=== block 1 ===
Figure 1. Pin placement (block 1).
Pins as bars across the die edge, other pins in gray.
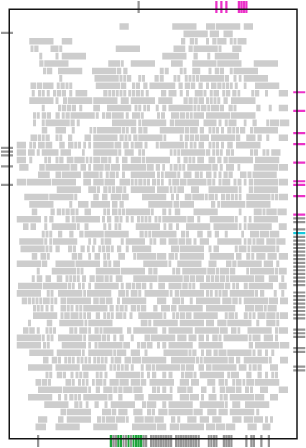
## src/rtl/eth_pkg.sv

```systemverilog
// Shared encodings and frame-layout constants for the RMII receive-frame controller.
package eth_pkg;

    typedef enum logic [1:0] {
        RX_IDLE,
        RX_PREAMBLE,
        RX_DATA
    } rx_state_t;

    typedef enum logic [2:0] {
        B_IDLE,
        B_DEST_ADDR,
        B_SRC_ADDR,
        B_LEN_TYPE,
        B_PAYLOAD,
        B_DROP,
        B_CHECK
    } byte_state_t;

    localparam int ST_CRC_ERR  = 0;
    localparam int ST_RUNT     = 1;
    localparam int ST_GIANT    = 2;
    localparam int ST_FILTERED = 3;

    localparam int DEST_BYTES = 6;
    localparam int SRC_BYTES  = 6;
    localparam int TYPE_BYTES = 2;
    localparam int HDR_BYTES  = DEST_BYTES + SRC_BYTES + TYPE_BYTES;
    localparam int FCS_BYTES  = 4;

    function automatic logic [15:0] sat_inc16(input logic [15:0] v);
        return (v == 16'hFFFF) ? v : v + 16'd1;
    endfunction

endpackage

```

## src/rtl/eth_rx_fcs_delay.sv

```systemverilog
// Four-byte delay line: holds back the trailing FCS so only frame data reaches the CRC engine.
module eth_rx_fcs_delay (
    input  logic        i_clk,
    input  logic        i_rst_n,
    input  logic        i_clr,
    input  logic        i_load,
    input  logic [7:0]  i_byte,
    output logic        o_dly_vld,
    output logic [7:0]  o_dly_byte,
    output logic [2:0]  o_fill,
    output logic [31:0] o_fcs
);
    import eth_pkg::*;

    logic [7:0] r_sh [FCS_BYTES];
    logic [2:0] r_fill;
    logic       r_vld;
    logic [7:0] r_byte;

    always_ff @(posedge i_clk or negedge i_rst_n) begin
        if (!i_rst_n) begin
            r_fill <= 3'd0;
            r_vld  <= 1'b0;
            r_byte <= 8'd0;
            for (int i = 0; i < FCS_BYTES; i++) r_sh[i] <= 8'd0;
        end else if (i_clr) begin
            r_fill <= 3'd0;
            r_vld  <= 1'b0;
            for (int i = 0; i < FCS_BYTES; i++) r_sh[i] <= 8'd0;
        end else begin
            r_vld <= 1'b0;
            if (i_load) begin
                if (r_fill == 3'(FCS_BYTES)) begin
                    r_vld  <= 1'b1;
                    r_byte <= r_sh[FCS_BYTES-1];
                end else begin
                    r_fill <= r_fill + 3'd1;
                end
                r_sh[0] <= i_byte;
                for (int i = 1; i < FCS_BYTES; i++) r_sh[i] <= r_sh[i-1];
            end
        end
    end

    // Oldest held byte is FCS byte 0, so it lands in the LSBs.
    assign o_fcs      = {r_sh[0], r_sh[1], r_sh[2], r_sh[3]};
    assign o_dly_vld  = r_vld;
    assign o_dly_byte = r_byte;
    assign o_fill     = r_fill;

endmodule

```

## src/rtl/eth_rx_frame_ctrl.sv

```systemverilog
// RMII receive-frame controller: preamble/SFD detection, header parse and filter,
// FCS strip and check, length limits and per-frame status reporting.
module eth_rx_frame_ctrl #(
    parameter int          pPreamble_Dibits = 31,
    parameter logic [47:0] pMAC_Addr        = 48'h02_00_00_00_00_01,
    parameter bit          pPromisc         = 1'b0,
    parameter bit          pAccept_Bcast    = 1'b1,
    parameter int          pNum_Types       = 2,
    parameter logic [16*((pNum_Types > 0) ? pNum_Types : 1)-1:0] pLen_Types = {16'h0800, 16'h0806},
    parameter int          pMin_Frame_Bytes = 64,
    parameter int          pMax_Frame_Bytes = 1518,
    parameter int          pCrc_Latency     = 1
) (
    input  logic        Clk,
    input  logic        Rst_N,
    input  logic        Crs_Dv,
    input  logic [1:0]  Rxd,
    input  logic        Byte_Rdy,
    input  logic [7:0]  Byte,
    input  logic [31:0] Crc_Computed,
    output logic        Rx_En,
    output logic        Crc_Rst,
    output logic        Crc_Byte_Vld,
    output logic [7:0]  Crc_Byte,
    output logic        Payload_Vld,
    output logic [7:0]  Payload_Byte,
    output logic [15:0] Len_Type,
    output logic        Frame_Done,
    output logic        Frame_Good,
    output logic [3:0]  Frame_Status,
    output logic [15:0] Frame_Bytes
);
    import eth_pkg::*;

    localparam int          NT        = (pNum_Types > 0) ? pNum_Types : 1;
    localparam logic [7:0]  PRE_N     = 8'(pPreamble_Dibits);
    localparam logic [15:0] MIN_B     = 16'(pMin_Frame_Bytes);
    localparam logic [15:0] MAX_B     = 16'(pMax_Frame_Bytes);
    localparam logic [15:0] PAY_START = 16'(HDR_BYTES + FCS_BYTES);
    localparam logic [7:0]  CRC_LAT   = 8'(pCrc_Latency);

    rx_state_t   r_rx_state;
    logic [7:0]  r_dibit_cnt;
    logic        r_rx_en;
    logic        r_crc_rst;

    byte_state_t r_by_state;
    logic [15:0] r_byte_cnt;
    logic [39:0] r_dest;
    logic [15:0] r_len_type;
    logic        r_filt;
    logic        r_giant;
    logic        r_pay_gate;
    logic [7:0]  r_wait;
    logic        r_done;
    logic        r_good;
    logic [3:0]  r_status;
    logic [15:0] r_bytes;

    logic        w_sof, w_eof, w_acc, w_giant_now, w_pay;
    logic [47:0] w_dest_full;
    logic        w_dest_ok, w_type_ok;
    logic        w_dly_vld;
    logic [7:0]  w_dly_byte;
    logic [2:0]  w_fill;
    logic [31:0] w_fcs;
    logic [3:0]  w_status;

    function automatic logic type_match(input logic [15:0] t);
        logic m;
        m = (pNum_Types == 0);
        for (int k = 0; k < NT; k++)
            if (pNum_Types > 0 && pLen_Types[16*k +: 16] == t) m = 1'b1;
        return m;
    endfunction

    // A new SFD is only taken once the previous frame has reported its status.
    assign w_sof = (r_rx_state == RX_PREAMBLE) && Crs_Dv && (Rxd == 2'b11) &&
                   (r_dibit_cnt == PRE_N) && (r_by_state == B_IDLE);
    assign w_eof = (r_rx_state == RX_DATA) && !Crs_Dv;
    assign w_acc = Byte_Rdy && (r_rx_state == RX_DATA);
    assign w_giant_now = w_acc && (r_byte_cnt >= MAX_B);

    assign w_dest_full = {r_dest, Byte};
    assign w_dest_ok   = pPromisc || (w_dest_full == pMAC_Addr) || (pAccept_Bcast && (&w_dest_full));
    assign w_type_ok   = type_match({r_len_type[7:0], Byte});

    assign w_pay = w_acc && (r_by_state == B_PAYLOAD) && !w_giant_now &&
                   (w_fill == 3'(FCS_BYTES)) && (r_byte_cnt >= PAY_START);

    always_comb begin
        w_status = 4'd0;
        w_status[ST_CRC_ERR]  = (w_fcs != Crc_Computed) || (r_byte_cnt < 16'(FCS_BYTES));
        w_status[ST_RUNT]     = r_byte_cnt < MIN_B;
        w_status[ST_GIANT]    = r_giant;
        w_status[ST_FILTERED] = r_filt;
    end

    eth_rx_fcs_delay u_fcs_delay (
        .i_clk      (Clk),
        .i_rst_n    (Rst_N),
        .i_clr      (w_sof),
        .i_load     (w_acc),
        .i_byte     (Byte),
        .o_dly_vld  (w_dly_vld),
        .o_dly_byte (w_dly_byte),
        .o_fill     (w_fill),
        .o_fcs      (w_fcs)
    );

    always_ff @(posedge Clk or negedge Rst_N) begin
        if (!Rst_N) begin
            r_rx_state  <= RX_IDLE;
            r_dibit_cnt <= 8'd0;
            r_rx_en     <= 1'b0;
            r_crc_rst   <= 1'b0;
        end else begin
            r_crc_rst <= 1'b0;
            case (r_rx_state)
                RX_IDLE: begin
                    if (Crs_Dv && Rxd == 2'b01) begin
                        r_rx_state  <= RX_PREAMBLE;
                        r_dibit_cnt <= 8'd1;
                    end
                end
                RX_PREAMBLE: begin
                    if (w_sof) begin
                        r_rx_state <= RX_DATA;
                        r_rx_en    <= 1'b1;
                        r_crc_rst  <= 1'b1;
                    end else if (!Crs_Dv) begin
                        r_rx_state <= RX_IDLE;
                    end else if (Rxd == 2'b01) begin
                        if (r_dibit_cnt != 8'hFF) r_dibit_cnt <= r_dibit_cnt + 8'd1;
                    end else if (!(Rxd == 2'b11 && r_dibit_cnt == PRE_N)) begin
                        r_rx_state <= RX_IDLE;
                    end
                end
                RX_DATA: begin
                    if (!Crs_Dv) begin
                        r_rx_state <= RX_IDLE;
                        r_rx_en    <= 1'b0;
                    end
                end
                default: r_rx_state <= RX_IDLE;
            endcase
        end
    end

    always_ff @(posedge Clk or negedge Rst_N) begin
        if (!Rst_N) begin
            r_by_state <= B_IDLE;
            r_byte_cnt <= 16'd0;
            r_dest     <= 40'd0;
            r_len_type <= 16'd0;
            r_filt     <= 1'b0;
            r_giant    <= 1'b0;
            r_pay_gate <= 1'b0;
            r_wait     <= 8'd0;
            r_done     <= 1'b0;
            r_good     <= 1'b0;
            r_status   <= 4'd0;
            r_bytes    <= 16'd0;
        end else begin
            r_done     <= 1'b0;
            r_pay_gate <= w_pay;
            if (w_acc) r_byte_cnt <= sat_inc16(r_byte_cnt);
            if (w_giant_now) r_giant <= 1'b1;
            case (r_by_state)
                B_IDLE: begin
                    if (w_sof) begin
                        r_by_state <= B_DEST_ADDR;
                        r_byte_cnt <= 16'd0;
                        r_dest     <= 40'd0;
                        r_len_type <= 16'd0;
                        r_filt     <= 1'b0;
                        r_giant    <= 1'b0;
                    end
                end
                B_DEST_ADDR: begin
                    if (w_acc) begin
                        r_dest <= {r_dest[31:0], Byte};
                        if (r_byte_cnt == 16'(DEST_BYTES-1)) begin
                            if (w_dest_ok) begin
                                r_by_state <= B_SRC_ADDR;
                            end else begin
                                r_filt     <= 1'b1;
                                r_by_state <= B_DROP;
                            end
                        end
                    end
                end
                B_SRC_ADDR: begin
                    if (w_acc && r_byte_cnt == 16'(DEST_BYTES+SRC_BYTES-1)) r_by_state <= B_LEN_TYPE;
                end
                B_LEN_TYPE: begin
                    if (w_acc) begin
                        r_len_type <= {r_len_type[7:0], Byte};
                        if (r_byte_cnt == 16'(HDR_BYTES-1)) begin
                            if (w_type_ok) begin
                                r_by_state <= B_PAYLOAD;
                            end else begin
                                r_filt     <= 1'b1;
                                r_by_state <= B_DROP;
                            end
                        end
                    end
                end
                B_PAYLOAD, B_DROP: begin
                end
                B_CHECK: begin
                    if (r_wait == CRC_LAT) begin
                        r_done     <= 1'b1;
                        r_status   <= w_status;
                        r_good     <= (w_status == 4'd0);
                        r_bytes    <= r_byte_cnt;
                        r_by_state <= B_IDLE;
                    end else begin
                        r_wait <= r_wait + 8'd1;
                    end
                end
                default: r_by_state <= B_IDLE;
            endcase
            if (w_giant_now) r_by_state <= B_DROP;
            // End of frame wins over every parse decision made on the same cycle.
            if (w_eof && r_by_state != B_IDLE && r_by_state != B_CHECK) begin
                r_by_state <= B_CHECK;
                r_wait     <= 8'd0;
            end
        end
    end

    assign Rx_En        = r_rx_en;
    assign Crc_Rst      = r_crc_rst;
    assign Crc_Byte_Vld = w_dly_vld;
    assign Crc_Byte     = w_dly_byte;
    assign Payload_Vld  = w_dly_vld & r_pay_gate;
    assign Payload_Byte = Payload_Vld ? w_dly_byte : 8'd0;
    assign Len_Type     = r_len_type;
    assign Frame_Done   = r_done;
    assign Frame_Good   = r_good;
    assign Frame_Status = r_status;
    assign Frame_Bytes  = r_bytes;

endmodule

```

## config.mk

```make
export PLATFORM = sky130hd
export DESIGN_NAME = eth_rx_frame_ctrl
export DESIGN_NICKNAME = d
export VERILOG_FILES = /design/src/rtl/eth_pkg.sv /design/src/rtl/eth_rx_fcs_delay.sv /design/src/rtl/eth_rx_frame_ctrl.sv
export SDC_FILE = /design/constraint.sdc
export NUM_CORES = 1
export LEC_CHECK = 0
export ABC_AREA = 1
export ABC_CLOCK_PERIOD_IN_PS = 2200
export CORE_AREA = 2 2 103 155
export DETAILED_ROUTE_END_ITERATION = 10
export DIE_AREA = 0 0 105 157
export PLACE_DENSITY = 0.79
export SLEW_MARGIN = 20
export SYNTH_ARGS = -nofsm -noshare
export SYNTH_HDL_FRONTEND = slang
export SYNTH_SLANG_ARGS = --single-unit
```

## constraint.sdc

```tcl
create_clock -name Clk -period 2.2 [get_ports Clk]
set_clock_uncertainty 0.15 [all_clocks]
set_input_delay 0.55 -clock Clk [delete_from_list [all_inputs] [get_ports Clk]]
set_output_delay 0.55 -clock Clk [all_outputs]
set_load 0.01 [all_outputs]
```

==> flow_metrics.env <==
# source this file to load flow results
export IMPL_status="complete, no violations"
export IMPL_fill_cells=1175
export IMPL_async_flop_share=1.000
export IMPL_ys_sh_simple=0.2467
export IMPL_yosys_area_mm2=0.008348
export IMPL_area_leaders="dfrtp_1 49%, nand2_1 8.9%, inv_1 7.1%"
export IMPL_ys_cells=1021
export IMPL_drt_iter0_drc=375
export IMPL_worst_ep_required_time_ns=1.50
export IMPL_synthXorXnorAreaFrac=0.03252
export IMPL_rows=55
export IMPL_synth_cell_types=42
export IMPL_yosysMostFrequentCell="nand2_1"
export IMPL_tightest_slew_ns=0.4119
export IMPL_netlist_area_mm2=0.008348
export IMPL_buf_share=0.1384
## Picture notes: Figure 1
`Frame_Bytes` -> magenta  # pins 16, direction output, edge 9 right, 7 top
`Byte` -> green  # pins 8, direction input, edge bottom
`Payload_Vld` -> cyan  # pins 1, direction output, edge right
all pins by edge = 48 bottom, 42 right, 8 top, 6 left
Die Y: 157 um
IO Port Bufs: 103
DIE WIDTH: 105 um


=== block 2 ===
--- config.mk ---
export PLATFORM = sky130hd
export DESIGN_NAME = axis_stream_fifo_flat
export DESIGN_NICKNAME = d
export VERILOG_FILES = /design/src/rtl/axis_pkg.sv /design/src/rtl/axis_stream_fifo_if.sv /design/src/rtl/axis_fifo_ram.sv /design/src/rtl/axis_stream_fifo.sv /design/src/flat_wrapper.sv
export SDC_FILE = /design/constraint.sdc
export NUM_CORES = 1
export LEC_CHECK = 0
export CORE_MARGIN = 2
export CORE_UTILIZATION = 25
export DETAILED_ROUTE_END_ITERATION = 8
export HOLD_SLACK_MARGIN = 0.06
export PLACE_DENSITY = 0.43
export SLEW_MARGIN = 20
export SYNTH_ARGS = -nofsm -noshare
export SYNTH_HDL_FRONTEND = slang
export SYNTH_HIERARCHICAL = 1
export SYNTH_SLANG_ARGS = --single-unit
--- constraint.sdc ---
create_clock -name aclk -period 6.98 [get_ports aclk]
set_input_delay 0.698 -clock aclk [delete_from_list [all_inputs] [get_ports aclk]]
set_output_delay 0.698 -clock aclk [all_outputs]
set_load 0.01 [all_outputs]
--- src/rtl/axis_pkg.sv ---
// Shared types and sizing helpers for the AXI-Stream FIFO slice.
package axis_pkg;

    localparam int AXIS_DATA_W = 64;

    typedef struct packed {
        logic                   tlast;
        logic [AXIS_DATA_W-1:0] tdata;
    } axis_beat_t;

    // Occupancy counts 0..depth inclusive, so it needs one more code than a pointer.
    function automatic int occ_width(input int depth);
        return $clog2(depth + 1);
    endfunction

endpackage

--- src/rtl/axis_stream_fifo_if.sv ---
// One AXI-Stream link; the FIFO uses one instance per side.
interface axis_stream_fifo_if #(
    parameter int DATA_W = 64
);

    logic              tvalid;
    logic              tready;
    logic              tlast;
    logic [DATA_W-1:0] tdata;

    modport master (
        output tvalid,
        output tlast,
        output tdata,
        input  tready
    );

    modport slave (
        input  tvalid,
        input  tlast,
        input  tdata,
        output tready
    );

endinterface

--- src/rtl/axis_fifo_ram.sv ---
// Beat storage: synchronous write, asynchronous read, deliberately not reset.
module axis_fifo_ram
    import axis_pkg::*;
#(
    parameter int DEPTH = 16
) (
    input  logic                     aclk,
    input  logic                     wr_en,
    input  logic [$clog2(DEPTH)-1:0] wr_addr,
    input  axis_beat_t               wr_beat,
    input  logic [$clog2(DEPTH)-1:0] rd_addr,
    output axis_beat_t               rd_beat
);

    axis_beat_t mem [DEPTH];

    always_ff @(posedge aclk) begin
        if (wr_en) begin
            mem[wr_addr] <= wr_beat;
        end
    end

    assign rd_beat = mem[rd_addr];

endmodule

--- src/rtl/axis_stream_fifo.sv ---
// First-word-fall-through FIFO for AXI-Stream beats with occupancy,
// stored-packet count and almost-full reporting.
module axis_stream_fifo
    import axis_pkg::*;
#(
    parameter int DATA_W       = AXIS_DATA_W,
    parameter int DEPTH        = 16,
    parameter int AFULL_THRESH = DEPTH - 2
) (
    input  logic                         aclk,
    input  logic                         aresetn,
    axis_stream_fifo_if.slave            s_axis,
    axis_stream_fifo_if.master           m_axis,
    output logic [occ_width(DEPTH)-1:0]  occupancy,
    output logic [occ_width(DEPTH)-1:0]  pkt_count,
    output logic                         almost_full
);

    localparam int PTR_W = $clog2(DEPTH);
    localparam int OCC_W = occ_width(DEPTH);

    localparam logic [OCC_W-1:0] FULL_LEVEL  = OCC_W'(DEPTH);
    localparam logic [OCC_W-1:0] AFULL_LEVEL = OCC_W'(AFULL_THRESH);

    logic [PTR_W-1:0] wr_ptr_q, wr_ptr_d;
    logic [PTR_W-1:0] rd_ptr_q, rd_ptr_d;
    logic [OCC_W-1:0] occ_q, occ_d;
    logic [OCC_W-1:0] pkt_q, pkt_d;
    logic             s_tready_q, s_tready_d;
    logic             almost_full_q, almost_full_d;

    logic             wr_en;
    logic             rd_en;
    logic             m_tvalid;
    logic             wr_pkt;
    logic             rd_pkt;
    axis_beat_t       wr_beat;
    axis_beat_t       rd_beat;

    axis_fifo_ram #(
        .DEPTH (DEPTH)
    ) u_ram (
        .aclk    (aclk),
        .wr_en   (wr_en),
        .wr_addr (wr_ptr_q),
        .wr_beat (wr_beat),
        .rd_addr (rd_ptr_q),
        .rd_beat (rd_beat)
    );

    // Handshakes are qualified only by registered state, so there is no input-to-output path.
    always_comb begin
        m_tvalid      = (occ_q != '0);
        wr_en         = s_axis.tvalid && s_tready_q;
        rd_en         = m_tvalid && m_axis.tready;
        wr_pkt        = wr_en && s_axis.tlast;
        rd_pkt        = rd_en && rd_beat.tlast;
        wr_beat.tlast = s_axis.tlast;
        wr_beat.tdata = s_axis.tdata;
    end

    always_comb begin
        wr_ptr_d = wr_ptr_q;
        rd_ptr_d = rd_ptr_q;
        occ_d    = occ_q;
        pkt_d    = pkt_q;

        if (wr_en) begin
            wr_ptr_d = wr_ptr_q + PTR_W'(1);
        end
        if (rd_en) begin
            rd_ptr_d = rd_ptr_q + PTR_W'(1);
        end

        case ({wr_en, rd_en})
            2'b10:   occ_d = occ_q + OCC_W'(1);
            2'b01:   occ_d = occ_q - OCC_W'(1);
            default: occ_d = occ_q;
        endcase

        case ({wr_pkt, rd_pkt})
            2'b10:   pkt_d = pkt_q + OCC_W'(1);
            2'b01:   pkt_d = pkt_q - OCC_W'(1);
            default: pkt_d = pkt_q;
        endcase

        // Flags come from next-state occupancy so they line up with the counter.
        s_tready_d    = (occ_d != FULL_LEVEL);
        almost_full_d = (occ_d >= AFULL_LEVEL);
    end

    always_ff @(posedge aclk or negedge aresetn) begin
        if (!aresetn) begin
            wr_ptr_q      <= '0;
            rd_ptr_q      <= '0;
            occ_q         <= '0;
            pkt_q         <= '0;
            s_tready_q    <= 1'b0;
            almost_full_q <= 1'b0;
        end else begin
            wr_ptr_q      <= wr_ptr_d;
            rd_ptr_q      <= rd_ptr_d;
            occ_q         <= occ_d;
            pkt_q         <= pkt_d;
            s_tready_q    <= s_tready_d;
            almost_full_q <= almost_full_d;
        end
    end

    assign s_axis.tready = s_tready_q;
    assign m_axis.tvalid = m_tvalid;
    assign m_axis.tlast  = m_tvalid ? rd_beat.tlast : 1'b0;
    assign m_axis.tdata  = m_tvalid ? rd_beat.tdata : '0;

    assign occupancy   = occ_q;
    assign pkt_count   = pkt_q;
    assign almost_full = almost_full_q;

endmodule

--- src/flat_wrapper.sv ---
// flat-port wrapper written by rule: the top's interface ports become plain ports
module axis_stream_fifo_flat import axis_pkg::*;
#(
    parameter int DATA_W       = AXIS_DATA_W,
    parameter int DEPTH        = 16,
    parameter int AFULL_THRESH = DEPTH - 2
)
  (aclk, aresetn, occupancy, pkt_count, almost_full, s_axis_tvalid, s_axis_tlast, s_axis_tdata, s_axis_tready, m_axis_tvalid, m_axis_tlast, m_axis_tdata, m_axis_tready);
  axis_stream_fifo_if #(.DATA_W(DATA_W)) s_axis_i ();
  axis_stream_fifo_if #(.DATA_W(DATA_W)) m_axis_i ();
  input  logic aclk;
  input  logic aresetn;
  output logic [occ_width(DEPTH)-1:0] occupancy;
  output logic [occ_width(DEPTH)-1:0] pkt_count;
  output logic almost_full;
  input wire logic [$bits(s_axis_i.tvalid)-1:0] s_axis_tvalid;
  input wire logic [$bits(s_axis_i.tlast)-1:0] s_axis_tlast;
  input wire logic [$bits(s_axis_i.tdata)-1:0] s_axis_tdata;
  output wire logic [$bits(s_axis_i.tready)-1:0] s_axis_tready;
  output wire logic [$bits(m_axis_i.tvalid)-1:0] m_axis_tvalid;
  output wire logic [$bits(m_axis_i.tlast)-1:0] m_axis_tlast;
  output wire logic [$bits(m_axis_i.tdata)-1:0] m_axis_tdata;
  input wire logic [$bits(m_axis_i.tready)-1:0] m_axis_tready;
  assign s_axis_i.tvalid = s_axis_tvalid;
  assign s_axis_i.tlast = s_axis_tlast;
  assign s_axis_i.tdata = s_axis_tdata;
  assign s_axis_tready = s_axis_i.tready;
  assign m_axis_tvalid = m_axis_i.tvalid;
  assign m_axis_tlast = m_axis_i.tlast;
  assign m_axis_tdata = m_axis_i.tdata;
  assign m_axis_i.tready = m_axis_tready;
  axis_stream_fifo #(.DATA_W(DATA_W), .DEPTH(DEPTH), .AFULL_THRESH(AFULL_THRESH)) u_core (.aclk(aclk), .aresetn(aresetn), .s_axis(s_axis_i), .m_axis(m_axis_i), .occupancy(occupancy), .pkt_count(pkt_count), .almost_full(almost_full));
endmodule
Figure 2. Placed cells, one color a class (block 2).
Fill, decap, tap and diode cells in gray.
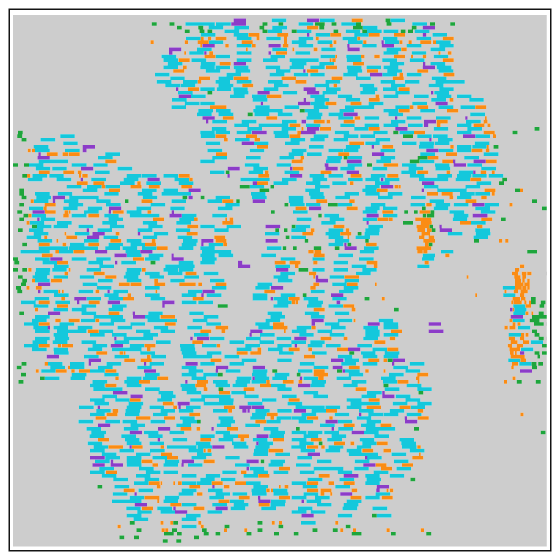
flip-flops -> cyan  # cells 1060
other buffers and delay cells -> green  # cells 193
all other logic -> orange  # cells 619
clock drivers and dummy loads -> purple  # cells 221

Figure 3. Pin placement (block 2).
Pins as bars across the die edge, other pins in gray.
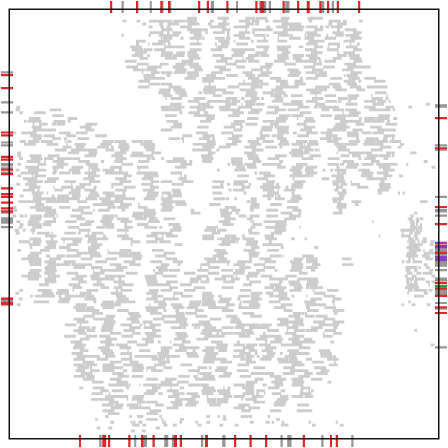
`occupancy` -> purple  # pins 5, direction output, edge right
`aresetn` -> green  # pins 1, direction input, edge right
`s_axis_tdata` -> red  # pins 64, direction input, edge 18 bottom, 18 top, 17 left, 11 right
all pins by edge = 45 right, 35 bottom, 34 left, 33 top
IO Port Bufs: 146
DIE WIDTH: 406.3 um
Die Y: 406.3 um

Figure 4. Wiring by layer (block 2).
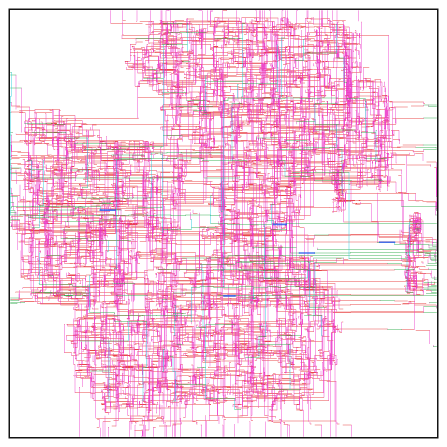
met2 -> magenta  # wire length 50.1 mm
met5 -> blue  # wire length 63.5 um
met4 -> cyan  # wire length 2310 um
met3 -> green  # wire length 5170 um
met1 -> red  # wire length 46.6 mm

==> flow_metrics.env <==
# source this file to load flow results
export IMPL_status="complete, no violations"
export IMPL_cp_max_fo=68
export IMPL_nonClockInverterCount=5
export IMPL_clock_latency_ns=0.73
export IMPL_yosysSeqAreaShare=0.7842
export IMPL_cts_buffers=116
export IMPL_async_flop_share=0.01887
export IMPL_cp_top_family="buffers and inverters"
export IMPL_ant_nets=0
export IMPL_synthAoiAreaFrac=0.02662
export IMPL_vias=18833
export IMPL_worstPathArrival_ns=4.12
export IMPL_tightest_slew_ns=1.064
export IMPL_clock_skew_final_ns=0.04642
export IMPL_grt_pass1_vias=20454
export IMPL_largest_register="u_core/u_ram/mem"
export IMPL_cts_sinks=1060

=== block 3 ===
Figure 5. Placed cells, one color a class (block 3).
Fill, decap, tap and diode cells in gray.
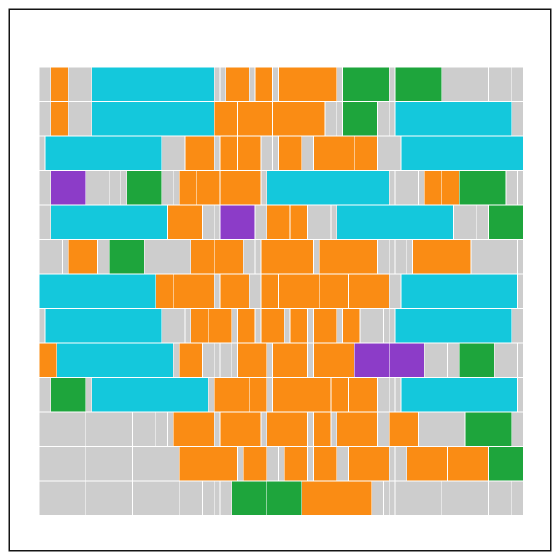
Figure 6. Placement view (block 3).
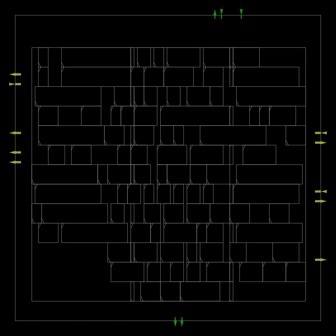
**config.mk**
```make
export PLATFORM = sky130hd
export DESIGN_NAME = park_gate_arbiter
export DESIGN_NICKNAME = d
export VERILOG_FILES = /design/src/rtl/park_gate_arbiter.sv
export SDC_FILE = /design/constraint.sdc
export NUM_CORES = 1
export LEC_CHECK = 0
export ABC_AREA = 0
export ABC_CLOCK_PERIOD_IN_PS = 3500
export CAP_MARGIN = 25
export CORE_MARGIN = 2
export CORE_UTILIZATION = 57
export CTS_BUF_LIST = sky130_fd_sc_hd__clkbuf_4
export DETAILED_ROUTE_END_ITERATION = 7
export PLACE_DENSITY = 0.92
export SLEW_MARGIN = 25
export SYNTH_ARGS = -nofsm -noshare
export SYNTH_HDL_FRONTEND = slang
export SYNTH_SLANG_ARGS = --single-unit
```
**constraint.sdc**
```tcl
create_clock -name Clk -period 3.5 [get_ports Clk]
set_clock_uncertainty 0.1 [all_clocks]
set_input_delay 1.05 -clock Clk [delete_from_list [all_inputs] [get_ports Clk]]
set_output_delay 1.05 -clock Clk [all_outputs]
set_load 0.1 [all_outputs]
```
**src/rtl/park_gate_arbiter.sv**
```systemverilog
// One-lane barrier shared by the entry and exit sensors: round-robin on ties, owner of CarCount, all outputs registered.
// A grant appears one cycle after its request, with no backpressure. Define PARK_GATE_TIMEOUT_EN to enable the open-gate timeout and Abort.
module park_gate_arbiter #(
  parameter int CAPACITY = 15,
  parameter int TIMEOUT  = 1000
) (
  input  logic       Clk,
  input  logic       Reset,
  input  logic       ReqIn,
  input  logic       ReqOut,
  input  logic       PassSensor,
  output logic       GrantIn,
  output logic       GrantOut,
  output logic       GateOpen,
  output logic       Full,
  output logic       Empty,
  output logic       Abort,
  output logic [3:0] CarCount
);

  typedef enum logic [1:0] {IDLE, OPEN, PASS, CLOSE} state_t;

  localparam logic [3:0] CAP = 4'(CAPACITY);

  if (CAPACITY < 1 || CAPACITY > 15 || TIMEOUT < 2 || TIMEOUT > 65535) begin : g_param_check
    $error("park_gate_arbiter: CAPACITY or TIMEOUT out of range");
  end

  state_t     state, state_nxt;
  logic       dir;        // 1 = exit direction owns the gate
  logic       last_dir;
  logic       arm_in, arm_out;
  logic       elig_in, elig_out;
  logic       grant_vld, grant_dir, dir_nxt;
  logic       gate_nxt;
  logic       timeout_hit;
  logic [3:0] count_nxt;

  always_comb begin
    elig_in   = ReqIn  & arm_in  & ~Full  & ~PassSensor;
    elig_out  = ReqOut & arm_out & ~Empty & ~PassSensor;
    grant_vld = (state == IDLE) && (elig_in || elig_out);
    grant_dir = (elig_in && elig_out) ? ~last_dir : elig_out;
    dir_nxt   = grant_vld ? grant_dir : dir;
    state_nxt = state;
    count_nxt = CarCount;
    case (state)
      IDLE: begin
        if (grant_vld) state_nxt = OPEN;
      end
      OPEN: begin
        if (PassSensor)       state_nxt = PASS;
        else if (timeout_hit) state_nxt = CLOSE;
      end
      PASS: begin
        // The count moves on the falling edge of the pass sensor; saturation is only a backstop.
        if (!PassSensor) begin
          state_nxt = CLOSE;
          if (!dir) begin
            if (CarCount < CAP) count_nxt = CarCount + 4'd1;
          end else if (CarCount != 4'd0) begin
            count_nxt = CarCount - 4'd1;
          end
        end
      end
      CLOSE:   state_nxt = IDLE;
      default: state_nxt = IDLE;
    endcase
    gate_nxt = (state_nxt == OPEN) || (state_nxt == PASS);
  end

  always_ff @(posedge Clk or negedge Reset) begin
    if (!Reset) begin
      state    <= IDLE;
      dir      <= 1'b0;
      last_dir <= 1'b1;
      arm_in   <= 1'b1;
      arm_out  <= 1'b1;
      GateOpen <= 1'b0;
      GrantIn  <= 1'b0;
      GrantOut <= 1'b0;
      CarCount <= 4'd0;
      Full     <= 1'b0;
      Empty    <= 1'b1;
    end else begin
      state    <= state_nxt;
      dir      <= dir_nxt;
      if (grant_vld) last_dir <= grant_dir;
      // A side is re-armed only by seeing its request low, so a parked car cannot be granted twice.
      if (!ReqIn)                        arm_in  <= 1'b1;
      else if (grant_vld && !grant_dir)  arm_in  <= 1'b0;
      if (!ReqOut)                       arm_out <= 1'b1;
      else if (grant_vld && grant_dir)   arm_out <= 1'b0;
      GateOpen <= gate_nxt;
      GrantIn  <= gate_nxt & ~dir_nxt;
      GrantOut <= gate_nxt &  dir_nxt;
      CarCount <= count_nxt;
      Full     <= (count_nxt == CAP);
      Empty    <= (count_nxt == 4'd0);
    end
  end

`ifdef PARK_GATE_TIMEOUT_EN
  localparam logic [15:0] TIMER_LAST = 16'(TIMEOUT - 1);

  logic [15:0] timer;

  assign timeout_hit = (timer == TIMER_LAST);

  always_ff @(posedge Clk or negedge Reset) begin
    if (!Reset) begin
      timer <= 16'd0;
      Abort <= 1'b0;
    end else begin
      Abort <= (state == OPEN) && !PassSensor && timeout_hit;
      if (grant_vld)           timer <= 16'd0;
      else if (state == OPEN)  timer <= timer + 16'd1;
    end
  end
`else
  assign timeout_hit = 1'b0;
  assign Abort       = 1'b0;
`endif

endmodule

```
==> flow_metrics.env <==
# source this file to load flow results
export IMPL_status="complete, no violations"
export IMPL_area_leaders="dfrtp_1 32%, dfstp_2 12%, o21ai_0 4.1%"
export IMPL_buffers=13
export IMPL_edf_count=0
export IMPL_clock_path_buffers=2
export IMPL_cp_max_fo=8
export IMPL_synthXorXnorAreaFrac=0.02065
export IMPL_viasPerCell=6.186
export IMPL_async_flop_share=1.000
export IMPL_tool_warnings=27
export IMPL_top_layer="met4"
export IMPL_period_needed_ns=2.777
export IMPL_ys_warn_count=0
export IMPL_lay_top_cells="11 x dfrtp_1, 9 x inv_1, 9 x buf_4"
export IMPL_r2r_end="Full"
export IMPL_ys_sh_adder=0.02950
export IMPL_place_inst=109
export IMPL_end_kind="flip-flop"
export IMPL_layout_area_comb_um2=402.9
export IMPL_postCtsSetupBuffers=0
export IMPL_cpPeakStageDelay_ns=0.54
export IMPL_ys_sh_mux=0
export IMPL_path_class="input pin to flip-flop"
export IMPL_globalRoute_busiestLayer="met2"
export IMPL_place_congestion=0.8067
export IMPL_top_area_cell="dfrtp_1"
Notes on Figure 5 above:
clock drivers and dummy loads -> purple  # cells 4
other buffers and delay cells -> green  # cells 13
all other logic -> orange  # cells 66
flip-flops -> cyan  # cells 15
fin util: 0.7210
core area: 0.001350 mm^2
Seq/total area: 0.3907
Core Rows: 13

Notes on Figure 6 above:
Well Taps: 15
Layout Cells excl Fill: 113
Flops: 15


=== block 4 ===
`config.mk`:
```
export PLATFORM = sky130hd
export DESIGN_NAME = wb_drain_ctrl
export DESIGN_NICKNAME = d
export VERILOG_FILES = /design/src/rtl/wb_pkg.sv /design/src/rtl/wb_ost_fifo.sv /design/src/rtl/wb_drain_ctrl.sv
export SDC_FILE = /design/constraint.sdc
export NUM_CORES = 1
export LEC_CHECK = 0
export ABC_CLOCK_PERIOD_IN_PS = 7250
export CAP_MARGIN = 10
export CELL_PAD_IN_SITES_DETAIL_PLACEMENT = 2
export CELL_PAD_IN_SITES_GLOBAL_PLACEMENT = 2
export CORE_MARGIN = 4
export CORE_UTILIZATION = 25
export CTS_BUF_LIST = sky130_fd_sc_hd__clkbuf_16
export DETAILED_ROUTE_END_ITERATION = 7
export DONT_BUFFER_PORTS = 1
export GPL_TIMING_DRIVEN = 0
export HOLD_SLACK_MARGIN = 0.12
export PLACE_DENSITY = 0.5
export SETUP_SLACK_MARGIN = 0.15
export SLEW_MARGIN = 20
export SYNTH_ARGS = -nofsm -noshare
export SYNTH_HDL_FRONTEND = slang
export SYNTH_SLANG_ARGS = --single-unit
export TNS_END_PERCENT = 30
```
`constraint.sdc`:
```
create_clock -name clk_i -period 7.25 [get_ports clk_i]
set_clock_uncertainty 0.15 [all_clocks]
set_input_delay 1.45 -clock clk_i [delete_from_list [all_inputs] [get_ports clk_i]]
set_output_delay 1.45 -clock clk_i [all_outputs]
set_load 0.03 [all_outputs]
```
`src/rtl/wb_pkg.sv`:
```
// Shared definitions for the L2 write-buffer drain path.
//   WB_DATA_D_WTH / WB_DATA_A_WTH : default entry data / address widths
//   wb_drain_st_e                 : drain controller FSM states
//   wb_req_t                      : one buffered store (address + data)
package wb_pkg;

  localparam int WB_DATA_D_WTH = 8;
  localparam int WB_DATA_A_WTH = 32;

  typedef enum logic [1:0] {
    RUN   = 2'd0,
    FLUSH = 2'd1,
    DONE  = 2'd2
  } wb_drain_st_e;

  typedef struct packed {
    logic [WB_DATA_A_WTH-1:0] addr;
    logic [WB_DATA_D_WTH-1:0] data;
  } wb_req_t;

endpackage

```
`src/rtl/wb_ost_fifo.sv`:
```
// Outstanding-write address queue. Holds the address of every issued write
// in issue order so the responding write's address is always at the head.
//   clk_i, rst_i : clock, synchronous active-high reset
//   push_i       : enqueue data_i (write accepted)
//   pop_i        : dequeue head (write response)
//   data_i       : address to enqueue
//   head_o       : oldest queued address
// The owner never pushes into a full queue or pops an empty one: both are
// bounded by its outstanding counter. Push and pop together are legal.
module wb_ost_fifo
  import wb_pkg::*;
#(
  parameter int DEPTH = 4,
  parameter int WTH   = WB_DATA_A_WTH
) (
  input  logic           clk_i,
  input  logic           rst_i,
  input  logic           push_i,
  input  logic           pop_i,
  input  logic [WTH-1:0] data_i,
  output logic [WTH-1:0] head_o
);

  localparam int PTR_W = (DEPTH > 1) ? $clog2(DEPTH) : 1;

  logic [WTH-1:0]   mem [DEPTH];
  logic [PTR_W-1:0] wr_ptr;
  logic [PTR_W-1:0] rd_ptr;

  // Explicit wrap so non-power-of-two depths work.
  function automatic logic [PTR_W-1:0] ptr_inc(input logic [PTR_W-1:0] p);
    return (p == PTR_W'(DEPTH - 1)) ? '0 : p + 1'b1;
  endfunction

  always_ff @(posedge clk_i) begin
    if (rst_i) begin
      wr_ptr <= '0;
      rd_ptr <= '0;
    end else begin
      if (push_i) wr_ptr <= ptr_inc(wr_ptr);
      if (pop_i)  rd_ptr <= ptr_inc(rd_ptr);
    end
  end

  always_ff @(posedge clk_i) begin
    if (push_i) mem[wr_ptr] <= data_i;
  end

  assign head_o = mem[rd_ptr];

endmodule

```
`src/rtl/wb_drain_ctrl.sv`:
```
// Write-buffer drain engine: pops buffered stores, issues them as memory
// write requests under an outstanding-write credit limit, records the
// address of the first erroring write, and offers a flush handshake.
//   clk_i, rst_i        : clock, synchronous active-high reset
//   wb_*                : show-ahead write buffer read side
//   mem_wr_*            : write request channel (valid/ready)
//   mem_rsp_*           : in-order write responses
//   flush_i/flush_done_o: drain request pulse / completion pulse
//   busy_o, err_o, err_addr_o : status
//
// state | meaning
// RUN   | normal draining, waiting for a flush request
// FLUSH | draining, waiting for buffer, stage and in-flight writes to empty
// DONE  | one-cycle flush_done_o pulse, then back to RUN
module wb_drain_ctrl
  import wb_pkg::*;
#(
  parameter int DATA_D_WTH = WB_DATA_D_WTH,
  parameter int DATA_A_WTH = WB_DATA_A_WTH,
  parameter int MAX_OST    = 4,
  parameter int OST_WTH    = 4
) (
  input  logic                  clk_i,
  input  logic                  rst_i,
  input  logic                  wb_empty_i,
  input  logic [DATA_D_WTH-1:0] wb_rd_data_d_i,
  input  logic [DATA_A_WTH-1:0] wb_rd_data_a_i,
  output logic                  wb_rd_en_o,
  output logic                  mem_wr_valid_o,
  input  logic                  mem_wr_ready_i,
  output logic [DATA_A_WTH-1:0] mem_wr_addr_o,
  output logic [DATA_D_WTH-1:0] mem_wr_data_o,
  input  logic                  mem_rsp_valid_i,
  input  logic                  mem_rsp_err_i,
  input  logic                  flush_i,
  output logic                  flush_done_o,
  output logic                  busy_o,
  output logic                  err_o,
  output logic [DATA_A_WTH-1:0] err_addr_o
);

  logic                  stage_vld;
  logic [DATA_A_WTH-1:0] stage_addr;
  logic [DATA_D_WTH-1:0] stage_data;
  logic [OST_WTH-1:0]    ost_cnt;
  logic [OST_WTH:0]      credit_use;
  logic [DATA_A_WTH-1:0] head_addr;
  logic                  accept;
  logic                  rsp_take;
  logic                  ost_room;
  logic                  staged_keep;
  logic                  credit_ok;
  logic                  path_idle;
  wb_drain_st_e          state_q;
  wb_drain_st_e          state_d;

  // A staged entry is only presented while a credit is free, so the
  // in-flight count can never pass MAX_OST. Once presented, the count can
  // only rise through this entry's own accept, so valid never drops early.
  assign ost_room       = (ost_cnt < OST_WTH'(MAX_OST));
  assign mem_wr_valid_o = stage_vld & ost_room;
  assign accept         = mem_wr_valid_o & mem_wr_ready_i;

  assign staged_keep = stage_vld & ~accept;
  assign credit_use  = {1'b0, ost_cnt} + {{OST_WTH{1'b0}}, staged_keep};
  assign credit_ok   = (credit_use < (OST_WTH + 1)'(MAX_OST));

  // No pop during reset: the stage would not capture the entry.
  assign wb_rd_en_o = ~rst_i & ~wb_empty_i & (~stage_vld | accept) & credit_ok;

  // Responses with nothing in flight (e.g. stale ones after a reset) are dropped.
  assign rsp_take = mem_rsp_valid_i & (ost_cnt != '0);

  assign mem_wr_addr_o = stage_addr;
  assign mem_wr_data_o = stage_data;
  assign busy_o        = ~wb_empty_i | mem_wr_valid_o | (ost_cnt != '0);
  assign path_idle     = wb_empty_i & ~stage_vld & (ost_cnt == '0);
  assign flush_done_o  = (state_q == DONE);

  always_ff @(posedge clk_i) begin
    if (rst_i) begin
      stage_vld  <= 1'b0;
      stage_addr <= '0;
      stage_data <= '0;
    end else if (wb_rd_en_o) begin
      stage_vld  <= 1'b1;
      stage_addr <= wb_rd_data_a_i;
      stage_data <= wb_rd_data_d_i;
    end else if (accept) begin
      stage_vld  <= 1'b0;
    end
  end

  always_ff @(posedge clk_i) begin
    if (rst_i) begin
      ost_cnt <= '0;
    end else begin
      case ({accept, rsp_take})
        2'b10:   ost_cnt <= ost_cnt + 1'b1;
        2'b01:   ost_cnt <= ost_cnt - 1'b1;
        default: ost_cnt <= ost_cnt;
      endcase
    end
  end

  wb_ost_fifo #(
    .DEPTH (MAX_OST),
    .WTH   (DATA_A_WTH)
  ) u_ost_fifo (
    .clk_i  (clk_i),
    .rst_i  (rst_i),
    .push_i (accept),
    .pop_i  (rsp_take),
    .data_i (stage_addr),
    .head_o (head_addr)
  );

  always_ff @(posedge clk_i) begin
    if (rst_i) begin
      err_o      <= 1'b0;
      err_addr_o <= '0;
    end else if (rsp_take & mem_rsp_err_i & ~err_o) begin
      err_o      <= 1'b1;
      err_addr_o <= head_addr;
    end
  end

  always_comb begin
    state_d = state_q;
    case (state_q)
      RUN:     if (flush_i) state_d = FLUSH;
      FLUSH:   if (path_idle) state_d = DONE;
      DONE:    state_d = RUN;
      default: state_d = RUN;
    endcase
  end

  always_ff @(posedge clk_i) begin
    if (rst_i) state_q <= RUN;
    else       state_q <= state_d;
  end

endmodule

```
Figure 7. Clock network drawn from the DEF (block 4).
The bar under the picture is 50 um long.
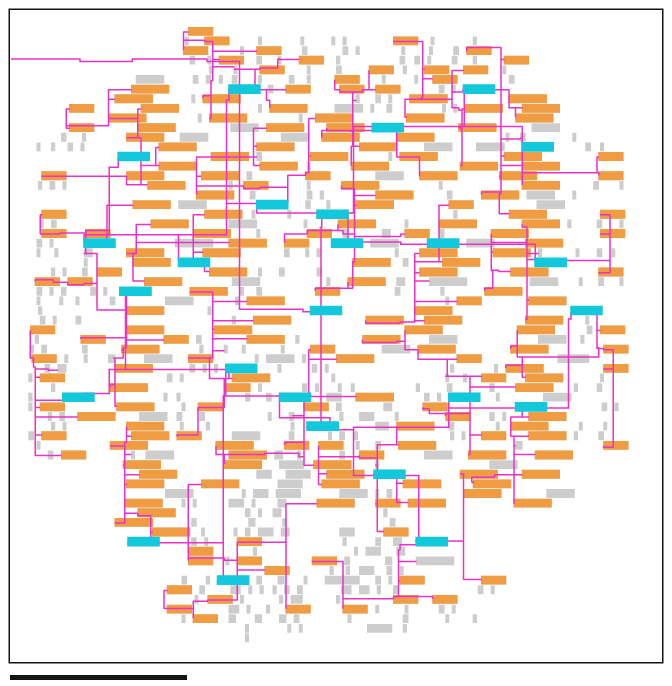
cells driving clock nets -> cyan  # count 25
clock wires -> magenta  # length 3060 um
flip-flops -> orange  # count 212
flops lie = spread over the die

Figure 8. Placed cells, one color a class (block 4).
Fill, decap, tap and diode cells in gray.
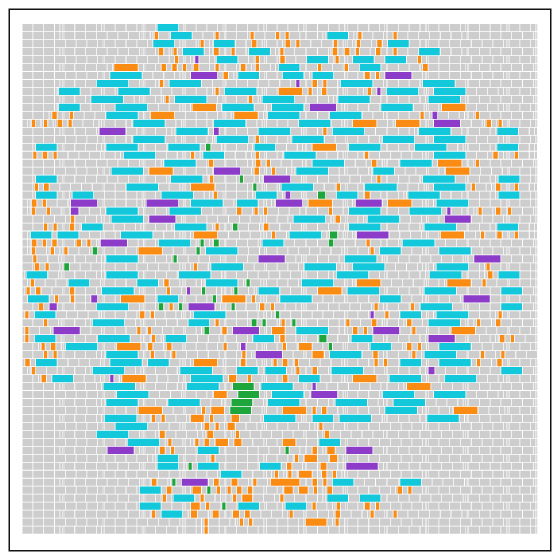
flip-flops -> cyan  # cells 212
all other logic -> orange  # cells 319
clock drivers and dummy loads -> purple  # cells 45
other buffers and delay cells -> green  # cells 36

==> flow_metrics.env <==
# source this file to load flow results
export IMPL_start_kind="input pin"
export IMPL_die_h_um=184.2
export IMPL_final_clk_cell_share=0.08932
export IMPL_diodes=1
export IMPL_wl_met3_mm=1.337
export IMPL_layout_drive_gt1_share=0.1536
export IMPL_ys_warn_count=0
export IMPL_p_total_mw=3.206
export IMPL_tns_ns=0
export IMPL_area_leaders="edfxtp_1 50%, dfxtp_1 22%, mux4_2 9.3%"
export IMPL_status="complete, no violations"
export IMPL_io_pin_count=124
export IMPL_area_growth_pct=18.06
export IMPL_place_ws_ns=2.950
export IMPL_top_layer="met4"
export IMPL_startpoint="wb_empty_i"
export IMPL_comb_share=0.2248
export IMPL_period_needed_ns=4.237
Figure 9. Placement view (block 4).
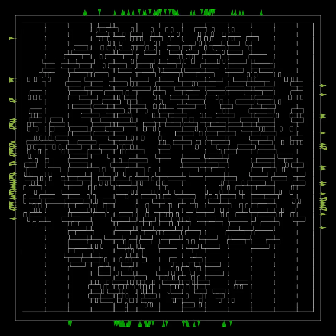
fin util: 0.2995
Core Rows: 64


=== block 5 ===
Figure 10. Pin placement (block 5).
Pins as bars across the die edge, other pins in gray.
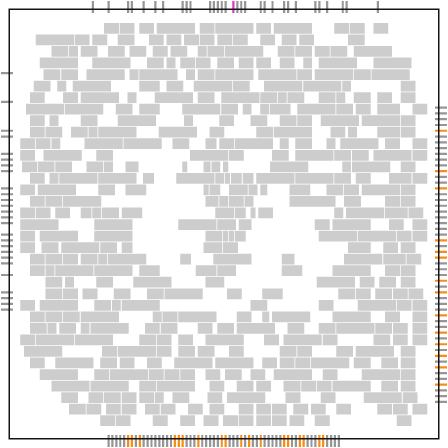
File: config.mk
export PLATFORM = sky130hd
export DESIGN_NAME = if_fetch_unit_flat
export DESIGN_NICKNAME = d
export VERILOG_FILES = /design/src/rtl/if_fetch_unit_pkg.sv /design/src/rtl/if_fetch_unit_if.sv /design/src/rtl/if_fetch_unit_skid.sv /design/src/rtl/if_fetch_unit.sv /design/src/flat_wrapper.sv
export SDC_FILE = /design/constraint.sdc
export NUM_CORES = 1
export LEC_CHECK = 0
export CAP_MARGIN = 20
export CORE_MARGIN = 2
export CORE_UTILIZATION = 47
export DETAILED_ROUTE_END_ITERATION = 10
export PLACE_DENSITY = 0.85
export SLEW_MARGIN = 20
export SYNTH_ARGS = -nofsm -noshare
export SYNTH_HDL_FRONTEND = slang
export SYNTH_SLANG_ARGS = --single-unit
File: constraint.sdc
create_clock -name clk_i -period 8.95 [get_ports clk_i]
set_input_delay 1.3425 -clock clk_i [delete_from_list [all_inputs] [get_ports clk_i]]
set_output_delay 1.3425 -clock clk_i [all_outputs]
set_load 0.005 [all_outputs]
File: src/rtl/if_fetch_unit_pkg.sv
// ---------------------------------------------------------------------------
// if_fetch_unit_pkg
// Shared types and constants for the instruction-fetch stage.
//   DEF_ADDR_W / DEF_DATA_W : default instruction address / word widths
//   NOP                     : instruction word loaded into IF/ID on reset
//   fetch_state_e           : fetch FSM state encoding
// ---------------------------------------------------------------------------
package if_fetch_unit_pkg;

  localparam int DEF_ADDR_W = 32;
  localparam int DEF_DATA_W = 32;

  localparam logic [31:0] NOP = 32'h0000_0000;

  typedef enum logic [1:0] {
    ST_IDLE = 2'd0,  // request low for one cycle (after reset or redirect)
    ST_REQ  = 2'd1,  // request presented, waiting for grant
    ST_WAIT = 2'd2,  // granted, waiting for the response strobe
    ST_HOLD = 2'd3   // response parked in the skid entry, decode stalled
  } fetch_state_e;

endpackage : if_fetch_unit_pkg

File: src/rtl/if_fetch_unit_if.sv
// ---------------------------------------------------------------------------
// if_fetch_unit_if
// Instruction-memory request/grant/response bundle.
//   req    : fetch request, held until granted       (master -> slave)
//   addr   : request address                         (master -> slave)
//   gnt    : memory accepts the request this cycle   (slave -> master)
//   rvalid : response strobe                         (slave -> master)
//   rdata  : response instruction word               (slave -> master)
// Modports: master = fetch unit, slave = instruction memory.
// ---------------------------------------------------------------------------
interface if_fetch_unit_if
  import if_fetch_unit_pkg::*;
#(
  parameter int ADDR_W = DEF_ADDR_W,
  parameter int DATA_W = DEF_DATA_W
);

  logic              req;
  logic [ADDR_W-1:0] addr;
  logic              gnt;
  logic              rvalid;
  logic [DATA_W-1:0] rdata;

  modport master (
    output req,
    output addr,
    input  gnt,
    input  rvalid,
    input  rdata
  );

  modport slave (
    input  req,
    input  addr,
    output gnt,
    output rvalid,
    output rdata
  );

endinterface : if_fetch_unit_if

File: src/rtl/if_fetch_unit_skid.sv
// ---------------------------------------------------------------------------
// if_fetch_unit_skid
// One-entry holding register that parks a returned instruction while decode
// is stalled and IF/ID is occupied.
//   clk_i   : clock, rising edge
//   rst_i   : asynchronous active-high reset (entry emptied)
//   load_i  : capture data_i, entry becomes valid
//   drop_i  : empty the entry (consumed or flushed)
//   data_i  : instruction word to park
//   valid_o : entry holds an instruction
//   data_o  : parked instruction word
// ---------------------------------------------------------------------------
module if_fetch_unit_skid
  import if_fetch_unit_pkg::*;
#(
  parameter int DATA_W = DEF_DATA_W
) (
  input  logic              clk_i,
  input  logic              rst_i,
  input  logic              load_i,
  input  logic              drop_i,
  input  logic [DATA_W-1:0] data_i,
  output logic              valid_o,
  output logic [DATA_W-1:0] data_o
);

  logic              valid_q;
  logic [DATA_W-1:0] data_q;

  // Load wins over drop; the fetch FSM never asks for both together.
  always_ff @(posedge clk_i or posedge rst_i) begin
    if (rst_i) begin
      valid_q <= 1'b0;
      data_q  <= '0;
    end else if (load_i) begin
      valid_q <= 1'b1;
      data_q  <= data_i;
    end else if (drop_i) begin
      valid_q <= 1'b0;
    end
  end

  assign valid_o = valid_q;
  assign data_o  = data_q;

endmodule : if_fetch_unit_skid

File: src/rtl/if_fetch_unit.sv
// ---------------------------------------------------------------------------
// if_fetch_unit
// Instruction-fetch stage. Issues one instruction-memory request at a time
// for the current PC, captures the response with its address into the IF/ID
// register, tells the PC when to advance, and absorbs decode stalls (via a
// one-entry skid) and branch redirects (flush).
//   clk_i         : clock, rising edge
//   rst_i         : asynchronous active-high reset
//   pc_in_i       : current PC value
//   pc_write_o    : PC may load its next value this edge
//   imem          : instruction-memory request/grant/response (master side)
//   id_stall_i    : decode holds IF/ID
//   flush_i       : redirect; discard current fetch and IF/ID contents
//   if_id_valid_o : IF/ID holds a live instruction
//   if_id_instr_o : fetched instruction
//   if_id_pc_o    : address of if_id_instr_o
// ---------------------------------------------------------------------------
module if_fetch_unit
  import if_fetch_unit_pkg::*;
#(
  parameter int ADDR_W = DEF_ADDR_W,
  parameter int DATA_W = DEF_DATA_W
) (
  input  logic              clk_i,
  input  logic              rst_i,
  input  logic [ADDR_W-1:0] pc_in_i,
  output logic              pc_write_o,
  if_fetch_unit_if.master   imem,
  input  logic              id_stall_i,
  input  logic              flush_i,
  output logic              if_id_valid_o,
  output logic [DATA_W-1:0] if_id_instr_o,
  output logic [ADDR_W-1:0] if_id_pc_o
);

  fetch_state_e      state_q, state_d;
  logic              discard_q, discard_d;

  logic              if_id_valid_q;
  logic [DATA_W-1:0] if_id_instr_q;
  logic [ADDR_W-1:0] if_id_pc_q;

  logic              fetch_req;
  logic              pc_write;
  logic              ifid_load;
  logic [DATA_W-1:0] ifid_data;
  logic              skid_load;
  logic              skid_drop;
  logic              skid_valid;
  logic [DATA_W-1:0] skid_data;
  logic              slot_free;

  // IF/ID can accept a new instruction if it is empty or decode is taking
  // the current one this cycle.
  assign slot_free = !if_id_valid_q || !id_stall_i;

  // -------------------------------------------------------------------------
  // Skid entry
  // -------------------------------------------------------------------------
  if_fetch_unit_skid #(
    .DATA_W (DATA_W)
  ) u_skid (
    .clk_i   (clk_i),
    .rst_i   (rst_i),
    .load_i  (skid_load),
    .drop_i  (skid_drop),
    .data_i  (imem.rdata),
    .valid_o (skid_valid),
    .data_o  (skid_data)
  );

  // -------------------------------------------------------------------------
  // FSM state register
  // -------------------------------------------------------------------------
  always_ff @(posedge clk_i or posedge rst_i) begin
    if (rst_i) begin
      state_q   <= ST_IDLE;
      discard_q <= 1'b0;
    end else begin
      state_q   <= state_d;
      discard_q <= discard_d;
    end
  end

  // -------------------------------------------------------------------------
  // FSM next-state and outputs
  // -------------------------------------------------------------------------
  always_comb begin
    state_d   = state_q;
    discard_d = discard_q;
    fetch_req = 1'b0;
    pc_write  = 1'b0;
    ifid_load = 1'b0;
    ifid_data = imem.rdata;
    skid_load = 1'b0;
    skid_drop = 1'b0;

    unique case (state_q)
      ST_IDLE: begin
        state_d = ST_REQ;
      end

      ST_REQ: begin
        fetch_req = 1'b1;
        if (imem.gnt) begin
          // A flush in the grant cycle still leaves a response in flight;
          // remember to throw it away when it arrives.
          state_d = ST_WAIT;
          if (flush_i) begin
            discard_d = 1'b1;
          end
        end else if (flush_i) begin
          // Drop the request for a cycle while the PC takes the redirect.
          state_d = ST_IDLE;
        end
      end

      ST_WAIT: begin
        if (imem.rvalid) begin
          if (discard_q || flush_i) begin
            discard_d = 1'b0;
            state_d   = ST_REQ;
          end else if (slot_free) begin
            ifid_load = 1'b1;
            pc_write  = 1'b1;
            state_d   = ST_REQ;
          end else begin
            skid_load = 1'b1;
            state_d   = ST_HOLD;
          end
        end else if (flush_i) begin
          discard_d = 1'b1;
        end
      end

      ST_HOLD: begin
        if (flush_i) begin
          skid_drop = 1'b1;
          state_d   = ST_REQ;
        end else if (!id_stall_i && skid_valid) begin
          // IF/ID is being consumed this cycle; refill it from the skid.
          ifid_load = 1'b1;
          ifid_data = skid_data;
          pc_write  = 1'b1;
          skid_drop = 1'b1;
          state_d   = ST_REQ;
        end
      end

      default: begin
        state_d = ST_IDLE;
      end
    endcase
  end

  // -------------------------------------------------------------------------
  // IF/ID pipeline register. Instr/PC only change on a load, so they keep
  // their last values while Valid is low.
  // -------------------------------------------------------------------------
  always_ff @(posedge clk_i or posedge rst_i) begin
    if (rst_i) begin
      if_id_valid_q <= 1'b0;
      if_id_instr_q <= DATA_W'(NOP);
      if_id_pc_q    <= '0;
    end else if (flush_i) begin
      if_id_valid_q <= 1'b0;
    end else if (ifid_load) begin
      if_id_valid_q <= 1'b1;
      if_id_instr_q <= ifid_data;
      if_id_pc_q    <= pc_in_i;
    end else if (!id_stall_i) begin
      if_id_valid_q <= 1'b0;
    end
  end

  // -------------------------------------------------------------------------
  // Outputs
  // -------------------------------------------------------------------------
  assign imem.req      = fetch_req;
  assign imem.addr     = pc_in_i;
  assign pc_write_o    = pc_write;
  assign if_id_valid_o = if_id_valid_q;
  assign if_id_instr_o = if_id_instr_q;
  assign if_id_pc_o    = if_id_pc_q;

endmodule : if_fetch_unit

File: src/flat_wrapper.sv
// flat-port wrapper written by rule: the top's interface ports become plain ports
module if_fetch_unit_flat import if_fetch_unit_pkg::*;
#(
  parameter int ADDR_W = DEF_ADDR_W,
  parameter int DATA_W = DEF_DATA_W
)
  (clk_i, rst_i, pc_in_i, pc_write_o, id_stall_i, flush_i, if_id_valid_o, if_id_instr_o, if_id_pc_o, imem_req, imem_addr, imem_gnt, imem_rvalid, imem_rdata);
  if_fetch_unit_if #(.ADDR_W(ADDR_W), .DATA_W(DATA_W)) imem_i ();
  input  logic clk_i;
  input  logic rst_i;
  input  logic [ADDR_W-1:0] pc_in_i;
  output logic pc_write_o;
  input  logic id_stall_i;
  input  logic flush_i;
  output logic if_id_valid_o;
  output logic [DATA_W-1:0] if_id_instr_o;
  output logic [ADDR_W-1:0] if_id_pc_o;
  output wire logic [$bits(imem_i.req)-1:0] imem_req;
  output wire logic [$bits(imem_i.addr)-1:0] imem_addr;
  input wire logic [$bits(imem_i.gnt)-1:0] imem_gnt;
  input wire logic [$bits(imem_i.rvalid)-1:0] imem_rvalid;
  input wire logic [$bits(imem_i.rdata)-1:0] imem_rdata;
  assign imem_req = imem_i.req;
  assign imem_addr = imem_i.addr;
  assign imem_i.gnt = imem_gnt;
  assign imem_i.rvalid = imem_rvalid;
  assign imem_i.rdata = imem_rdata;
  if_fetch_unit #(.ADDR_W(ADDR_W), .DATA_W(DATA_W)) u_core (.clk_i(clk_i), .rst_i(rst_i), .pc_in_i(pc_in_i), .pc_write_o(pc_write_o), .imem(imem_i), .id_stall_i(id_stall_i), .flush_i(flush_i), .if_id_valid_o(if_id_valid_o), .if_id_instr_o(if_id_instr_o), .if_id_pc_o(if_id_pc_o));
endmodule
==> flow_metrics.env <==
# source this file to load flow results
export IMPL_status="complete, no violations"
export IMPL_p_seq_mw=0.610
export IMPL_ys_ff=101
export IMPL_hold_start="u_core.u_skid.data_o[25]"
export IMPL_globalRoute_busiestLayer="met2"
export IMPL_fin_ws_ns=4.651
export IMPL_place_ws_ns=4.683
export IMPL_synth_cells=309
export IMPL_lay_top_cells="168 x clkdlybuf4s50_1, 101 x dfrtp_1, 59 x mux2_2"
export IMPL_synth_cell_types=28
export IMPL_ant_nets=0
export IMPL_path_class="input pin to primary output"
export IMPL_wl_mm=9.487
export IMPL_topCombFamilyByArea="multiplexers"
export IMPL_startpoint="flush_i"
export IMPL_cts_resized=0
export IMPL_cts_sinks=101
export IMPL_drt_first_pass_iters=4
export IMPL_fp_nets=383
export IMPL_synthXorXnorAreaFrac=0
export IMPL_clock_path_buffers=2
export IMPL_place_hpwl_mm=6.692
export IMPL_final_core_util=0.6692
export IMPL_tns_ns=0
export IMPL_wl_met3_um=467
export IMPL_antenna_found_initial=0
export IMPL_period_needed_ns=4.299
About Figure 10:
`flush_i` -> magenta  # pins 1, direction input, edge top
`imem_addr` -> orange  # pins 32, direction output, edge 18 bottom, 14 right
all pins by edge = 60 bottom, 52 right, 31 top, 26 left
IO Port Bufs: 168
DIE WIDTH: 100.9 um


=== block 6 ===
Figure 11. Placed cells, one color a class (block 6).
Fill, decap, tap and diode cells in gray.
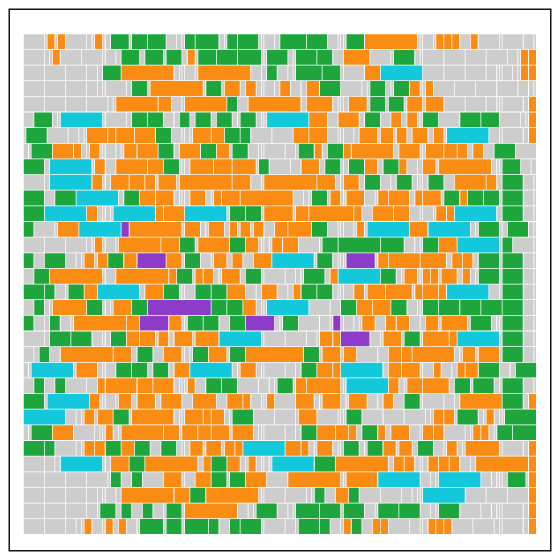
Figure 12. Pin placement (block 6).
Pins as bars across the die edge, other pins in gray.
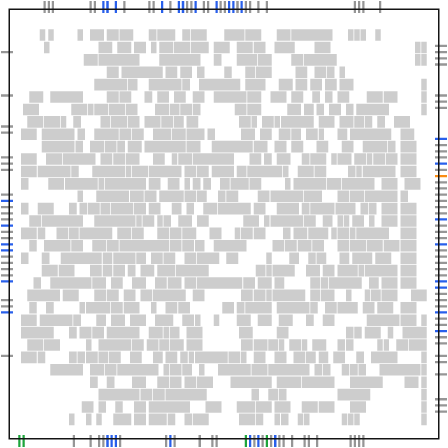
[src/rtl/alu_branch_unit.sv]
// AND/ADD datapath slice with Z register pair and CON branch flip-flop.
// Define ALU_OVF_EN to build the signed-overflow flag into V and ZHi[1].
module alu_branch_unit (
  input  logic        Clock,
  input  logic        Clear,
  input  logic [31:0] Y,
  input  logic [31:0] BusIn,
  input  logic        AND,
  input  logic        ADD,
  input  logic        CarryIn,
  input  logic        Zin,
  input  logic [3:0]  C2,
  input  logic        CONIn,
  output logic [31:0] ZHi,
  output logic [31:0] ZLo,
  output logic        CarryOut,
  output logic        V,
  output logic        BranchMet
);

  logic [31:0] r_zhi;
  logic [31:0] r_zlo;
  logic        r_bm;

  logic        w_and_sel;
  logic        w_add_sel;
  logic [31:0] w_and;
  logic [31:0] w_sum;
  logic [31:0] w_g;
  logic [31:0] w_p;
  logic [8:0]  w_gc;
  logic        w_vbit;
  logic        w_ld;
  logic [31:0] w_zhi_nxt;
  logic [31:0] w_zlo_nxt;
  logic [3:0]  w_dec;
  logic        w_zero;
  logic        w_neg;
  logic        w_cond;

  assign w_and_sel = AND;
  assign w_add_sel = ADD & ~AND;
  assign w_and     = Y & BusIn;
  assign w_g       = Y & BusIn;
  assign w_p       = Y ^ BusIn;
  assign w_gc[0]   = CarryIn;

  // Lookahead inside each nibble, ripple between nibbles.
  for (genvar gi = 0; gi < 8; gi++) begin : g_cla
    logic [3:0] w_gg;
    logic [3:0] w_pp;
    logic [3:0] w_c;
    logic       w_grp_g;
    logic       w_grp_p;

    assign w_gg   = w_g[4*gi +: 4];
    assign w_pp   = w_p[4*gi +: 4];
    assign w_c[0] = w_gc[gi];
    assign w_c[1] = w_gg[0]
                  | (w_pp[0] & w_c[0]);
    assign w_c[2] = w_gg[1]
                  | (w_pp[1] & w_gg[0])
                  | (w_pp[1] & w_pp[0] & w_c[0]);
    assign w_c[3] = w_gg[2]
                  | (w_pp[2] & w_gg[1])
                  | (w_pp[2] & w_pp[1] & w_gg[0])
                  | (&w_pp[2:0] & w_c[0]);

    assign w_grp_g = w_gg[3]
                   | (w_pp[3] & w_gg[2])
                   | (w_pp[3] & w_pp[2] & w_gg[1])
                   | (&w_pp[3:1] & w_gg[0]);
    assign w_grp_p = &w_pp;

    assign w_gc[gi+1]       = w_grp_g | (w_grp_p & w_c[0]);
    assign w_sum[4*gi +: 4] = w_pp ^ w_c;
  end

  assign CarryOut = w_gc[8];

`ifdef ALU_OVF_EN
  assign V = w_add_sel
           & (Y[31] == BusIn[31])
           & (w_sum[31] != Y[31]);
`else
  assign V = 1'b0;
`endif

  assign w_vbit = V;

  always_comb begin
    w_ld      = 1'b0;
    w_zhi_nxt = r_zhi;
    w_zlo_nxt = r_zlo;
    unique case (1'b1)
      w_and_sel: begin
        w_ld      = Zin;
        w_zhi_nxt = 32'h0;
        w_zlo_nxt = w_and;
      end
      w_add_sel: begin
        w_ld      = Zin;
        w_zhi_nxt = {30'h0, w_vbit, w_gc[8]};
        w_zlo_nxt = w_sum;
      end
      default: ;
    endcase
  end

  assign w_zero = (BusIn == 32'h0);
  assign w_neg  = BusIn[31];
  assign w_dec  = 4'b0001 << C2[1:0];
  assign w_cond = |(w_dec & {w_neg, ~w_neg,
                             ~w_zero, w_zero});

  always_ff @(posedge Clock) begin
    if (!Clear) begin
      r_zhi <= 32'h0;
      r_zlo <= 32'h0;
      r_bm  <= 1'b0;
    end else begin
      if (w_ld) begin
        r_zhi <= w_zhi_nxt;
        r_zlo <= w_zlo_nxt;
      end
      if (CONIn) r_bm <= w_cond;
    end
  end

  assign ZHi       = r_zhi;
  assign ZLo       = r_zlo;
  assign BranchMet = r_bm;

endmodule

[config.mk]
export PLATFORM = sky130hd
export DESIGN_NAME = alu_branch_unit
export DESIGN_NICKNAME = d
export VERILOG_FILES = /design/src/rtl/alu_branch_unit.sv
export SDC_FILE = /design/constraint.sdc
export NUM_CORES = 1
export LEC_CHECK = 0
export CORE_MARGIN = 2
export CORE_UTILIZATION = 39
export CTS_BUF_LIST = sky130_fd_sc_hd__clkbuf_8
export CTS_CLUSTER_DIAMETER = 40
export DETAILED_ROUTE_END_ITERATION = 16
export HOLD_SLACK_MARGIN = 0.03
export PLACE_DENSITY_LB_ADDON = 0.15
export SKIP_LAST_GASP = 1
export SYNTH_ARGS = -nofsm -noshare
export SYNTH_HDL_FRONTEND = slang
export SYNTH_SLANG_ARGS = --single-unit
[constraint.sdc]
create_clock -name Clock -period 2.8 [get_ports Clock]
set_input_delay 0.42 -clock Clock [delete_from_list [all_inputs] [get_ports Clock]]
set_output_delay 0.42 -clock Clock [all_outputs]
set_load 0.01 [all_outputs]
==> flow_metrics.env <==
# source this file to load flow results
export IMPL_status="finished, violations left"
export IMPL_violations="setup timing"
export IMPL_setup_viol=2
export IMPL_seq_area_frac=0.1292
export IMPL_cts_buffers=5
export IMPL_cts_resized=190
export IMPL_place_congestion=0.8659
export IMPL_cp_top_family="AND-OR/OR-AND gates"
export IMPL_cpPeakStageDelay_ns=0.56
export IMPL_fin_ws_ns=-0.05118
export IMPL_ys_sh_mux=0.02541
export IMPL_viasPerCell=5.257
export IMPL_ys_cells=367
export IMPL_ys_sh_simple=0.1306
export IMPL_grtUsageMet2=0.3893
export IMPL_seq_area_um2=680.7
export IMPL_swShare=0.3276
Notes on Figure 11 above:
other buffers and delay cells -> green  # cells 208
all other logic -> orange  # cells 316
flip-flops -> cyan  # cells 34
clock drivers and dummy loads -> purple  # cells 8
Core Rows: 32
fin util: 0.6783

Notes on Figure 12 above:
`AND` -> orange  # pins 1, direction input, edge right
`BusIn` -> blue  # pins 32, direction input, edge 11 top, 8 right, 7 bottom, 6 left
`C2` -> green  # pins 4, direction input, edge bottom
all pins by edge = 47 right, 35 top, 34 bottom, 26 left
DIE WIDTH: 93.90 um
IO Port Bufs: 107


=== block 7 ===
Figure 13. Clock network drawn from the DEF (block 7).
The bar under the picture is 20 um long.
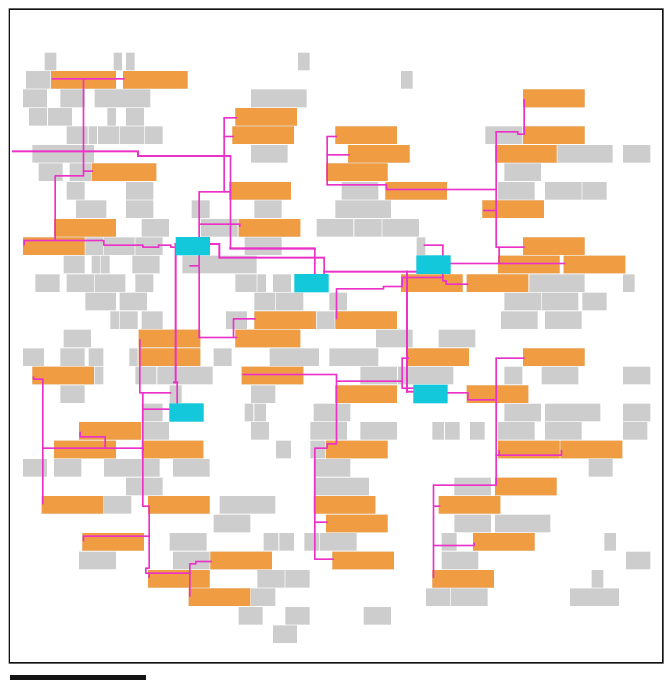
Figure 14. Placed cells, one color a class (block 7).
Fill, decap, tap and diode cells in gray.
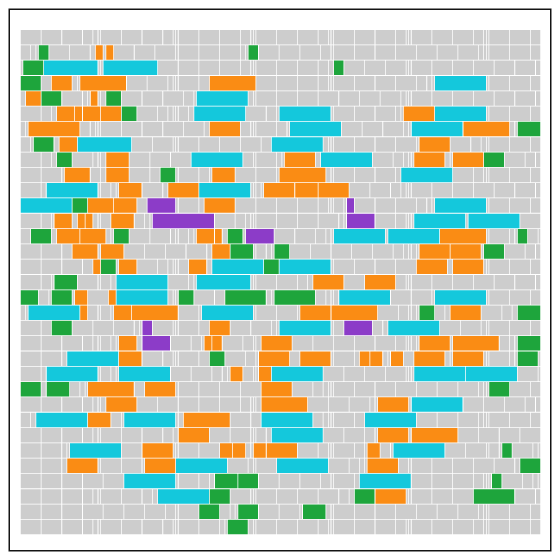
Figure 15. Wiring by layer (block 7).
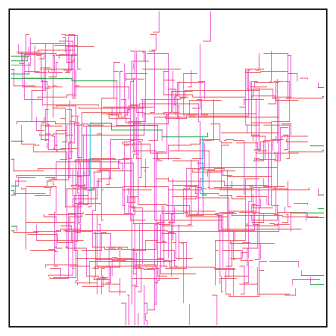
<file path="config.mk">
export PLATFORM = sky130hd
export DESIGN_NAME = swc_rtu_rsp_source
export DESIGN_NICKNAME = d
export VERILOG_FILES = /design/src/rtl/swc_rtu_rsp_source.sv
export SDC_FILE = /design/constraint.sdc
export NUM_CORES = 1
export LEC_CHECK = 0
export CAP_MARGIN = 20
export CORE_MARGIN = 1.5
export CORE_UTILIZATION = 30
export CTS_CLUSTER_DIAMETER = 60
export DETAILED_ROUTE_END_ITERATION = 12
export MAX_ROUTING_LAYER = met4
export PLACE_DENSITY_LB_ADDON = 0.12
export SLEW_MARGIN = 30
export SYNTH_ARGS = -nofsm -noshare
export SYNTH_HDL_FRONTEND = slang
export SYNTH_SLANG_ARGS = --single-unit
</file>
<file path="constraint.sdc">
create_clock -name clk_i -period 2.07 [get_ports clk_i]
set_clock_uncertainty 0.1 [all_clocks]
set_input_delay 0.3105 -clock clk_i [delete_from_list [all_inputs] [get_ports clk_i]]
set_output_delay 0.3105 -clock clk_i [all_outputs]
set_load 0.02 [all_outputs]
</file>
<file path="src/rtl/swc_rtu_rsp_source.sv">
// swc_rtu_rsp_source
// Per-port RTU response source: a small show-ahead FIFO of forwarding
// decisions (destination mask, drop flag, priority) presented to one port of
// the switch core with a valid/ack handshake. Decisions with drop set or an
// empty destination mask are normalised to "drop, no destinations" on entry.
module swc_rtu_rsp_source #(
  parameter int g_num_ports  = 7,
  parameter int g_prio_width = 3,
  parameter int g_fifo_depth = 4
) (
  input  logic                            clk_i,
  input  logic                            rst_n_i,
  input  logic                            req_valid_i,
  input  logic [g_num_ports-1:0]          req_mask_i,
  input  logic                            req_drop_i,
  input  logic [g_prio_width-1:0]         req_prio_i,
  output logic                            req_full_o,
  output logic                            rsp_valid_o,
  input  logic                            rsp_ack_i,
  output logic [g_num_ports-1:0]          rsp_dst_port_mask_o,
  output logic                            rsp_drop_o,
  output logic [g_prio_width-1:0]         rsp_prio_o,
  output logic [$clog2(g_fifo_depth):0]   count_o,
  output logic                            ovf_o,
  input  logic                            ovf_clr_i
);

  localparam int unsigned AW = $clog2(g_fifo_depth);
  localparam int unsigned CW = AW + 1;
  localparam logic [CW-1:0] DEPTH_C = CW'(g_fifo_depth);

  logic [g_num_ports-1:0]  mem_mask [g_fifo_depth];
  logic                    mem_drop [g_fifo_depth];
  logic [g_prio_width-1:0] mem_prio [g_fifo_depth];

  logic [AW-1:0] rd_ptr;
  logic [AW-1:0] wr_ptr;
  logic [CW-1:0] count;
  logic          ovf;

  logic                   full;
  logic                   empty;
  logic                   push_ok;
  logic                   push_rej;
  logic                   pop;
  logic [g_num_ports-1:0] wr_mask;
  logic                   wr_drop;

  // Handshake qualification and write-side normalisation
  always_comb begin
    full     = (count == DEPTH_C);
    empty    = (count == '0);
    push_ok  = req_valid_i && !full;
    push_rej = req_valid_i && full;
    pop      = rsp_ack_i && !empty;
    wr_mask  = req_drop_i ? '0 : req_mask_i;
    wr_drop  = req_drop_i || (req_mask_i == '0);
  end

  // Entry storage; cleared on reset so the head data reads zero when empty
  always_ff @(posedge clk_i or negedge rst_n_i) begin
    if (!rst_n_i) begin
      mem_mask <= '{default: '0};
      mem_drop <= '{default: 1'b0};
      mem_prio <= '{default: '0};
    end else if (push_ok) begin
      mem_mask[wr_ptr] <= wr_mask;
      mem_drop[wr_ptr] <= wr_drop;
      mem_prio[wr_ptr] <= req_prio_i;
    end
  end

  // Pointers and occupancy; full/empty come from count, not pointer compare
  always_ff @(posedge clk_i or negedge rst_n_i) begin
    if (!rst_n_i) begin
      rd_ptr <= '0;
      wr_ptr <= '0;
      count  <= '0;
    end else begin
      if (push_ok) wr_ptr <= wr_ptr + 1'b1;
      if (pop)     rd_ptr <= rd_ptr + 1'b1;
      case ({push_ok, pop})
        2'b10:   count <= count + 1'b1;
        2'b01:   count <= count - 1'b1;
        default: count <= count;
      endcase
    end
  end

  // Sticky overflow; a rejected push beats a same-cycle clear
  always_ff @(posedge clk_i or negedge rst_n_i) begin
    if (!rst_n_i)       ovf <= 1'b0;
    else if (push_rej)  ovf <= 1'b1;
    else if (ovf_clr_i) ovf <= 1'b0;
  end

  // Show-ahead head and status outputs
  always_comb begin
    rsp_valid_o         = !empty;
    rsp_dst_port_mask_o = mem_mask[rd_ptr];
    rsp_drop_o          = mem_drop[rd_ptr];
    rsp_prio_o          = mem_prio[rd_ptr];
    req_full_o          = full;
    count_o             = count;
    ovf_o               = ovf;
  end

endmodule

</file>
==> flow_metrics.env <==
# source this file to load flow results
export IMPL_ys_sh_adder=0.03185
export IMPL_largest_reg_flops=28
export IMPL_vias=1470
export IMPL_largestPowerGroup="combinational logic"
export IMPL_ir_drop_mv=0.8152
export IMPL_tns_ns=0
export IMPL_comb_power_share=0.536
export IMPL_routedWlPerCell_um=17.93
export IMPL_io_buffers=32
export IMPL_logic_gate_count=91
export IMPL_ant_nets=0
export IMPL_final_cell_count_no_fill=315
export IMPL_hold_slack_ns=0.4148
export IMPL_globalRoute_busiestLayer="met2"
export IMPL_static_leakage_power_nw=1.464
export IMPL_flop_count=52
export IMPL_drt_iter0_drc=27
export IMPL_viasPerCell=4.667
export IMPL_cap_violations=0
export IMPL_largest_register="mem_mask"
export IMPL_status="complete, no violations"
Notes on Figure 13 above:
clock wires -> magenta  # length 664 um
flip-flops -> orange  # count 52
cells driving clock nets -> cyan  # count 5
flops lie = spread over the die
routed clock nets = 6
P_clk: 0.693 mW
Clock power frac: 0.129
clock latency on the worst-skew pair: 0.30 ns

Notes on Figure 14 above:
all other logic -> orange  # cells 100
other buffers and delay cells -> green  # cells 50
clock drivers and dummy loads -> purple  # cells 8
flip-flops -> cyan  # cells 52
Final Instance Area: 0.003264 mm^2
fin util: 0.3933
core area: 0.008299 mm^2

Notes on Figure 15 above:
met4 -> cyan  # wire length 38.1 um
met1 -> red  # wire length 2600 um
met3 -> green  # wire length 151 um
met2 -> magenta  # wire length 2860 um


=== block 8 ===
<file path="src/rtl/branch_checkpoint_if.sv">
// Bundle between rename/dispatch, branch_misprediction and the branch checkpoint table.
// The master drives allocate/resolve/recovery requests; the slave is the table itself.
interface branch_checkpoint_if #(
  parameter int BRANCH_NUM       = 4,
  parameter int REG_NUM          = 32,
  parameter int PHYS_REG_NUM     = 64,
  parameter int ACTIVE_LIST_SIZE = 64
) ();
  localparam int BN_IDX = $clog2(BRANCH_NUM);
  localparam int PR_IDX = $clog2(PHYS_REG_NUM);
  localparam int AL_IDX = $clog2(ACTIVE_LIST_SIZE);

  // Allocation handshake: a checkpoint is taken on a clock edge where
  // alloc_valid && alloc_ready; alloc_valid may be held while alloc_ready is low.
  logic                               alloc_valid;
  logic                               alloc_ready;
  logic [AL_IDX-1:0]                  alloc_branch_id;
  logic [PR_IDX-1:0]                  alloc_free_head;
  logic [REG_NUM*PR_IDX-1:0]          alloc_rename_map;
  logic                               ds_set;
  logic                               resolve_valid;
  logic [AL_IDX-1:0]                  resolve_branch_id;
  logic                               mispredict;
  logic [BRANCH_NUM-1:0]              recov_valid;
  logic [BN_IDX-1:0]                  recov_write_pointer;
  logic [BRANCH_NUM-1:0]              valid;
  logic [BN_IDX-1:0]                  write_pointer;
  logic [BRANCH_NUM*AL_IDX-1:0]       branch_id;
  logic [BRANCH_NUM*PR_IDX-1:0]       free_head_pointer;
  logic [BRANCH_NUM*REG_NUM*PR_IDX-1:0] rename_buffer;
  logic [BRANCH_NUM-1:0]              ds_valid;
  logic                               full;

  modport master (
    output alloc_valid, alloc_branch_id, alloc_free_head, alloc_rename_map, ds_set,
           resolve_valid, resolve_branch_id, mispredict, recov_valid, recov_write_pointer,
    input  alloc_ready, valid, write_pointer, branch_id, free_head_pointer,
           rename_buffer, ds_valid, full
  );

  modport slave (
    input  alloc_valid, alloc_branch_id, alloc_free_head, alloc_rename_map, ds_set,
           resolve_valid, resolve_branch_id, mispredict, recov_valid, recov_write_pointer,
    output alloc_ready, valid, write_pointer, branch_id, free_head_pointer,
           rename_buffer, ds_valid, full
  );
endinterface

</file>
<file path="src/rtl/branch_checkpoint_table.sv">
// One rename checkpoint per in-flight branch, restored from branch_misprediction on a flush.
// Optional CHECKPOINT_STATS_EN adds saturating allocation/stall/flush counters.
module branch_checkpoint_table #(
  parameter int BRANCH_NUM       = 4,
  parameter int REG_NUM          = 32,
  parameter int PHYS_REG_NUM     = 64,
  parameter int ACTIVE_LIST_SIZE = 64
) (
  input  logic               clk,
  input  logic               rst,
  branch_checkpoint_if.slave bus,
  output logic               state_dbg_o
`ifdef CHECKPOINT_STATS_EN
  ,
  output logic [31:0]        stat_allocs,
  output logic [31:0]        stat_full_stalls,
  output logic [31:0]        stat_flushes
`endif
);
  localparam int BN_IDX = $clog2(BRANCH_NUM);
  localparam int PR_IDX = $clog2(PHYS_REG_NUM);
  localparam int AL_IDX = $clog2(ACTIVE_LIST_SIZE);
  localparam int MAP_W  = REG_NUM * PR_IDX;

  typedef enum logic [0:0] {NORMAL = 1'b0, RECOVER = 1'b1} state_e;

  state_e                  state_q;
  logic [BRANCH_NUM-1:0]   valid_q, valid_d;
  logic [BRANCH_NUM-1:0]   ds_valid_q, ds_valid_d;
  logic [BN_IDX-1:0]       wp_q, wp_d;
  logic [AL_IDX-1:0]       bid_q [BRANCH_NUM];
  logic [PR_IDX-1:0]       fh_q  [BRANCH_NUM];
  logic [MAP_W-1:0]        map_q [BRANCH_NUM];

  logic                    ready;
  logic                    alloc_fire;
  logic [BN_IDX-1:0]       ds_idx;

  assign ready       = !rst && (state_q == NORMAL) && !valid_q[wp_q] && !bus.mispredict;
  assign alloc_fire  = bus.alloc_valid && ready;
  // The newest checkpoint sits just behind the write pointer.
  assign ds_idx      = wp_q - BN_IDX'(1);
  assign state_dbg_o = state_q;

  always_comb begin
    valid_d    = valid_q;
    ds_valid_d = ds_valid_q;
    wp_d       = wp_q;
    if (bus.ds_set && valid_q[ds_idx]) ds_valid_d[ds_idx] = 1'b1;
    if (bus.resolve_valid) begin
      for (int i = 0; i < BRANCH_NUM; i++) begin
        if (valid_q[i] && (bid_q[i] == bus.resolve_branch_id)) valid_d[i] = 1'b0;
      end
    end
    if (alloc_fire) begin
      valid_d[wp_q]    = 1'b1;
      ds_valid_d[wp_q] = 1'b0;
      wp_d             = wp_q + BN_IDX'(1);
    end
  end

  always_ff @(posedge clk) begin
    if (rst) begin
      state_q    <= NORMAL;
      valid_q    <= '0;
      ds_valid_q <= '0;
      wp_q       <= '0;
      for (int i = 0; i < BRANCH_NUM; i++) begin
        bid_q[i] <= '0;
        fh_q[i]  <= '0;
        map_q[i] <= '0;
      end
    end else if (bus.mispredict) begin
      state_q    <= RECOVER;
      valid_q    <= bus.recov_valid;
      wp_q       <= bus.recov_write_pointer;
      ds_valid_q <= ds_valid_q & bus.recov_valid;
    end else begin
      state_q    <= NORMAL;
      valid_q    <= valid_d;
      ds_valid_q <= ds_valid_d;
      wp_q       <= wp_d;
      if (alloc_fire) begin
        bid_q[wp_q] <= bus.alloc_branch_id;
        fh_q[wp_q]  <= bus.alloc_free_head;
        map_q[wp_q] <= bus.alloc_rename_map;
      end
    end
  end

  assign bus.alloc_ready   = ready;
  assign bus.valid         = valid_q;
  assign bus.ds_valid      = ds_valid_q;
  assign bus.write_pointer = wp_q;
  assign bus.full          = valid_q[wp_q];

  for (genvar g = 0; g < BRANCH_NUM; g++) begin : g_flat
    assign bus.branch_id[g*AL_IDX +: AL_IDX]         = bid_q[g];
    assign bus.free_head_pointer[g*PR_IDX +: PR_IDX] = fh_q[g];
    assign bus.rename_buffer[g*MAP_W +: MAP_W]       = map_q[g];
  end

`ifdef CHECKPOINT_STATS_EN
  logic [31:0] allocs_q, stalls_q, flushes_q;

  always_ff @(posedge clk) begin
    if (rst) begin
      allocs_q  <= '0;
      stalls_q  <= '0;
      flushes_q <= '0;
    end else begin
      if (alloc_fire && !(&allocs_q)) allocs_q <= allocs_q + 32'd1;
      if (bus.alloc_valid && valid_q[wp_q] && (state_q == NORMAL) && !(&stalls_q))
        stalls_q <= stalls_q + 32'd1;
      if (bus.mispredict && !(&flushes_q)) flushes_q <= flushes_q + 32'd1;
    end
  end

  assign stat_allocs      = allocs_q;
  assign stat_full_stalls = stalls_q;
  assign stat_flushes     = flushes_q;
`endif
endmodule
</file>
<file path="src/flat_wrapper.sv">
// flat-port wrapper written by rule: the top's interface ports become plain ports
module branch_checkpoint_table_flat 
#(
  parameter int BRANCH_NUM       = 4,
  parameter int REG_NUM          = 32,
  parameter int PHYS_REG_NUM     = 64,
  parameter int ACTIVE_LIST_SIZE = 64
)
  (clk, rst, state_dbg_o, bus_alloc_valid, bus_alloc_branch_id, bus_alloc_free_head, bus_alloc_rename_map, bus_ds_set, bus_resolve_valid, bus_resolve_branch_id, bus_mispredict, bus_recov_valid, bus_recov_write_pointer, bus_alloc_ready, bus_valid, bus_write_pointer, bus_branch_id, bus_free_head_pointer, bus_rename_buffer, bus_ds_valid, bus_full);
  branch_checkpoint_if #(.BRANCH_NUM(BRANCH_NUM), .REG_NUM(REG_NUM), .PHYS_REG_NUM(PHYS_REG_NUM), .ACTIVE_LIST_SIZE(ACTIVE_LIST_SIZE)) bus_i ();
  input  logic clk;
  input  logic rst;
  output logic state_dbg_o;
  input wire logic [$bits(bus_i.alloc_valid)-1:0] bus_alloc_valid;
  input wire logic [$bits(bus_i.alloc_branch_id)-1:0] bus_alloc_branch_id;
  input wire logic [$bits(bus_i.alloc_free_head)-1:0] bus_alloc_free_head;
  input wire logic [$bits(bus_i.alloc_rename_map)-1:0] bus_alloc_rename_map;
  input wire logic [$bits(bus_i.ds_set)-1:0] bus_ds_set;
  input wire logic [$bits(bus_i.resolve_valid)-1:0] bus_resolve_valid;
  input wire logic [$bits(bus_i.resolve_branch_id)-1:0] bus_resolve_branch_id;
  input wire logic [$bits(bus_i.mispredict)-1:0] bus_mispredict;
  input wire logic [$bits(bus_i.recov_valid)-1:0] bus_recov_valid;
  input wire logic [$bits(bus_i.recov_write_pointer)-1:0] bus_recov_write_pointer;
  output wire logic [$bits(bus_i.alloc_ready)-1:0] bus_alloc_ready;
  output wire logic [$bits(bus_i.valid)-1:0] bus_valid;
  output wire logic [$bits(bus_i.write_pointer)-1:0] bus_write_pointer;
  output wire logic [$bits(bus_i.branch_id)-1:0] bus_branch_id;
  output wire logic [$bits(bus_i.free_head_pointer)-1:0] bus_free_head_pointer;
  output wire logic [$bits(bus_i.rename_buffer)-1:0] bus_rename_buffer;
  output wire logic [$bits(bus_i.ds_valid)-1:0] bus_ds_valid;
  output wire logic [$bits(bus_i.full)-1:0] bus_full;
  assign bus_i.alloc_valid = bus_alloc_valid;
  assign bus_i.alloc_branch_id = bus_alloc_branch_id;
  assign bus_i.alloc_free_head = bus_alloc_free_head;
  assign bus_i.alloc_rename_map = bus_alloc_rename_map;
  assign bus_i.ds_set = bus_ds_set;
  assign bus_i.resolve_valid = bus_resolve_valid;
  assign bus_i.resolve_branch_id = bus_resolve_branch_id;
  assign bus_i.mispredict = bus_mispredict;
  assign bus_i.recov_valid = bus_recov_valid;
  assign bus_i.recov_write_pointer = bus_recov_write_pointer;
  assign bus_alloc_ready = bus_i.alloc_ready;
  assign bus_valid = bus_i.valid;
  assign bus_write_pointer = bus_i.write_pointer;
  assign bus_branch_id = bus_i.branch_id;
  assign bus_free_head_pointer = bus_i.free_head_pointer;
  assign bus_rename_buffer = bus_i.rename_buffer;
  assign bus_ds_valid = bus_i.ds_valid;
  assign bus_full = bus_i.full;
  branch_checkpoint_table #(.BRANCH_NUM(BRANCH_NUM), .REG_NUM(REG_NUM), .PHYS_REG_NUM(PHYS_REG_NUM), .ACTIVE_LIST_SIZE(ACTIVE_LIST_SIZE)) u_core (.clk(clk), .rst(rst), .bus(bus_i), .state_dbg_o(state_dbg_o));
endmodule
</file>
<file path="config.mk">
export PLATFORM = sky130hd
export DESIGN_NAME = branch_checkpoint_table_flat
export DESIGN_NICKNAME = d
export VERILOG_FILES = /design/src/rtl/branch_checkpoint_if.sv /design/src/rtl/branch_checkpoint_table.sv /design/src/flat_wrapper.sv
export SDC_FILE = /design/constraint.sdc
export NUM_CORES = 1
export LEC_CHECK = 0
export ABC_CLOCK_PERIOD_IN_PS = 15290
export CORE_AREA = 10 10 398 400
export CTS_BUF_LIST = sky130_fd_sc_hd__clkbuf_4
export DETAILED_ROUTE_END_ITERATION = 16
export DIE_AREA = 0 0 408 410
export PLACE_DENSITY_LB_ADDON = 0.08
export SETUP_SLACK_MARGIN = 0.4
export SKIP_CTS_REPAIR_TIMING = 1
export SKIP_LAST_GASP = 1
export SYNTH_ARGS = -nofsm -noshare
export SYNTH_HDL_FRONTEND = slang
export SYNTH_SLANG_ARGS = --single-unit
</file>
<file path="constraint.sdc">
create_clock -name clk -period 15.29 [get_ports clk]
set_clock_uncertainty 0.05 [all_clocks]
set_input_delay 2.2935 -clock clk [delete_from_list [all_inputs] [get_ports clk]]
set_output_delay 2.2935 -clock clk [all_outputs]
set_load 0.1 [all_outputs]
</file>
==> flow_metrics.env <==
# source this file to load flow results
export IMPL_met1_usage=0.1578
export IMPL_pg_comb_mw=1.20
export IMPL_coreArea_mm2=0.1508
export IMPL_cpMaxStageDelayCell="clkdlybuf4s50_1"
export IMPL_top_regs="u_core.map_q x768, u_core.bid_q x24, u_core.fh_q x24"
export IMPL_ant_nets=0
export IMPL_place_congestion=0.7667
export IMPL_crit_top_cell="clkdlybuf4s50_1"
export IMPL_worst_path_stages=3
export IMPL_hold_slack_ns=0.4969
export IMPL_crit_chain="clkdlybuf4s50_1, nor4_1, clkdlybuf4s50_1"
export IMPL_diodes=15
export IMPL_met2_length_mm=69.64
export IMPL_place_area_mm2=0.04384
export IMPL_layout_drive_gt1_share=0.1274
export IMPL_status="complete, no violations"
export IMPL_seq_area_mm2=0.02472
export IMPL_clock_path_buffers=3
export IMPL_end_kind="primary output"
export IMPL_common_cells="816 x and2_1, 816 x edfxtp_1, 39 x clkbuf_1"
export IMPL_yosys_area_mm2=0.03146
export IMPL_viasPerCell=3.814
export IMPL_hold_viol=0
export IMPL_clkbuf_count=351
export IMPL_fp_nets=2054
export IMPL_nonClockInverterCount=7
Figure 16. Clock network drawn from the DEF (block 8).
The bar under the picture is 100 um long.
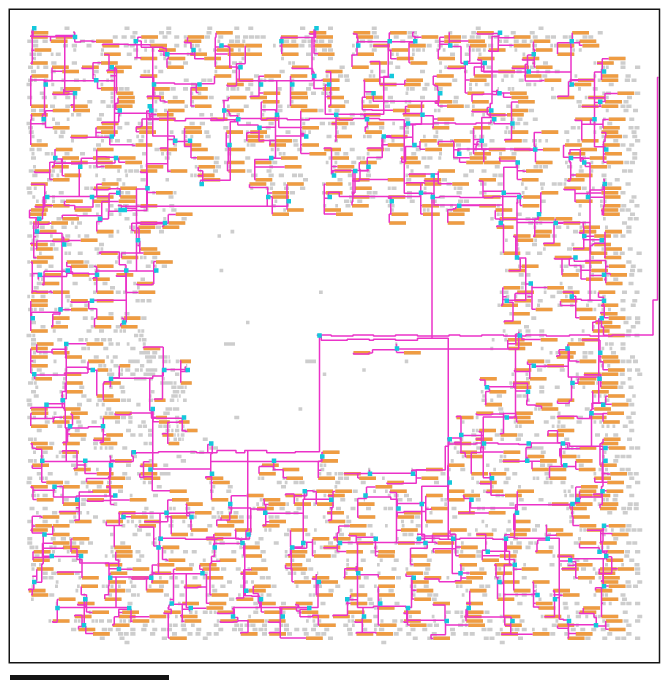
flip-flops -> orange  # count 827
clock wires -> magenta  # length 14400 um
cells driving clock nets -> cyan  # count 241
flops lie = spread over the die
routed clock nets = 242


=== block 9 ===
Figure 17. Wiring by layer (block 9).
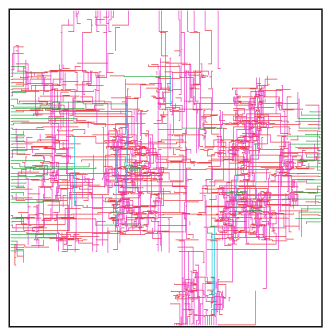
Figure 18. Clock network drawn from the DEF (block 9).
The bar under the picture is 50 um long.
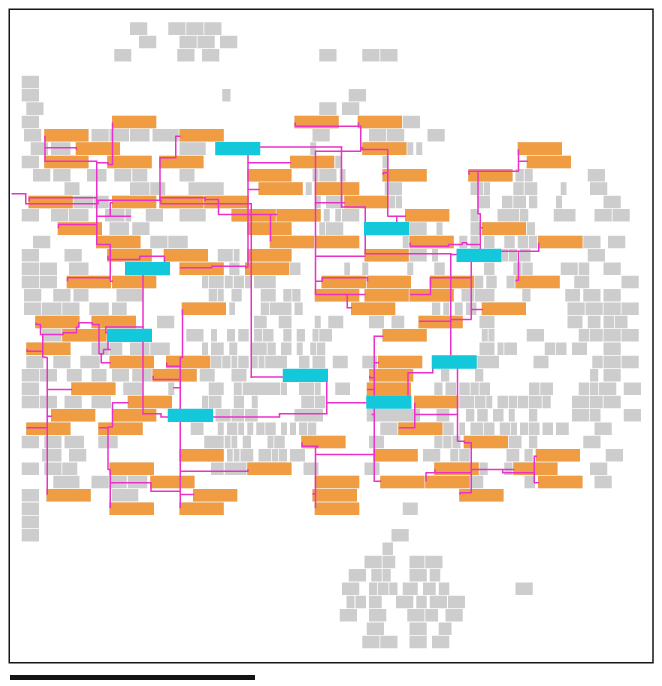
Figure 19. Pin placement (block 9).
Pins as bars across the die edge, other pins in gray.
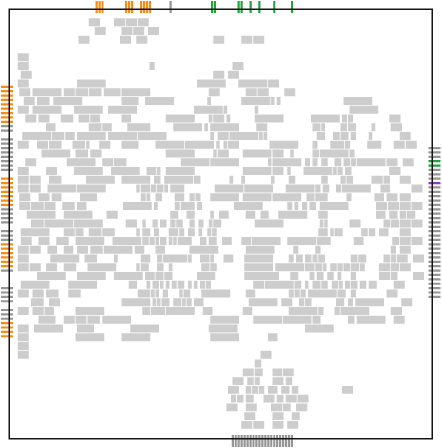
<file path="src/rtl/bram_bist_ctrl.sv">
// ============================================================================
// Module   : bram_bist_ctrl
// Brief    : March-style BIST initiator for one port of a block RAM.
//            It runs four sweeps: write P, read/compare, write ~P, read/compare.
//            Optional macro BRAM_BIST_ERR_INJECT_EN adds single-word fault
//            injection during the first write sweep.
// Revision : 1.0 - initial release
// ============================================================================
`default_nettype none

module bram_bist_ctrl #(
    parameter int AWIDTH = 10,
    parameter int DWIDTH = 36,
    parameter int ECW    = 16
) (
    input  logic              clk,
    input  logic              rst,
    input  logic              start,
    output logic              busy,
    output logic              done,
    output logic              pass,
    output logic [ECW-1:0]    err_cnt,
    output logic [AWIDTH-1:0] fail_addr,
    output logic              rce,
    output logic [AWIDTH-1:0] ra,
    input  logic [DWIDTH-1:0] rq,
    output logic              wce,
    output logic [AWIDTH-1:0] wa,
    output logic [DWIDTH-1:0] wd
`ifdef BRAM_BIST_ERR_INJECT_EN
    ,
    input  logic              inj_en,
    input  logic [AWIDTH-1:0] inj_addr
`endif
);

    typedef enum logic [2:0] {
        S_IDLE = 3'd0,
        S_WR0  = 3'd1,
        S_RD0  = 3'd2,
        S_DRN0 = 3'd3,
        S_WR1  = 3'd4,
        S_RD1  = 3'd5,
        S_DRN1 = 3'd6,
        S_DONE = 3'd7
    } state_t;

    state_t             r_state;
    state_t             w_nxt_state;
    logic [AWIDTH-1:0]  r_addr;
    logic [AWIDTH-1:0]  w_nxt_addr;
    logic               w_clear;
    logic               w_nxt_wr;
    logic               w_nxt_rd;
    logic [DWIDTH-1:0]  w_wd;
    logic               w_rd_now;
    logic               w_mismatch;

    logic               r_cmp_vld;
    logic [DWIDTH-1:0]  r_exp;
    logic [AWIDTH-1:0]  r_cmp_addr;
    logic               r_first_seen;

    // Address bits replicated across the data width, optionally inverted.
    function automatic logic [DWIDTH-1:0] f_pattern(input logic [AWIDTH-1:0] a,
                                                    input logic              inv);
        logic [DWIDTH-1:0] p;
        p = '0;
        for (int i = 0; i < DWIDTH; i++) begin
            p[i] = a[i % AWIDTH];
        end
        return inv ? ~p : p;
    endfunction

    always_comb begin
        w_nxt_state = r_state;
        w_nxt_addr  = r_addr;
        w_clear     = 1'b0;
        case (r_state)
            S_IDLE, S_DONE: begin
                if (start) begin
                    w_nxt_state = S_WR0;
                    w_nxt_addr  = '0;
                    w_clear     = 1'b1;
                end
            end
            S_WR0: begin
                w_nxt_addr = r_addr + 1'b1;
                if (&r_addr) w_nxt_state = S_RD0;
            end
            S_RD0: begin
                w_nxt_addr = r_addr + 1'b1;
                if (&r_addr) w_nxt_state = S_DRN0;
            end
            S_DRN0: begin
                w_nxt_state = S_WR1;
                w_nxt_addr  = '0;
            end
            S_WR1: begin
                w_nxt_addr = r_addr + 1'b1;
                if (&r_addr) w_nxt_state = S_RD1;
            end
            S_RD1: begin
                w_nxt_addr = r_addr + 1'b1;
                if (&r_addr) w_nxt_state = S_DRN1;
            end
            S_DRN1: begin
                w_nxt_state = S_DONE;
                w_nxt_addr  = '0;
            end
            default: begin
                w_nxt_state = S_IDLE;
                w_nxt_addr  = '0;
            end
        endcase
    end

    // RAM strobes are registered from the next-state decode so they line up
    // with the state that owns them.
    assign w_nxt_wr = (w_nxt_state == S_WR0) || (w_nxt_state == S_WR1);
    assign w_nxt_rd = (w_nxt_state == S_RD0) || (w_nxt_state == S_RD1);
    assign w_rd_now = (r_state == S_RD0) || (r_state == S_RD1);

`ifdef BRAM_BIST_ERR_INJECT_EN
    assign w_wd = f_pattern(w_nxt_addr, w_nxt_state == S_WR1)
                ^ {{(DWIDTH-1){1'b0}},
                   (w_nxt_state == S_WR0) && inj_en && (w_nxt_addr == inj_addr)};
`else
    assign w_wd = f_pattern(w_nxt_addr, w_nxt_state == S_WR1);
`endif

    assign w_mismatch = r_cmp_vld && (rq != r_exp);

    always_ff @(posedge clk or posedge rst) begin
        if (rst) begin
            r_state      <= S_IDLE;
            r_addr       <= '0;
            rce          <= 1'b0;
            ra           <= '0;
            wce          <= 1'b0;
            wa           <= '0;
            wd           <= '0;
            r_cmp_vld    <= 1'b0;
            r_exp        <= '0;
            r_cmp_addr   <= '0;
            r_first_seen <= 1'b0;
            err_cnt      <= '0;
            fail_addr    <= '0;
        end else begin
            r_state <= w_nxt_state;
            r_addr  <= w_nxt_addr;
            wce     <= w_nxt_wr;
            rce     <= w_nxt_rd;
            if (w_nxt_wr) begin
                wa <= w_nxt_addr;
                wd <= w_wd;
            end
            if (w_nxt_rd) begin
                ra <= w_nxt_addr;
            end
            // Expected data tracks the read issued this cycle; rq arrives next cycle.
            r_cmp_vld  <= w_rd_now;
            r_exp      <= f_pattern(r_addr, r_state == S_RD1);
            r_cmp_addr <= r_addr;
            if (w_clear) begin
                err_cnt      <= '0;
                fail_addr    <= '0;
                r_first_seen <= 1'b0;
            end else if (w_mismatch) begin
                if (~&err_cnt) err_cnt <= err_cnt + 1'b1;
                if (!r_first_seen) fail_addr <= r_cmp_addr;
                r_first_seen <= 1'b1;
            end
        end
    end

    assign busy = (r_state != S_IDLE) && (r_state != S_DONE);
    assign done = (r_state == S_DONE);
    assign pass = done && (err_cnt == '0);

endmodule

`default_nettype wire

</file>
<file path="config.mk">
export PLATFORM = sky130hd
export DESIGN_NAME = bram_bist_ctrl
export DESIGN_NICKNAME = d
export VERILOG_FILES = /design/src/rtl/bram_bist_ctrl.sv
export SDC_FILE = /design/constraint.sdc
export NUM_CORES = 1
export LEC_CHECK = 0
export CORE_AREA = 2 2 129 131
export CTS_CLUSTER_SIZE = 12
export DETAILED_ROUTE_END_ITERATION = 10
export DIE_AREA = 0 0 131 133
export HOLD_SLACK_MARGIN = 0.05
export PLACE_DENSITY = 0.6
export SLEW_MARGIN = 40
export SYNTH_ARGS = -nofsm -noshare
export SYNTH_HDL_FRONTEND = slang
export SYNTH_SLANG_ARGS = --single-unit
export TNS_END_PERCENT = 100
</file>
<file path="constraint.sdc">
create_clock -name clk -period 3.2 [get_ports clk]
set_input_delay 0.32 -clock clk [delete_from_list [all_inputs] [get_ports clk]]
set_output_delay 0.32 -clock clk [all_outputs]
set_load 0.02 [all_outputs]
</file>
==> flow_metrics.env <==
# source this file to load flow results
export IMPL_status="complete, no violations"
export IMPL_diodes=0
export IMPL_place_area_mm2=0.005991
export IMPL_fin_ws_ns=0.4658
export IMPL_powerDensity_mw_per_mm2=877.2
export IMPL_buf_share=0.2098
export IMPL_worst_path_stages=4
export IMPL_r2r_end="ra[6]"
export IMPL_antenna_found_initial=0
export IMPL_drt_first_pass_iters=4
export IMPL_cpPeakStageDelay_ns=0.60
export IMPL_coreArea_mm2=0.01617
export IMPL_p_seq_mw=2.04
export IMPL_place_inst=744
export IMPL_wl_met1_mm=5.332
export IMPL_place_congestion=0.8315
export IMPL_cts_root_buf="clkbuf_16"
export IMPL_grt_pass1_wl_mm=18.92
export IMPL_ys_sh_simple=0.1762
export IMPL_layout_area_comb_mm2=0.002037
export IMPL_rr_worst_depth=7
export IMPL_ys_sh_adder=0.007985
About Figure 17:
met4 -> cyan  # wire length 212 um
met1 -> red  # wire length 5330 um
met2 -> magenta  # wire length 5450 um
met3 -> green  # wire length 892 um
WL final: 11.89 mm
mean routed wirelength per cell: 15.66 um
vias: 3699
gr usage total: 0.1397

About Figure 18:
clock wires -> magenta  # length 1130 um
cells driving clock nets -> cyan  # count 9
flip-flops -> orange  # count 93
routed clock nets = 10
Max Clock Skew: 0.01170 ns
P_clk: 1.03 mW
clock latency on the worst-skew pair: 0.34 ns

About Figure 19:
`wd` -> orange  # pins 36, direction output, edge 26 left, 10 top
`fail_addr` -> green  # pins 10, direction output, edge 8 top, 2 right
`done` -> purple  # pins 1, direction output, edge right
IO Port Bufs: 125
DIE WIDTH: 131 um


=== block 10 ===
Figure 20. Pin placement (block 10).
Pins as bars across the die edge, other pins in gray.
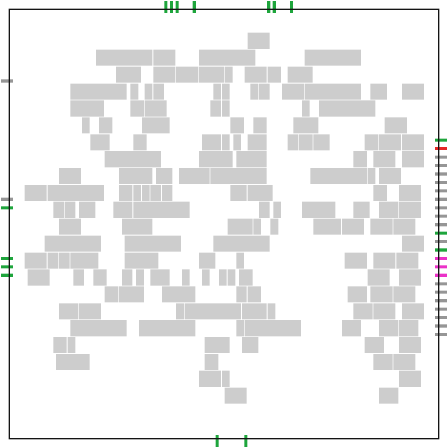
Figure 21. Wiring by layer (block 10).
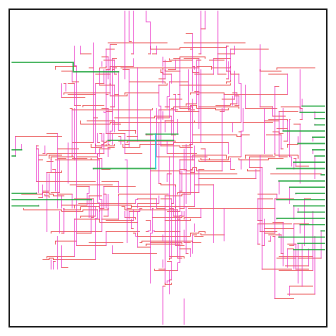
$ cat src/rtl/hazard_detection_unit.sv
// ---------------------------------------------------------------------------
// hazard_detection_unit
//
// Pipeline hazard controller. It detects load-use hazards between the decode
// stage and a load/pop sitting in ID/EX, flushes IF/ID on a taken branch, and
// freezes the whole pipeline while data memory is busy. A saturating counter
// records how many cycles the pipeline spent stalled or frozen.
//
// Ports
//   i_clk            pipeline clock, rising edge
//   i_rst_n          asynchronous active-low reset
//   i_rs, i_rd       decode-stage source registers
//   i_rs_valid       decode instruction reads i_rs
//   i_rd_valid       decode instruction reads i_rd
//   i_rd_idex        destination register of the ID/EX instruction
//   i_mem_read_idex  ID/EX instruction is a load/pop
//   i_branch_taken   execute stage resolved a taken branch/jump
//   i_mem_busy       data memory cannot complete this cycle
//   i_clr_count      synchronous clear of the stall counter
//   o_stall          hold PC and IF/ID
//   o_bubble         zero ID/EX control signals
//   o_flush          clear IF/ID to NOP
//   o_freeze         hold every pipeline register
//   o_state          current FSM state
//   o_stall_count    cycles spent stalled or frozen (saturating)
//
// State table
//   state      | meaning
//   RUN        | normal issue; hazards evaluated every cycle
//   LOAD_STALL | one bubble inserted; load-use match ignored this cycle
//   MEM_WAIT   | pipeline frozen waiting on data memory
// ---------------------------------------------------------------------------
module hazard_detection_unit (
    input  logic        i_clk,
    input  logic        i_rst_n,
    input  logic [2:0]  i_rs,
    input  logic [2:0]  i_rd,
    input  logic        i_rs_valid,
    input  logic        i_rd_valid,
    input  logic [2:0]  i_rd_idex,
    input  logic        i_mem_read_idex,
    input  logic        i_branch_taken,
    input  logic        i_mem_busy,
    input  logic        i_clr_count,
    output logic        o_stall,
    output logic        o_bubble,
    output logic        o_flush,
    output logic        o_freeze,
    output logic [1:0]  o_state,
    output logic [15:0] o_stall_count
);

    typedef enum logic [1:0] {
        RUN        = 2'b00,
        LOAD_STALL = 2'b01,
        MEM_WAIT   = 2'b10
    } state_t;

    state_t      state_q;
    state_t      state_d;
    logic [15:0] count_q;
    logic        load_use;
    logic        stall_c;
    logic        bubble_c;
    logic        flush_c;
    logic        freeze_c;

    assign load_use = i_mem_read_idex &
                      ((i_rs_valid & (i_rs == i_rd_idex)) |
                       (i_rd_valid & (i_rd == i_rd_idex)));

    // MEM_WAIT shares RUN's rules: while busy it re-freezes and stays, and the
    // first non-busy cycle behaves exactly like RUN (a fresh load-use stall
    // can be raised in that same cycle).
    always_comb begin
        stall_c  = 1'b0;
        bubble_c = 1'b0;
        flush_c  = 1'b0;
        freeze_c = 1'b0;
        state_d  = RUN;
        case (state_q)
            RUN, MEM_WAIT: begin
                if (i_mem_busy) begin
                    freeze_c = 1'b1;
                    state_d  = MEM_WAIT;
                end else if (i_branch_taken) begin
                    flush_c  = 1'b1;
                end else if (load_use) begin
                    stall_c  = 1'b1;
                    bubble_c = 1'b1;
                    state_d  = LOAD_STALL;
                end
            end
            LOAD_STALL: begin
                // The bubble has already been inserted, so the same match is
                // not allowed to stall a second cycle.
                if (i_mem_busy) begin
                    freeze_c = 1'b1;
                    state_d  = MEM_WAIT;
                end else if (i_branch_taken) begin
                    flush_c  = 1'b1;
                end
            end
            default: begin
                // Unreachable encoding 2'b11: outputs stay low, recover to RUN.
            end
        endcase
    end

    // Gate with reset so controls drop immediately, independent of the clock.
    assign o_stall       = stall_c  & i_rst_n;
    assign o_bubble      = bubble_c & i_rst_n;
    assign o_flush       = flush_c  & i_rst_n;
    assign o_freeze      = freeze_c & i_rst_n;
    assign o_state       = state_q;
    assign o_stall_count = count_q;

    always_ff @(posedge i_clk or negedge i_rst_n) begin
        if (!i_rst_n) begin
            state_q <= RUN;
            count_q <= 16'h0000;
        end else begin
            state_q <= state_d;
            if (i_clr_count) begin
                count_q <= 16'h0000;
            end else if ((stall_c | freeze_c) && (count_q != 16'hFFFF)) begin
                count_q <= count_q + 16'h0001;
            end
        end
    end

endmodule

$ cat config.mk
export PLATFORM = sky130hd
export DESIGN_NAME = hazard_detection_unit
export DESIGN_NICKNAME = d
export VERILOG_FILES = /design/src/rtl/hazard_detection_unit.sv
export SDC_FILE = /design/constraint.sdc
export NUM_CORES = 1
export LEC_CHECK = 0
export CAP_MARGIN = 20
export CELL_PAD_IN_SITES_DETAIL_PLACEMENT = 0
export CELL_PAD_IN_SITES_GLOBAL_PLACEMENT = 2
export CORE_MARGIN = 2
export CORE_UTILIZATION = 29
export DETAILED_ROUTE_END_ITERATION = 6
export HOLD_SLACK_MARGIN = 0.12
export PLACE_DENSITY = 0.86
export SETUP_SLACK_MARGIN = 0.3
export SYNTH_ARGS = -nofsm -noshare
export SYNTH_HDL_FRONTEND = slang
export SYNTH_SLANG_ARGS = --single-unit
$ cat constraint.sdc
create_clock -name i_clk -period 6.4 [get_ports i_clk]
set_clock_uncertainty 0.1 [all_clocks]
set_input_delay 1.6 -clock i_clk [delete_from_list [all_inputs] [get_ports i_clk]]
set_output_delay 1.6 -clock i_clk [all_outputs]
set_load 0.05 [all_outputs]
==> flow_metrics.env <==
# source this file to load flow results
export IMPL_status="complete, no violations"
export IMPL_place_hpwl_mm=2.137
export IMPL_met1_usage=0.1685
export IMPL_clk_power_mw=0.0803
export IMPL_cpMaxStageDelayCell="clkdlybuf4s50_1"
export IMPL_synthXorXnorAreaFrac=0.04303
export IMPL_place_inst=209
export IMPL_htree_levels=1
export IMPL_holdPathEnd="o_stall_count[1]"
export IMPL_topCombFamilyByArea="simple AND/OR/NAND/NOR gates"
export IMPL_nonClockInverterCount=3
export IMPL_synth_cells=126
export IMPL_place_ws_ns=0.8392
export IMPL_clkbuf_count=3
export IMPL_yosysSeqAreaShare=0.3689
export IMPL_comb_power_share=0.177
export IMPL_fp_dieW_um=68.89
export IMPL_tool_warnings=26
export IMPL_seq_area_um2=450.4
export IMPL_p_sw_mw=0.06300
export IMPL_design_area_mm2=0.001672
export IMPL_ys_sh_simple=0.2490
About Figure 20:
`i_rst_n` -> red  # pins 1, direction input, edge right
`o_stall_count` -> green  # pins 16, direction output, edge 7 top, 4 left, 3 right, 2 bottom
`i_rd` -> magenta  # pins 3, direction input, edge right
all pins by edge = 24 right, 7 top, 6 left, 2 bottom

About Figure 21:
met2 -> magenta  # wire length 1460 um
met3 -> green  # wire length 230 um
met1 -> red  # wire length 1320 um
met4 -> cyan  # wire length 7.50 um
vias: 1058
WL final: 3.017 mm
mean routed wirelength per cell: 14.23 um
gr usage total: 0.1405


=== block 11 ===
Figure 22. Wiring by layer (block 11).
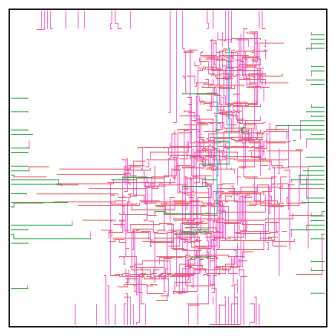
Figure 23. Placed cells, one color a class (block 11).
Fill, decap, tap and diode cells in gray.
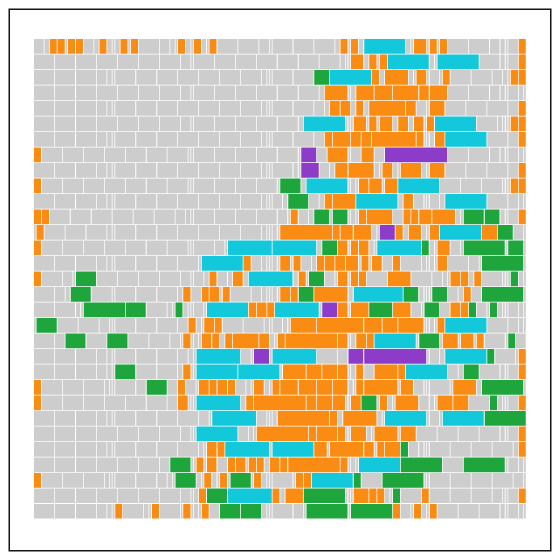
<file path="src/rtl/io_bus_pkg.sv">
// Shared definitions for the IO bus master: FSM states, IO address map and
// status register bit positions.
package io_bus_pkg;

  typedef enum logic [2:0] {
    IDLE      = 3'd0,
    POLL_IN   = 3'd1,
    READ_SW   = 3'd2,
    POLL_OUT  = 3'd3,
    WRITE_LED = 3'd4,
    FINISH    = 3'd5,
    ABORT     = 3'd6
  } state_e;

  localparam logic [31:0] STATUS_ADDR = 32'h0000_0080;
  localparam logic [31:0] LED_ADDR    = 32'h0000_0084;
  localparam logic [31:0] SWITCH_ADDR = 32'h0000_0088;

  localparam int unsigned LED_RDY_BIT = 0;
  localparam int unsigned SW_RDY_BIT  = 1;

  // Sum of the two switch bytes; 9 significant bits, so it cannot overflow 12.
  function automatic logic [11:0] sw_sum(input logic [15:0] sw);
    return {4'b0, sw[15:8]} + {4'b0, sw[7:0]};
  endfunction

endpackage

</file>
<file path="src/rtl/poll_timer.sv">
// Cycle counter for the poll states: cleared on entry, counts while waiting,
// flags the final allowed cycle so the FSM can abort.
module poll_timer #(
  parameter int unsigned POLL_TIMEOUT = 1024
) (
  input  logic clk,
  input  logic rst,
  input  logic clear,
  input  logic en,
  output logic expired
);

  localparam int unsigned CNT_W = (POLL_TIMEOUT > 1) ? $clog2(POLL_TIMEOUT) : 1;
  localparam logic [CNT_W-1:0] LAST = CNT_W'(POLL_TIMEOUT - 1);

  logic [CNT_W-1:0] count_q, count_d;

  assign expired = (count_q == LAST);

  // Saturates at LAST so the counter can never wrap.
  always_comb begin
    count_d = count_q;
    if (clear) begin
      count_d = '0;
    end else if (en && !expired) begin
      count_d = count_q + CNT_W'(1);
    end
  end

  always_ff @(posedge clk) begin
    if (rst) begin
      count_q <= '0;
    end else begin
      count_q <= count_d;
    end
  end

endmodule

</file>
<file path="src/rtl/io_bus_master.sv">
// Bus initiator that runs one IO transaction per start: poll switch-ready,
// read switches, poll LED-ready, write the byte sum of the switches to the LEDs.
module io_bus_master
  import io_bus_pkg::*;
#(
  parameter int unsigned POLL_TIMEOUT = 1024,
  parameter int unsigned DATA_W       = 32
) (
  input  logic              clk,
  input  logic              rst,
  input  logic              start,
  output logic              busy,
  output logic              done,
  output logic              error,
  output logic [11:0]       result,
  output logic              write_EN,
  output logic [DATA_W-1:0] data_addr,
  output logic [DATA_W-1:0] write_data,
  input  logic [DATA_W-1:0] read_data
);

  state_e      state_q, state_d;
  logic [15:0] sw_q, sw_d;
  logic [11:0] result_q, result_d;
  logic [11:0] sum;
  logic        tmr_clear, tmr_en, tmr_expired;
  logic        unused_rd_hi;

  assign unused_rd_hi = ^read_data[DATA_W-1:16];
  assign sum          = sw_sum(sw_q);

  poll_timer #(
    .POLL_TIMEOUT(POLL_TIMEOUT)
  ) u_poll_timer (
    .clk    (clk),
    .rst    (rst),
    .clear  (tmr_clear),
    .en     (tmr_en),
    .expired(tmr_expired)
  );

  always_comb begin
    state_d   = state_q;
    sw_d      = sw_q;
    result_d  = result_q;
    tmr_clear = 1'b0;
    tmr_en    = 1'b0;
    unique case (state_q)
      IDLE: begin
        tmr_clear = 1'b1;
        if (start) state_d = POLL_IN;
      end
      // Ready is tested before expiry so a late ready bit still wins.
      POLL_IN: begin
        if (read_data[SW_RDY_BIT])  state_d = READ_SW;
        else if (tmr_expired)       state_d = ABORT;
        else                        tmr_en  = 1'b1;
      end
      READ_SW: begin
        sw_d      = read_data[15:0];
        tmr_clear = 1'b1;
        state_d   = POLL_OUT;
      end
      POLL_OUT: begin
        if (read_data[LED_RDY_BIT]) state_d = WRITE_LED;
        else if (tmr_expired)       state_d = ABORT;
        else                        tmr_en  = 1'b1;
      end
      WRITE_LED: begin
        result_d = sum;
        state_d  = FINISH;
      end
      FINISH:  state_d = IDLE;
      ABORT:   state_d = IDLE;
      default: state_d = IDLE;
    endcase
  end

  always_ff @(posedge clk) begin
    if (rst) begin
      state_q  <= IDLE;
      sw_q     <= '0;
      result_q <= '0;
    end else begin
      state_q  <= state_d;
      sw_q     <= sw_d;
      result_q <= result_d;
    end
  end

  // Bus and status outputs decode from state only.
  always_comb begin
    busy       = (state_q != IDLE);
    done       = (state_q == FINISH) || (state_q == ABORT);
    error      = (state_q == ABORT);
    write_EN   = (state_q == WRITE_LED);
    data_addr  = '0;
    write_data = '0;
    unique case (state_q)
      POLL_IN, POLL_OUT: data_addr = DATA_W'(STATUS_ADDR);
      READ_SW:           data_addr = DATA_W'(SWITCH_ADDR);
      WRITE_LED: begin
        data_addr  = DATA_W'(LED_ADDR);
        write_data = DATA_W'(sum);
      end
      default: ;
    endcase
  end

  assign result = result_q;

endmodule

</file>
<file path="config.mk">
export PLATFORM = sky130hd
export DESIGN_NAME = io_bus_master
export DESIGN_NICKNAME = d
export VERILOG_FILES = /design/src/rtl/io_bus_pkg.sv /design/src/rtl/poll_timer.sv /design/src/rtl/io_bus_master.sv
export SDC_FILE = /design/constraint.sdc
export NUM_CORES = 1
export LEC_CHECK = 0
export CORE_MARGIN = 4
export CORE_UTILIZATION = 32
export CTS_BUF_LIST = sky130_fd_sc_hd__clkbuf_4
export DETAILED_ROUTE_END_ITERATION = 12
export PLACE_DENSITY = 0.74
export RECOVER_POWER = 100
export SYNTH_ARGS = -nofsm -noshare
export SYNTH_HDL_FRONTEND = slang
export SYNTH_HIERARCHICAL = 1
export SYNTH_SLANG_ARGS = --single-unit
</file>
<file path="constraint.sdc">
create_clock -name clk -period 2.6 [get_ports clk]
set_input_delay 0.52 -clock clk [delete_from_list [all_inputs] [get_ports clk]]
set_output_delay 0.52 -clock clk [all_outputs]
set_load 0.1 [all_outputs]
</file>
==> flow_metrics.env <==
# source this file to load flow results
export IMPL_status="finished, violations left"
export IMPL_violations="setup timing"
export IMPL_setup_worst_path_end="write_data[7]"
export IMPL_cts_hold_fix_buffers=0
export IMPL_cp_top_family="simple AND/OR/NAND/NOR gates"
export IMPL_async_flop_share=0
export IMPL_routedWlPerCell_um=11.98
export IMPL_yosysMostFrequentCell="buf_4"
export IMPL_worst_path_stages=6
export IMPL_cts_buffers=5
export IMPL_die_area_mm2=0.008987
export IMPL_setup_viol=1
export IMPL_fin_ws_ns=-0.0008991
export IMPL_ys_sh_adder=0.05501
export IMPL_fp_dieW_um=94.80
export IMPL_cts_resized=26
export IMPL_die_h_um=94.80
export IMPL_ys_cells=300
export IMPL_cpPeakStageDelay_ns=0.44
export IMPL_place_congestion=0.8066
## Picture notes: Figure 22
met4 -> cyan  # wire length 70.7 um
met1 -> red  # wire length 2310 um
met3 -> green  # wire length 436 um
met2 -> magenta  # wire length 2550 um

## Picture notes: Figure 23
flip-flops -> cyan  # cells 38
other buffers and delay cells -> green  # cells 56
clock drivers and dummy loads -> purple  # cells 8
all other logic -> orange  # cells 247
Final Instance Area: 0.003103 mm^2
core area: 0.007292 mm^2


=== block 12 ===
--- src/rtl/traffic_pkg.sv ---
// Shared light encodings and conflict-monitor fault codes.
package traffic_pkg;

    localparam logic [3:0] LIGHT_LEFT   = 4'b1001;
    localparam logic [3:0] LIGHT_GREEN  = 4'b0100;
    localparam logic [3:0] LIGHT_YELLOW = 4'b0010;
    localparam logic [3:0] LIGHT_RED    = 4'b0001;

    typedef enum logic [2:0] {
        FC_NONE       = 3'd0,
        FC_CONFLICT   = 3'd1,
        FC_ENCODING   = 3'd2,
        FC_TRANSITION = 3'd3,
        FC_STUCK      = 3'd4
    } fault_code_t;

    function automatic logic light_legal(input logic [3:0] l);
        return (l == LIGHT_LEFT) || (l == LIGHT_GREEN) ||
               (l == LIGHT_YELLOW) || (l == LIGHT_RED);
    endfunction

endpackage

--- src/rtl/traffic_conflict_monitor_light_watch.sv ---
// Per-direction history: previous sample, dwell counter and
// encoding / transition / stuck flags for the current sample.
module light_watch
    import traffic_pkg::*;
#(
    parameter int STUCK_MAX = 32
) (
    input  logic       clk,
    input  logic       rst_n,
    input  logic [3:0] light,
    input  logic       emg_hist,
    output logic       bad_code,
    output logic       bad_step,
    output logic       stuck
);

    localparam int CW = $clog2(STUCK_MAX + 2);
    localparam logic [CW-1:0] SAT = CW'(STUCK_MAX + 1);

    logic [3:0]    prev;
    logic          valid;
    logic [CW-1:0] dwell;
    logic [CW-1:0] dwell_next;
    logic          changed;
    logic          step_ok;

    assign changed  = valid && (light != prev);
    assign bad_code = !light_legal(light);

    // RED->anything is only a resume from all-stop when emergency was recent
    assign step_ok =
        (prev == LIGHT_LEFT   && light == LIGHT_GREEN)  ||
        (prev == LIGHT_GREEN  && light == LIGHT_YELLOW) ||
        (prev == LIGHT_YELLOW && light == LIGHT_RED)    ||
        (prev == LIGHT_RED    && light == LIGHT_LEFT)   ||
        (light == LIGHT_RED) ||
        (prev == LIGHT_RED && light_legal(light) && emg_hist);

    assign bad_step = changed && !step_ok;

    always_comb begin
        dwell_next = dwell;
        if (!valid || light != prev)
            dwell_next = CW'(1);
        else if (dwell != SAT)
            dwell_next = dwell + 1'b1;
    end

    assign stuck = (dwell_next == SAT);

    always_ff @(posedge clk or negedge rst_n) begin
        if (!rst_n) begin
            prev  <= '0;
            valid <= 1'b0;
            dwell <= '0;
        end else begin
            prev  <= light;
            valid <= 1'b1;
            dwell <= dwell_next;
        end
    end

endmodule

--- src/rtl/traffic_conflict_monitor.sv ---
// Intersection safety monitor: priority-encodes violations, latches
// the first fault and forces all-stop through the emergency output.
module traffic_conflict_monitor
    import traffic_pkg::*;
#(
    parameter int STUCK_MAX = 32
) (
    input  logic       clk,
    input  logic       rst_n,
    input  logic [3:0] ns_light,
    input  logic [3:0] ew_light,
    input  logic       ext_emergency,
    input  logic       clear,
    output logic       emergency,
    output logic       fault,
    output logic [2:0] fault_code
);

    logic        ns_code, ns_step, ns_stuck;
    logic        ew_code, ew_step, ew_stuck;
    logic        emergency_d;
    logic        emg_hist;
    logic        conflict;
    logic        violation;
    fault_code_t viol_code;
    logic        fault_next;
    logic [2:0]  code_next;

    assign emg_hist = emergency | emergency_d;

    light_watch #(.STUCK_MAX(STUCK_MAX)) u_ns (
        .clk      (clk),
        .rst_n    (rst_n),
        .light    (ns_light),
        .emg_hist (emg_hist),
        .bad_code (ns_code),
        .bad_step (ns_step),
        .stuck    (ns_stuck)
    );

    light_watch #(.STUCK_MAX(STUCK_MAX)) u_ew (
        .clk      (clk),
        .rst_n    (rst_n),
        .light    (ew_light),
        .emg_hist (emg_hist),
        .bad_code (ew_code),
        .bad_step (ew_step),
        .stuck    (ew_stuck)
    );

    assign conflict = (ns_light != LIGHT_RED) && (ew_light != LIGHT_RED);

    always_comb begin
        viol_code = FC_NONE;
        if (conflict)
            viol_code = FC_CONFLICT;
        else if (ns_code || ew_code)
            viol_code = FC_ENCODING;
        else if (ns_step || ew_step)
            viol_code = FC_TRANSITION;
        else if (ns_stuck || ew_stuck)
            viol_code = FC_STUCK;
    end

    assign violation = (viol_code != FC_NONE);

    always_comb begin
        fault_next = fault;
        code_next  = fault_code;
        if (!fault && violation) begin
            fault_next = 1'b1;
            code_next  = viol_code;
        end else if (fault && clear && !violation) begin
            fault_next = 1'b0;
            code_next  = FC_NONE;
        end
    end

    always_ff @(posedge clk or negedge rst_n) begin
        if (!rst_n) begin
            fault       <= 1'b0;
            fault_code  <= FC_NONE;
            emergency   <= 1'b0;
            emergency_d <= 1'b0;
        end else begin
            fault       <= fault_next;
            fault_code  <= code_next;
            emergency   <= fault_next | ext_emergency;
            emergency_d <= emergency;
        end
    end

endmodule

--- config.mk ---
export PLATFORM = sky130hd
export DESIGN_NAME = traffic_conflict_monitor
export DESIGN_NICKNAME = d
export VERILOG_FILES = /design/src/rtl/traffic_pkg.sv /design/src/rtl/traffic_conflict_monitor_light_watch.sv /design/src/rtl/traffic_conflict_monitor.sv
export SDC_FILE = /design/constraint.sdc
export NUM_CORES = 1
export LEC_CHECK = 0
export CORE_MARGIN = 2
export CORE_UTILIZATION = 58
export CTS_BUF_LIST = sky130_fd_sc_hd__clkbuf_8
export DETAILED_ROUTE_END_ITERATION = 7
export PLACE_DENSITY = 0.89
export SLEW_MARGIN = 25
export SYNTH_ARGS = -nofsm -noshare
export SYNTH_HDL_FRONTEND = slang
export SYNTH_SLANG_ARGS = --single-unit
--- constraint.sdc ---
create_clock -name clk -period 3.15 [get_ports clk]
set_input_delay 0.945 -clock clk [delete_from_list [all_inputs] [get_ports clk]]
set_output_delay 0.945 -clock clk [all_outputs]
set_load 0.01 [all_outputs]
Figure 24. Hierarchy map of the flops (block 12).
Other sequential cells in the stronger gray, the rest of the logic in the fainter gray.
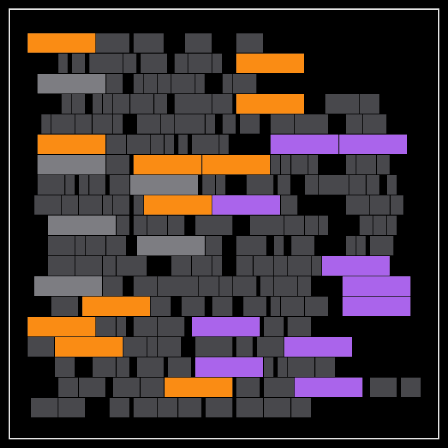
`u_ew` -> orange  # flops 11
`u_ns` -> purple  # flops 10
not colored = 6

Figure 25. Wiring by layer (block 12).
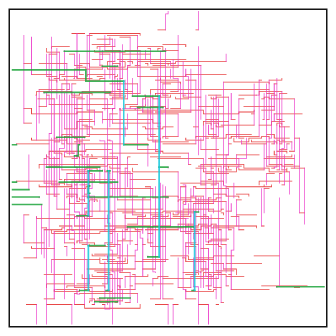
met2 -> magenta  # wire length 1840 um
met1 -> red  # wire length 1630 um
met3 -> green  # wire length 173 um
met4 -> cyan  # wire length 93.2 um
gr usage total: 0.2581
mean routed wirelength per cell: 15.91 um
WL final: 3.740 mm

==> flow_metrics.env <==
# source this file to load flow results
export IMPL_final_cell_count_no_fill=235
export IMPL_dominant_cells="multi-input combinational cells"
export IMPL_cts_sinks=27
export IMPL_tns_ns=0
export IMPL_wl_met1_mm=1.631
export IMPL_ys_ff=27
export IMPL_final_clk_cell_share=0.02323
export IMPL_synthAoiAreaFrac=0.1644
export IMPL_common_cells="27 x dfrtp_1, 19 x nor2_1, 13 x xor2_1"
export IMPL_r2r_start="u_ns.dwell[0]"
export IMPL_drt_iter0_drc=67
export IMPL_ir_drop_mv=0.2856
export IMPL_seq_area_um2=675.6
export IMPL_status="complete, no violations"
export IMPL_fp_nets=190
export IMPL_rsz0062_at_grt="no"
export IMPL_area_growth_pct=20.14
export IMPL_taps=31
export IMPL_ys_warn_count=0
export IMPL_top_area_cell="dfrtp_1"
export IMPL_worst_ep_required_time_ns=3.32
export IMPL_clock_latency_ns=0.28
export IMPL_seq_area_frac=0.3390
export IMPL_powerDensity_mw_per_mm2=338.6
export IMPL_clock_skew_final_ns=0.006321
export IMPL_diodes=0
Figure 26. Pin placement (block 12).
Pins as bars across the die edge, other pins in gray.
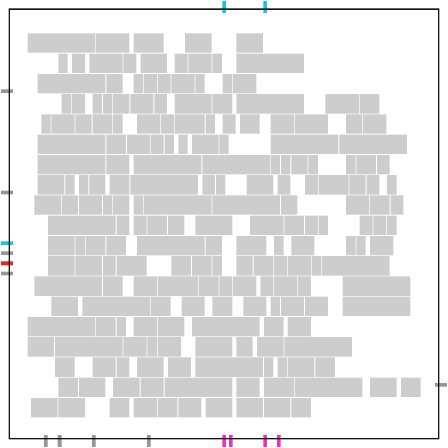
`ns_light` -> magenta  # pins 4, direction input, edge bottom
`fault_code` -> cyan  # pins 3, direction output, edge 2 top, 1 left
`ext_emergency` -> red  # pins 1, direction input, edge left



## Gallery

Wiring by layer.
shot_01.png
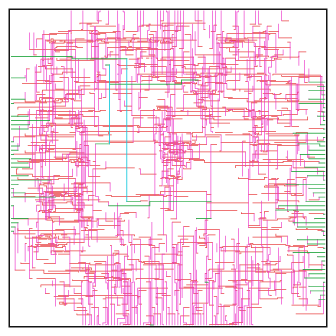
shot_02.png
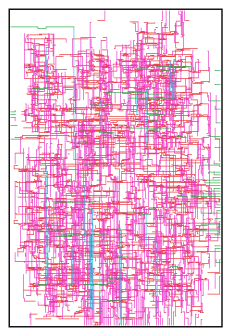
shot_03.png
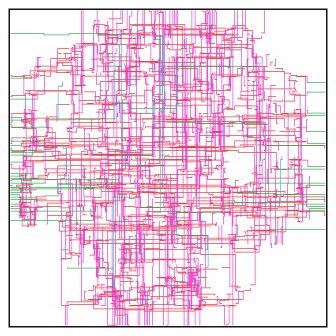
shot_04.png
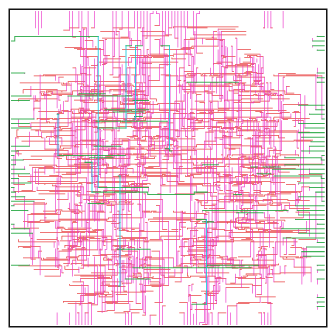
shot_05.png
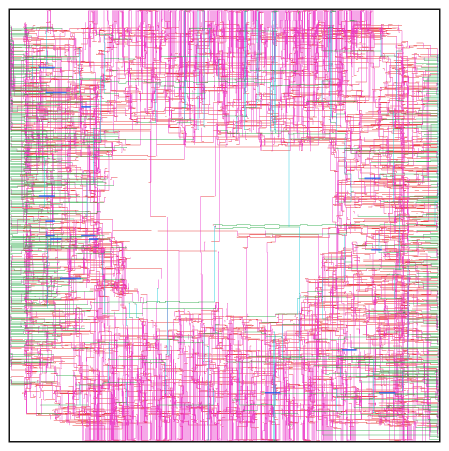
shot_06.png
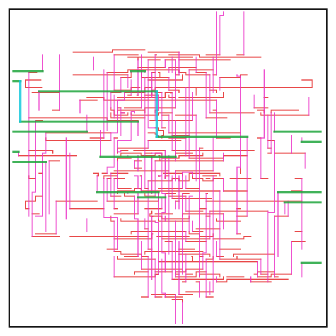
shot_02.png comes from block 1.
shot_03.png comes from block 4.
shot_01.png comes from block 5.
shot_05.png comes from block 8.
shot_04.png comes from block 6.
shot_06.png comes from block 3.
The one with the most wire is shot_05.png.
The one with the least wire is shot_06.png.


==> layout pictures side by side <==
Placed cells, one color a class.
Fill, decap, tap and diode cells in gray.
image #1
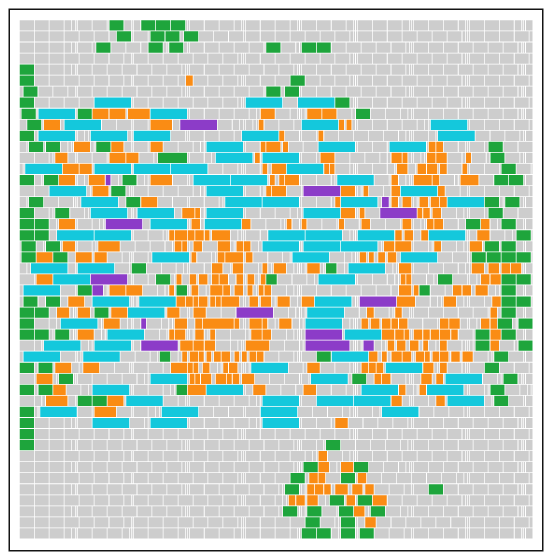
image #2
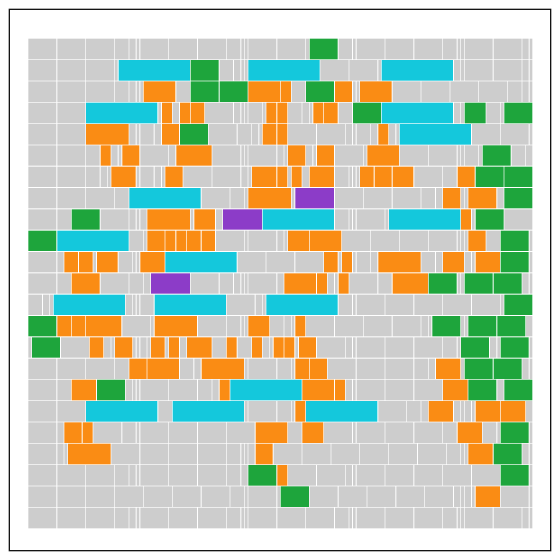
image #3
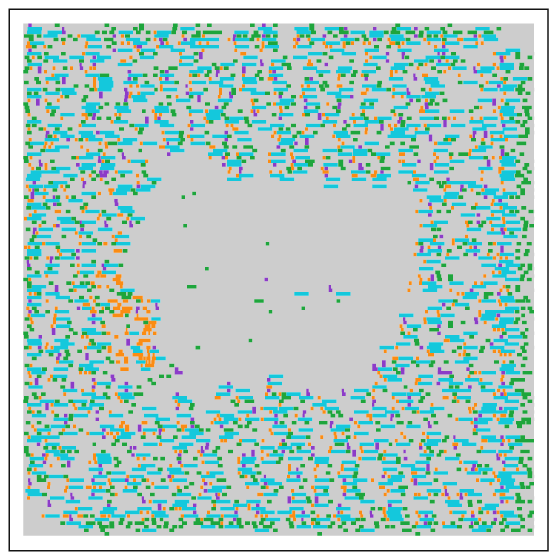
image #4
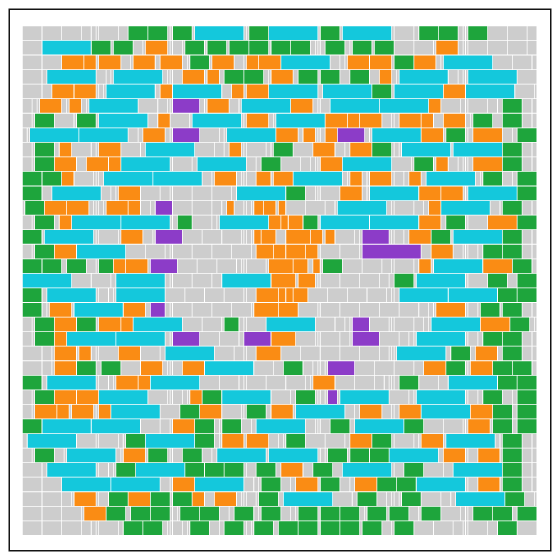
image #5
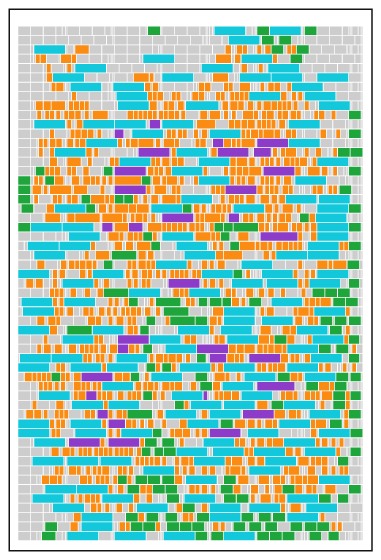
The one with the lowest utilization is image #3.
- block 10 = image #2
- block 1 = image #5
- block 9 = image #1
- block 8 = image #3
- block 5 = image #4

No activity file was given, so power comes from the tool's default toggle rates.
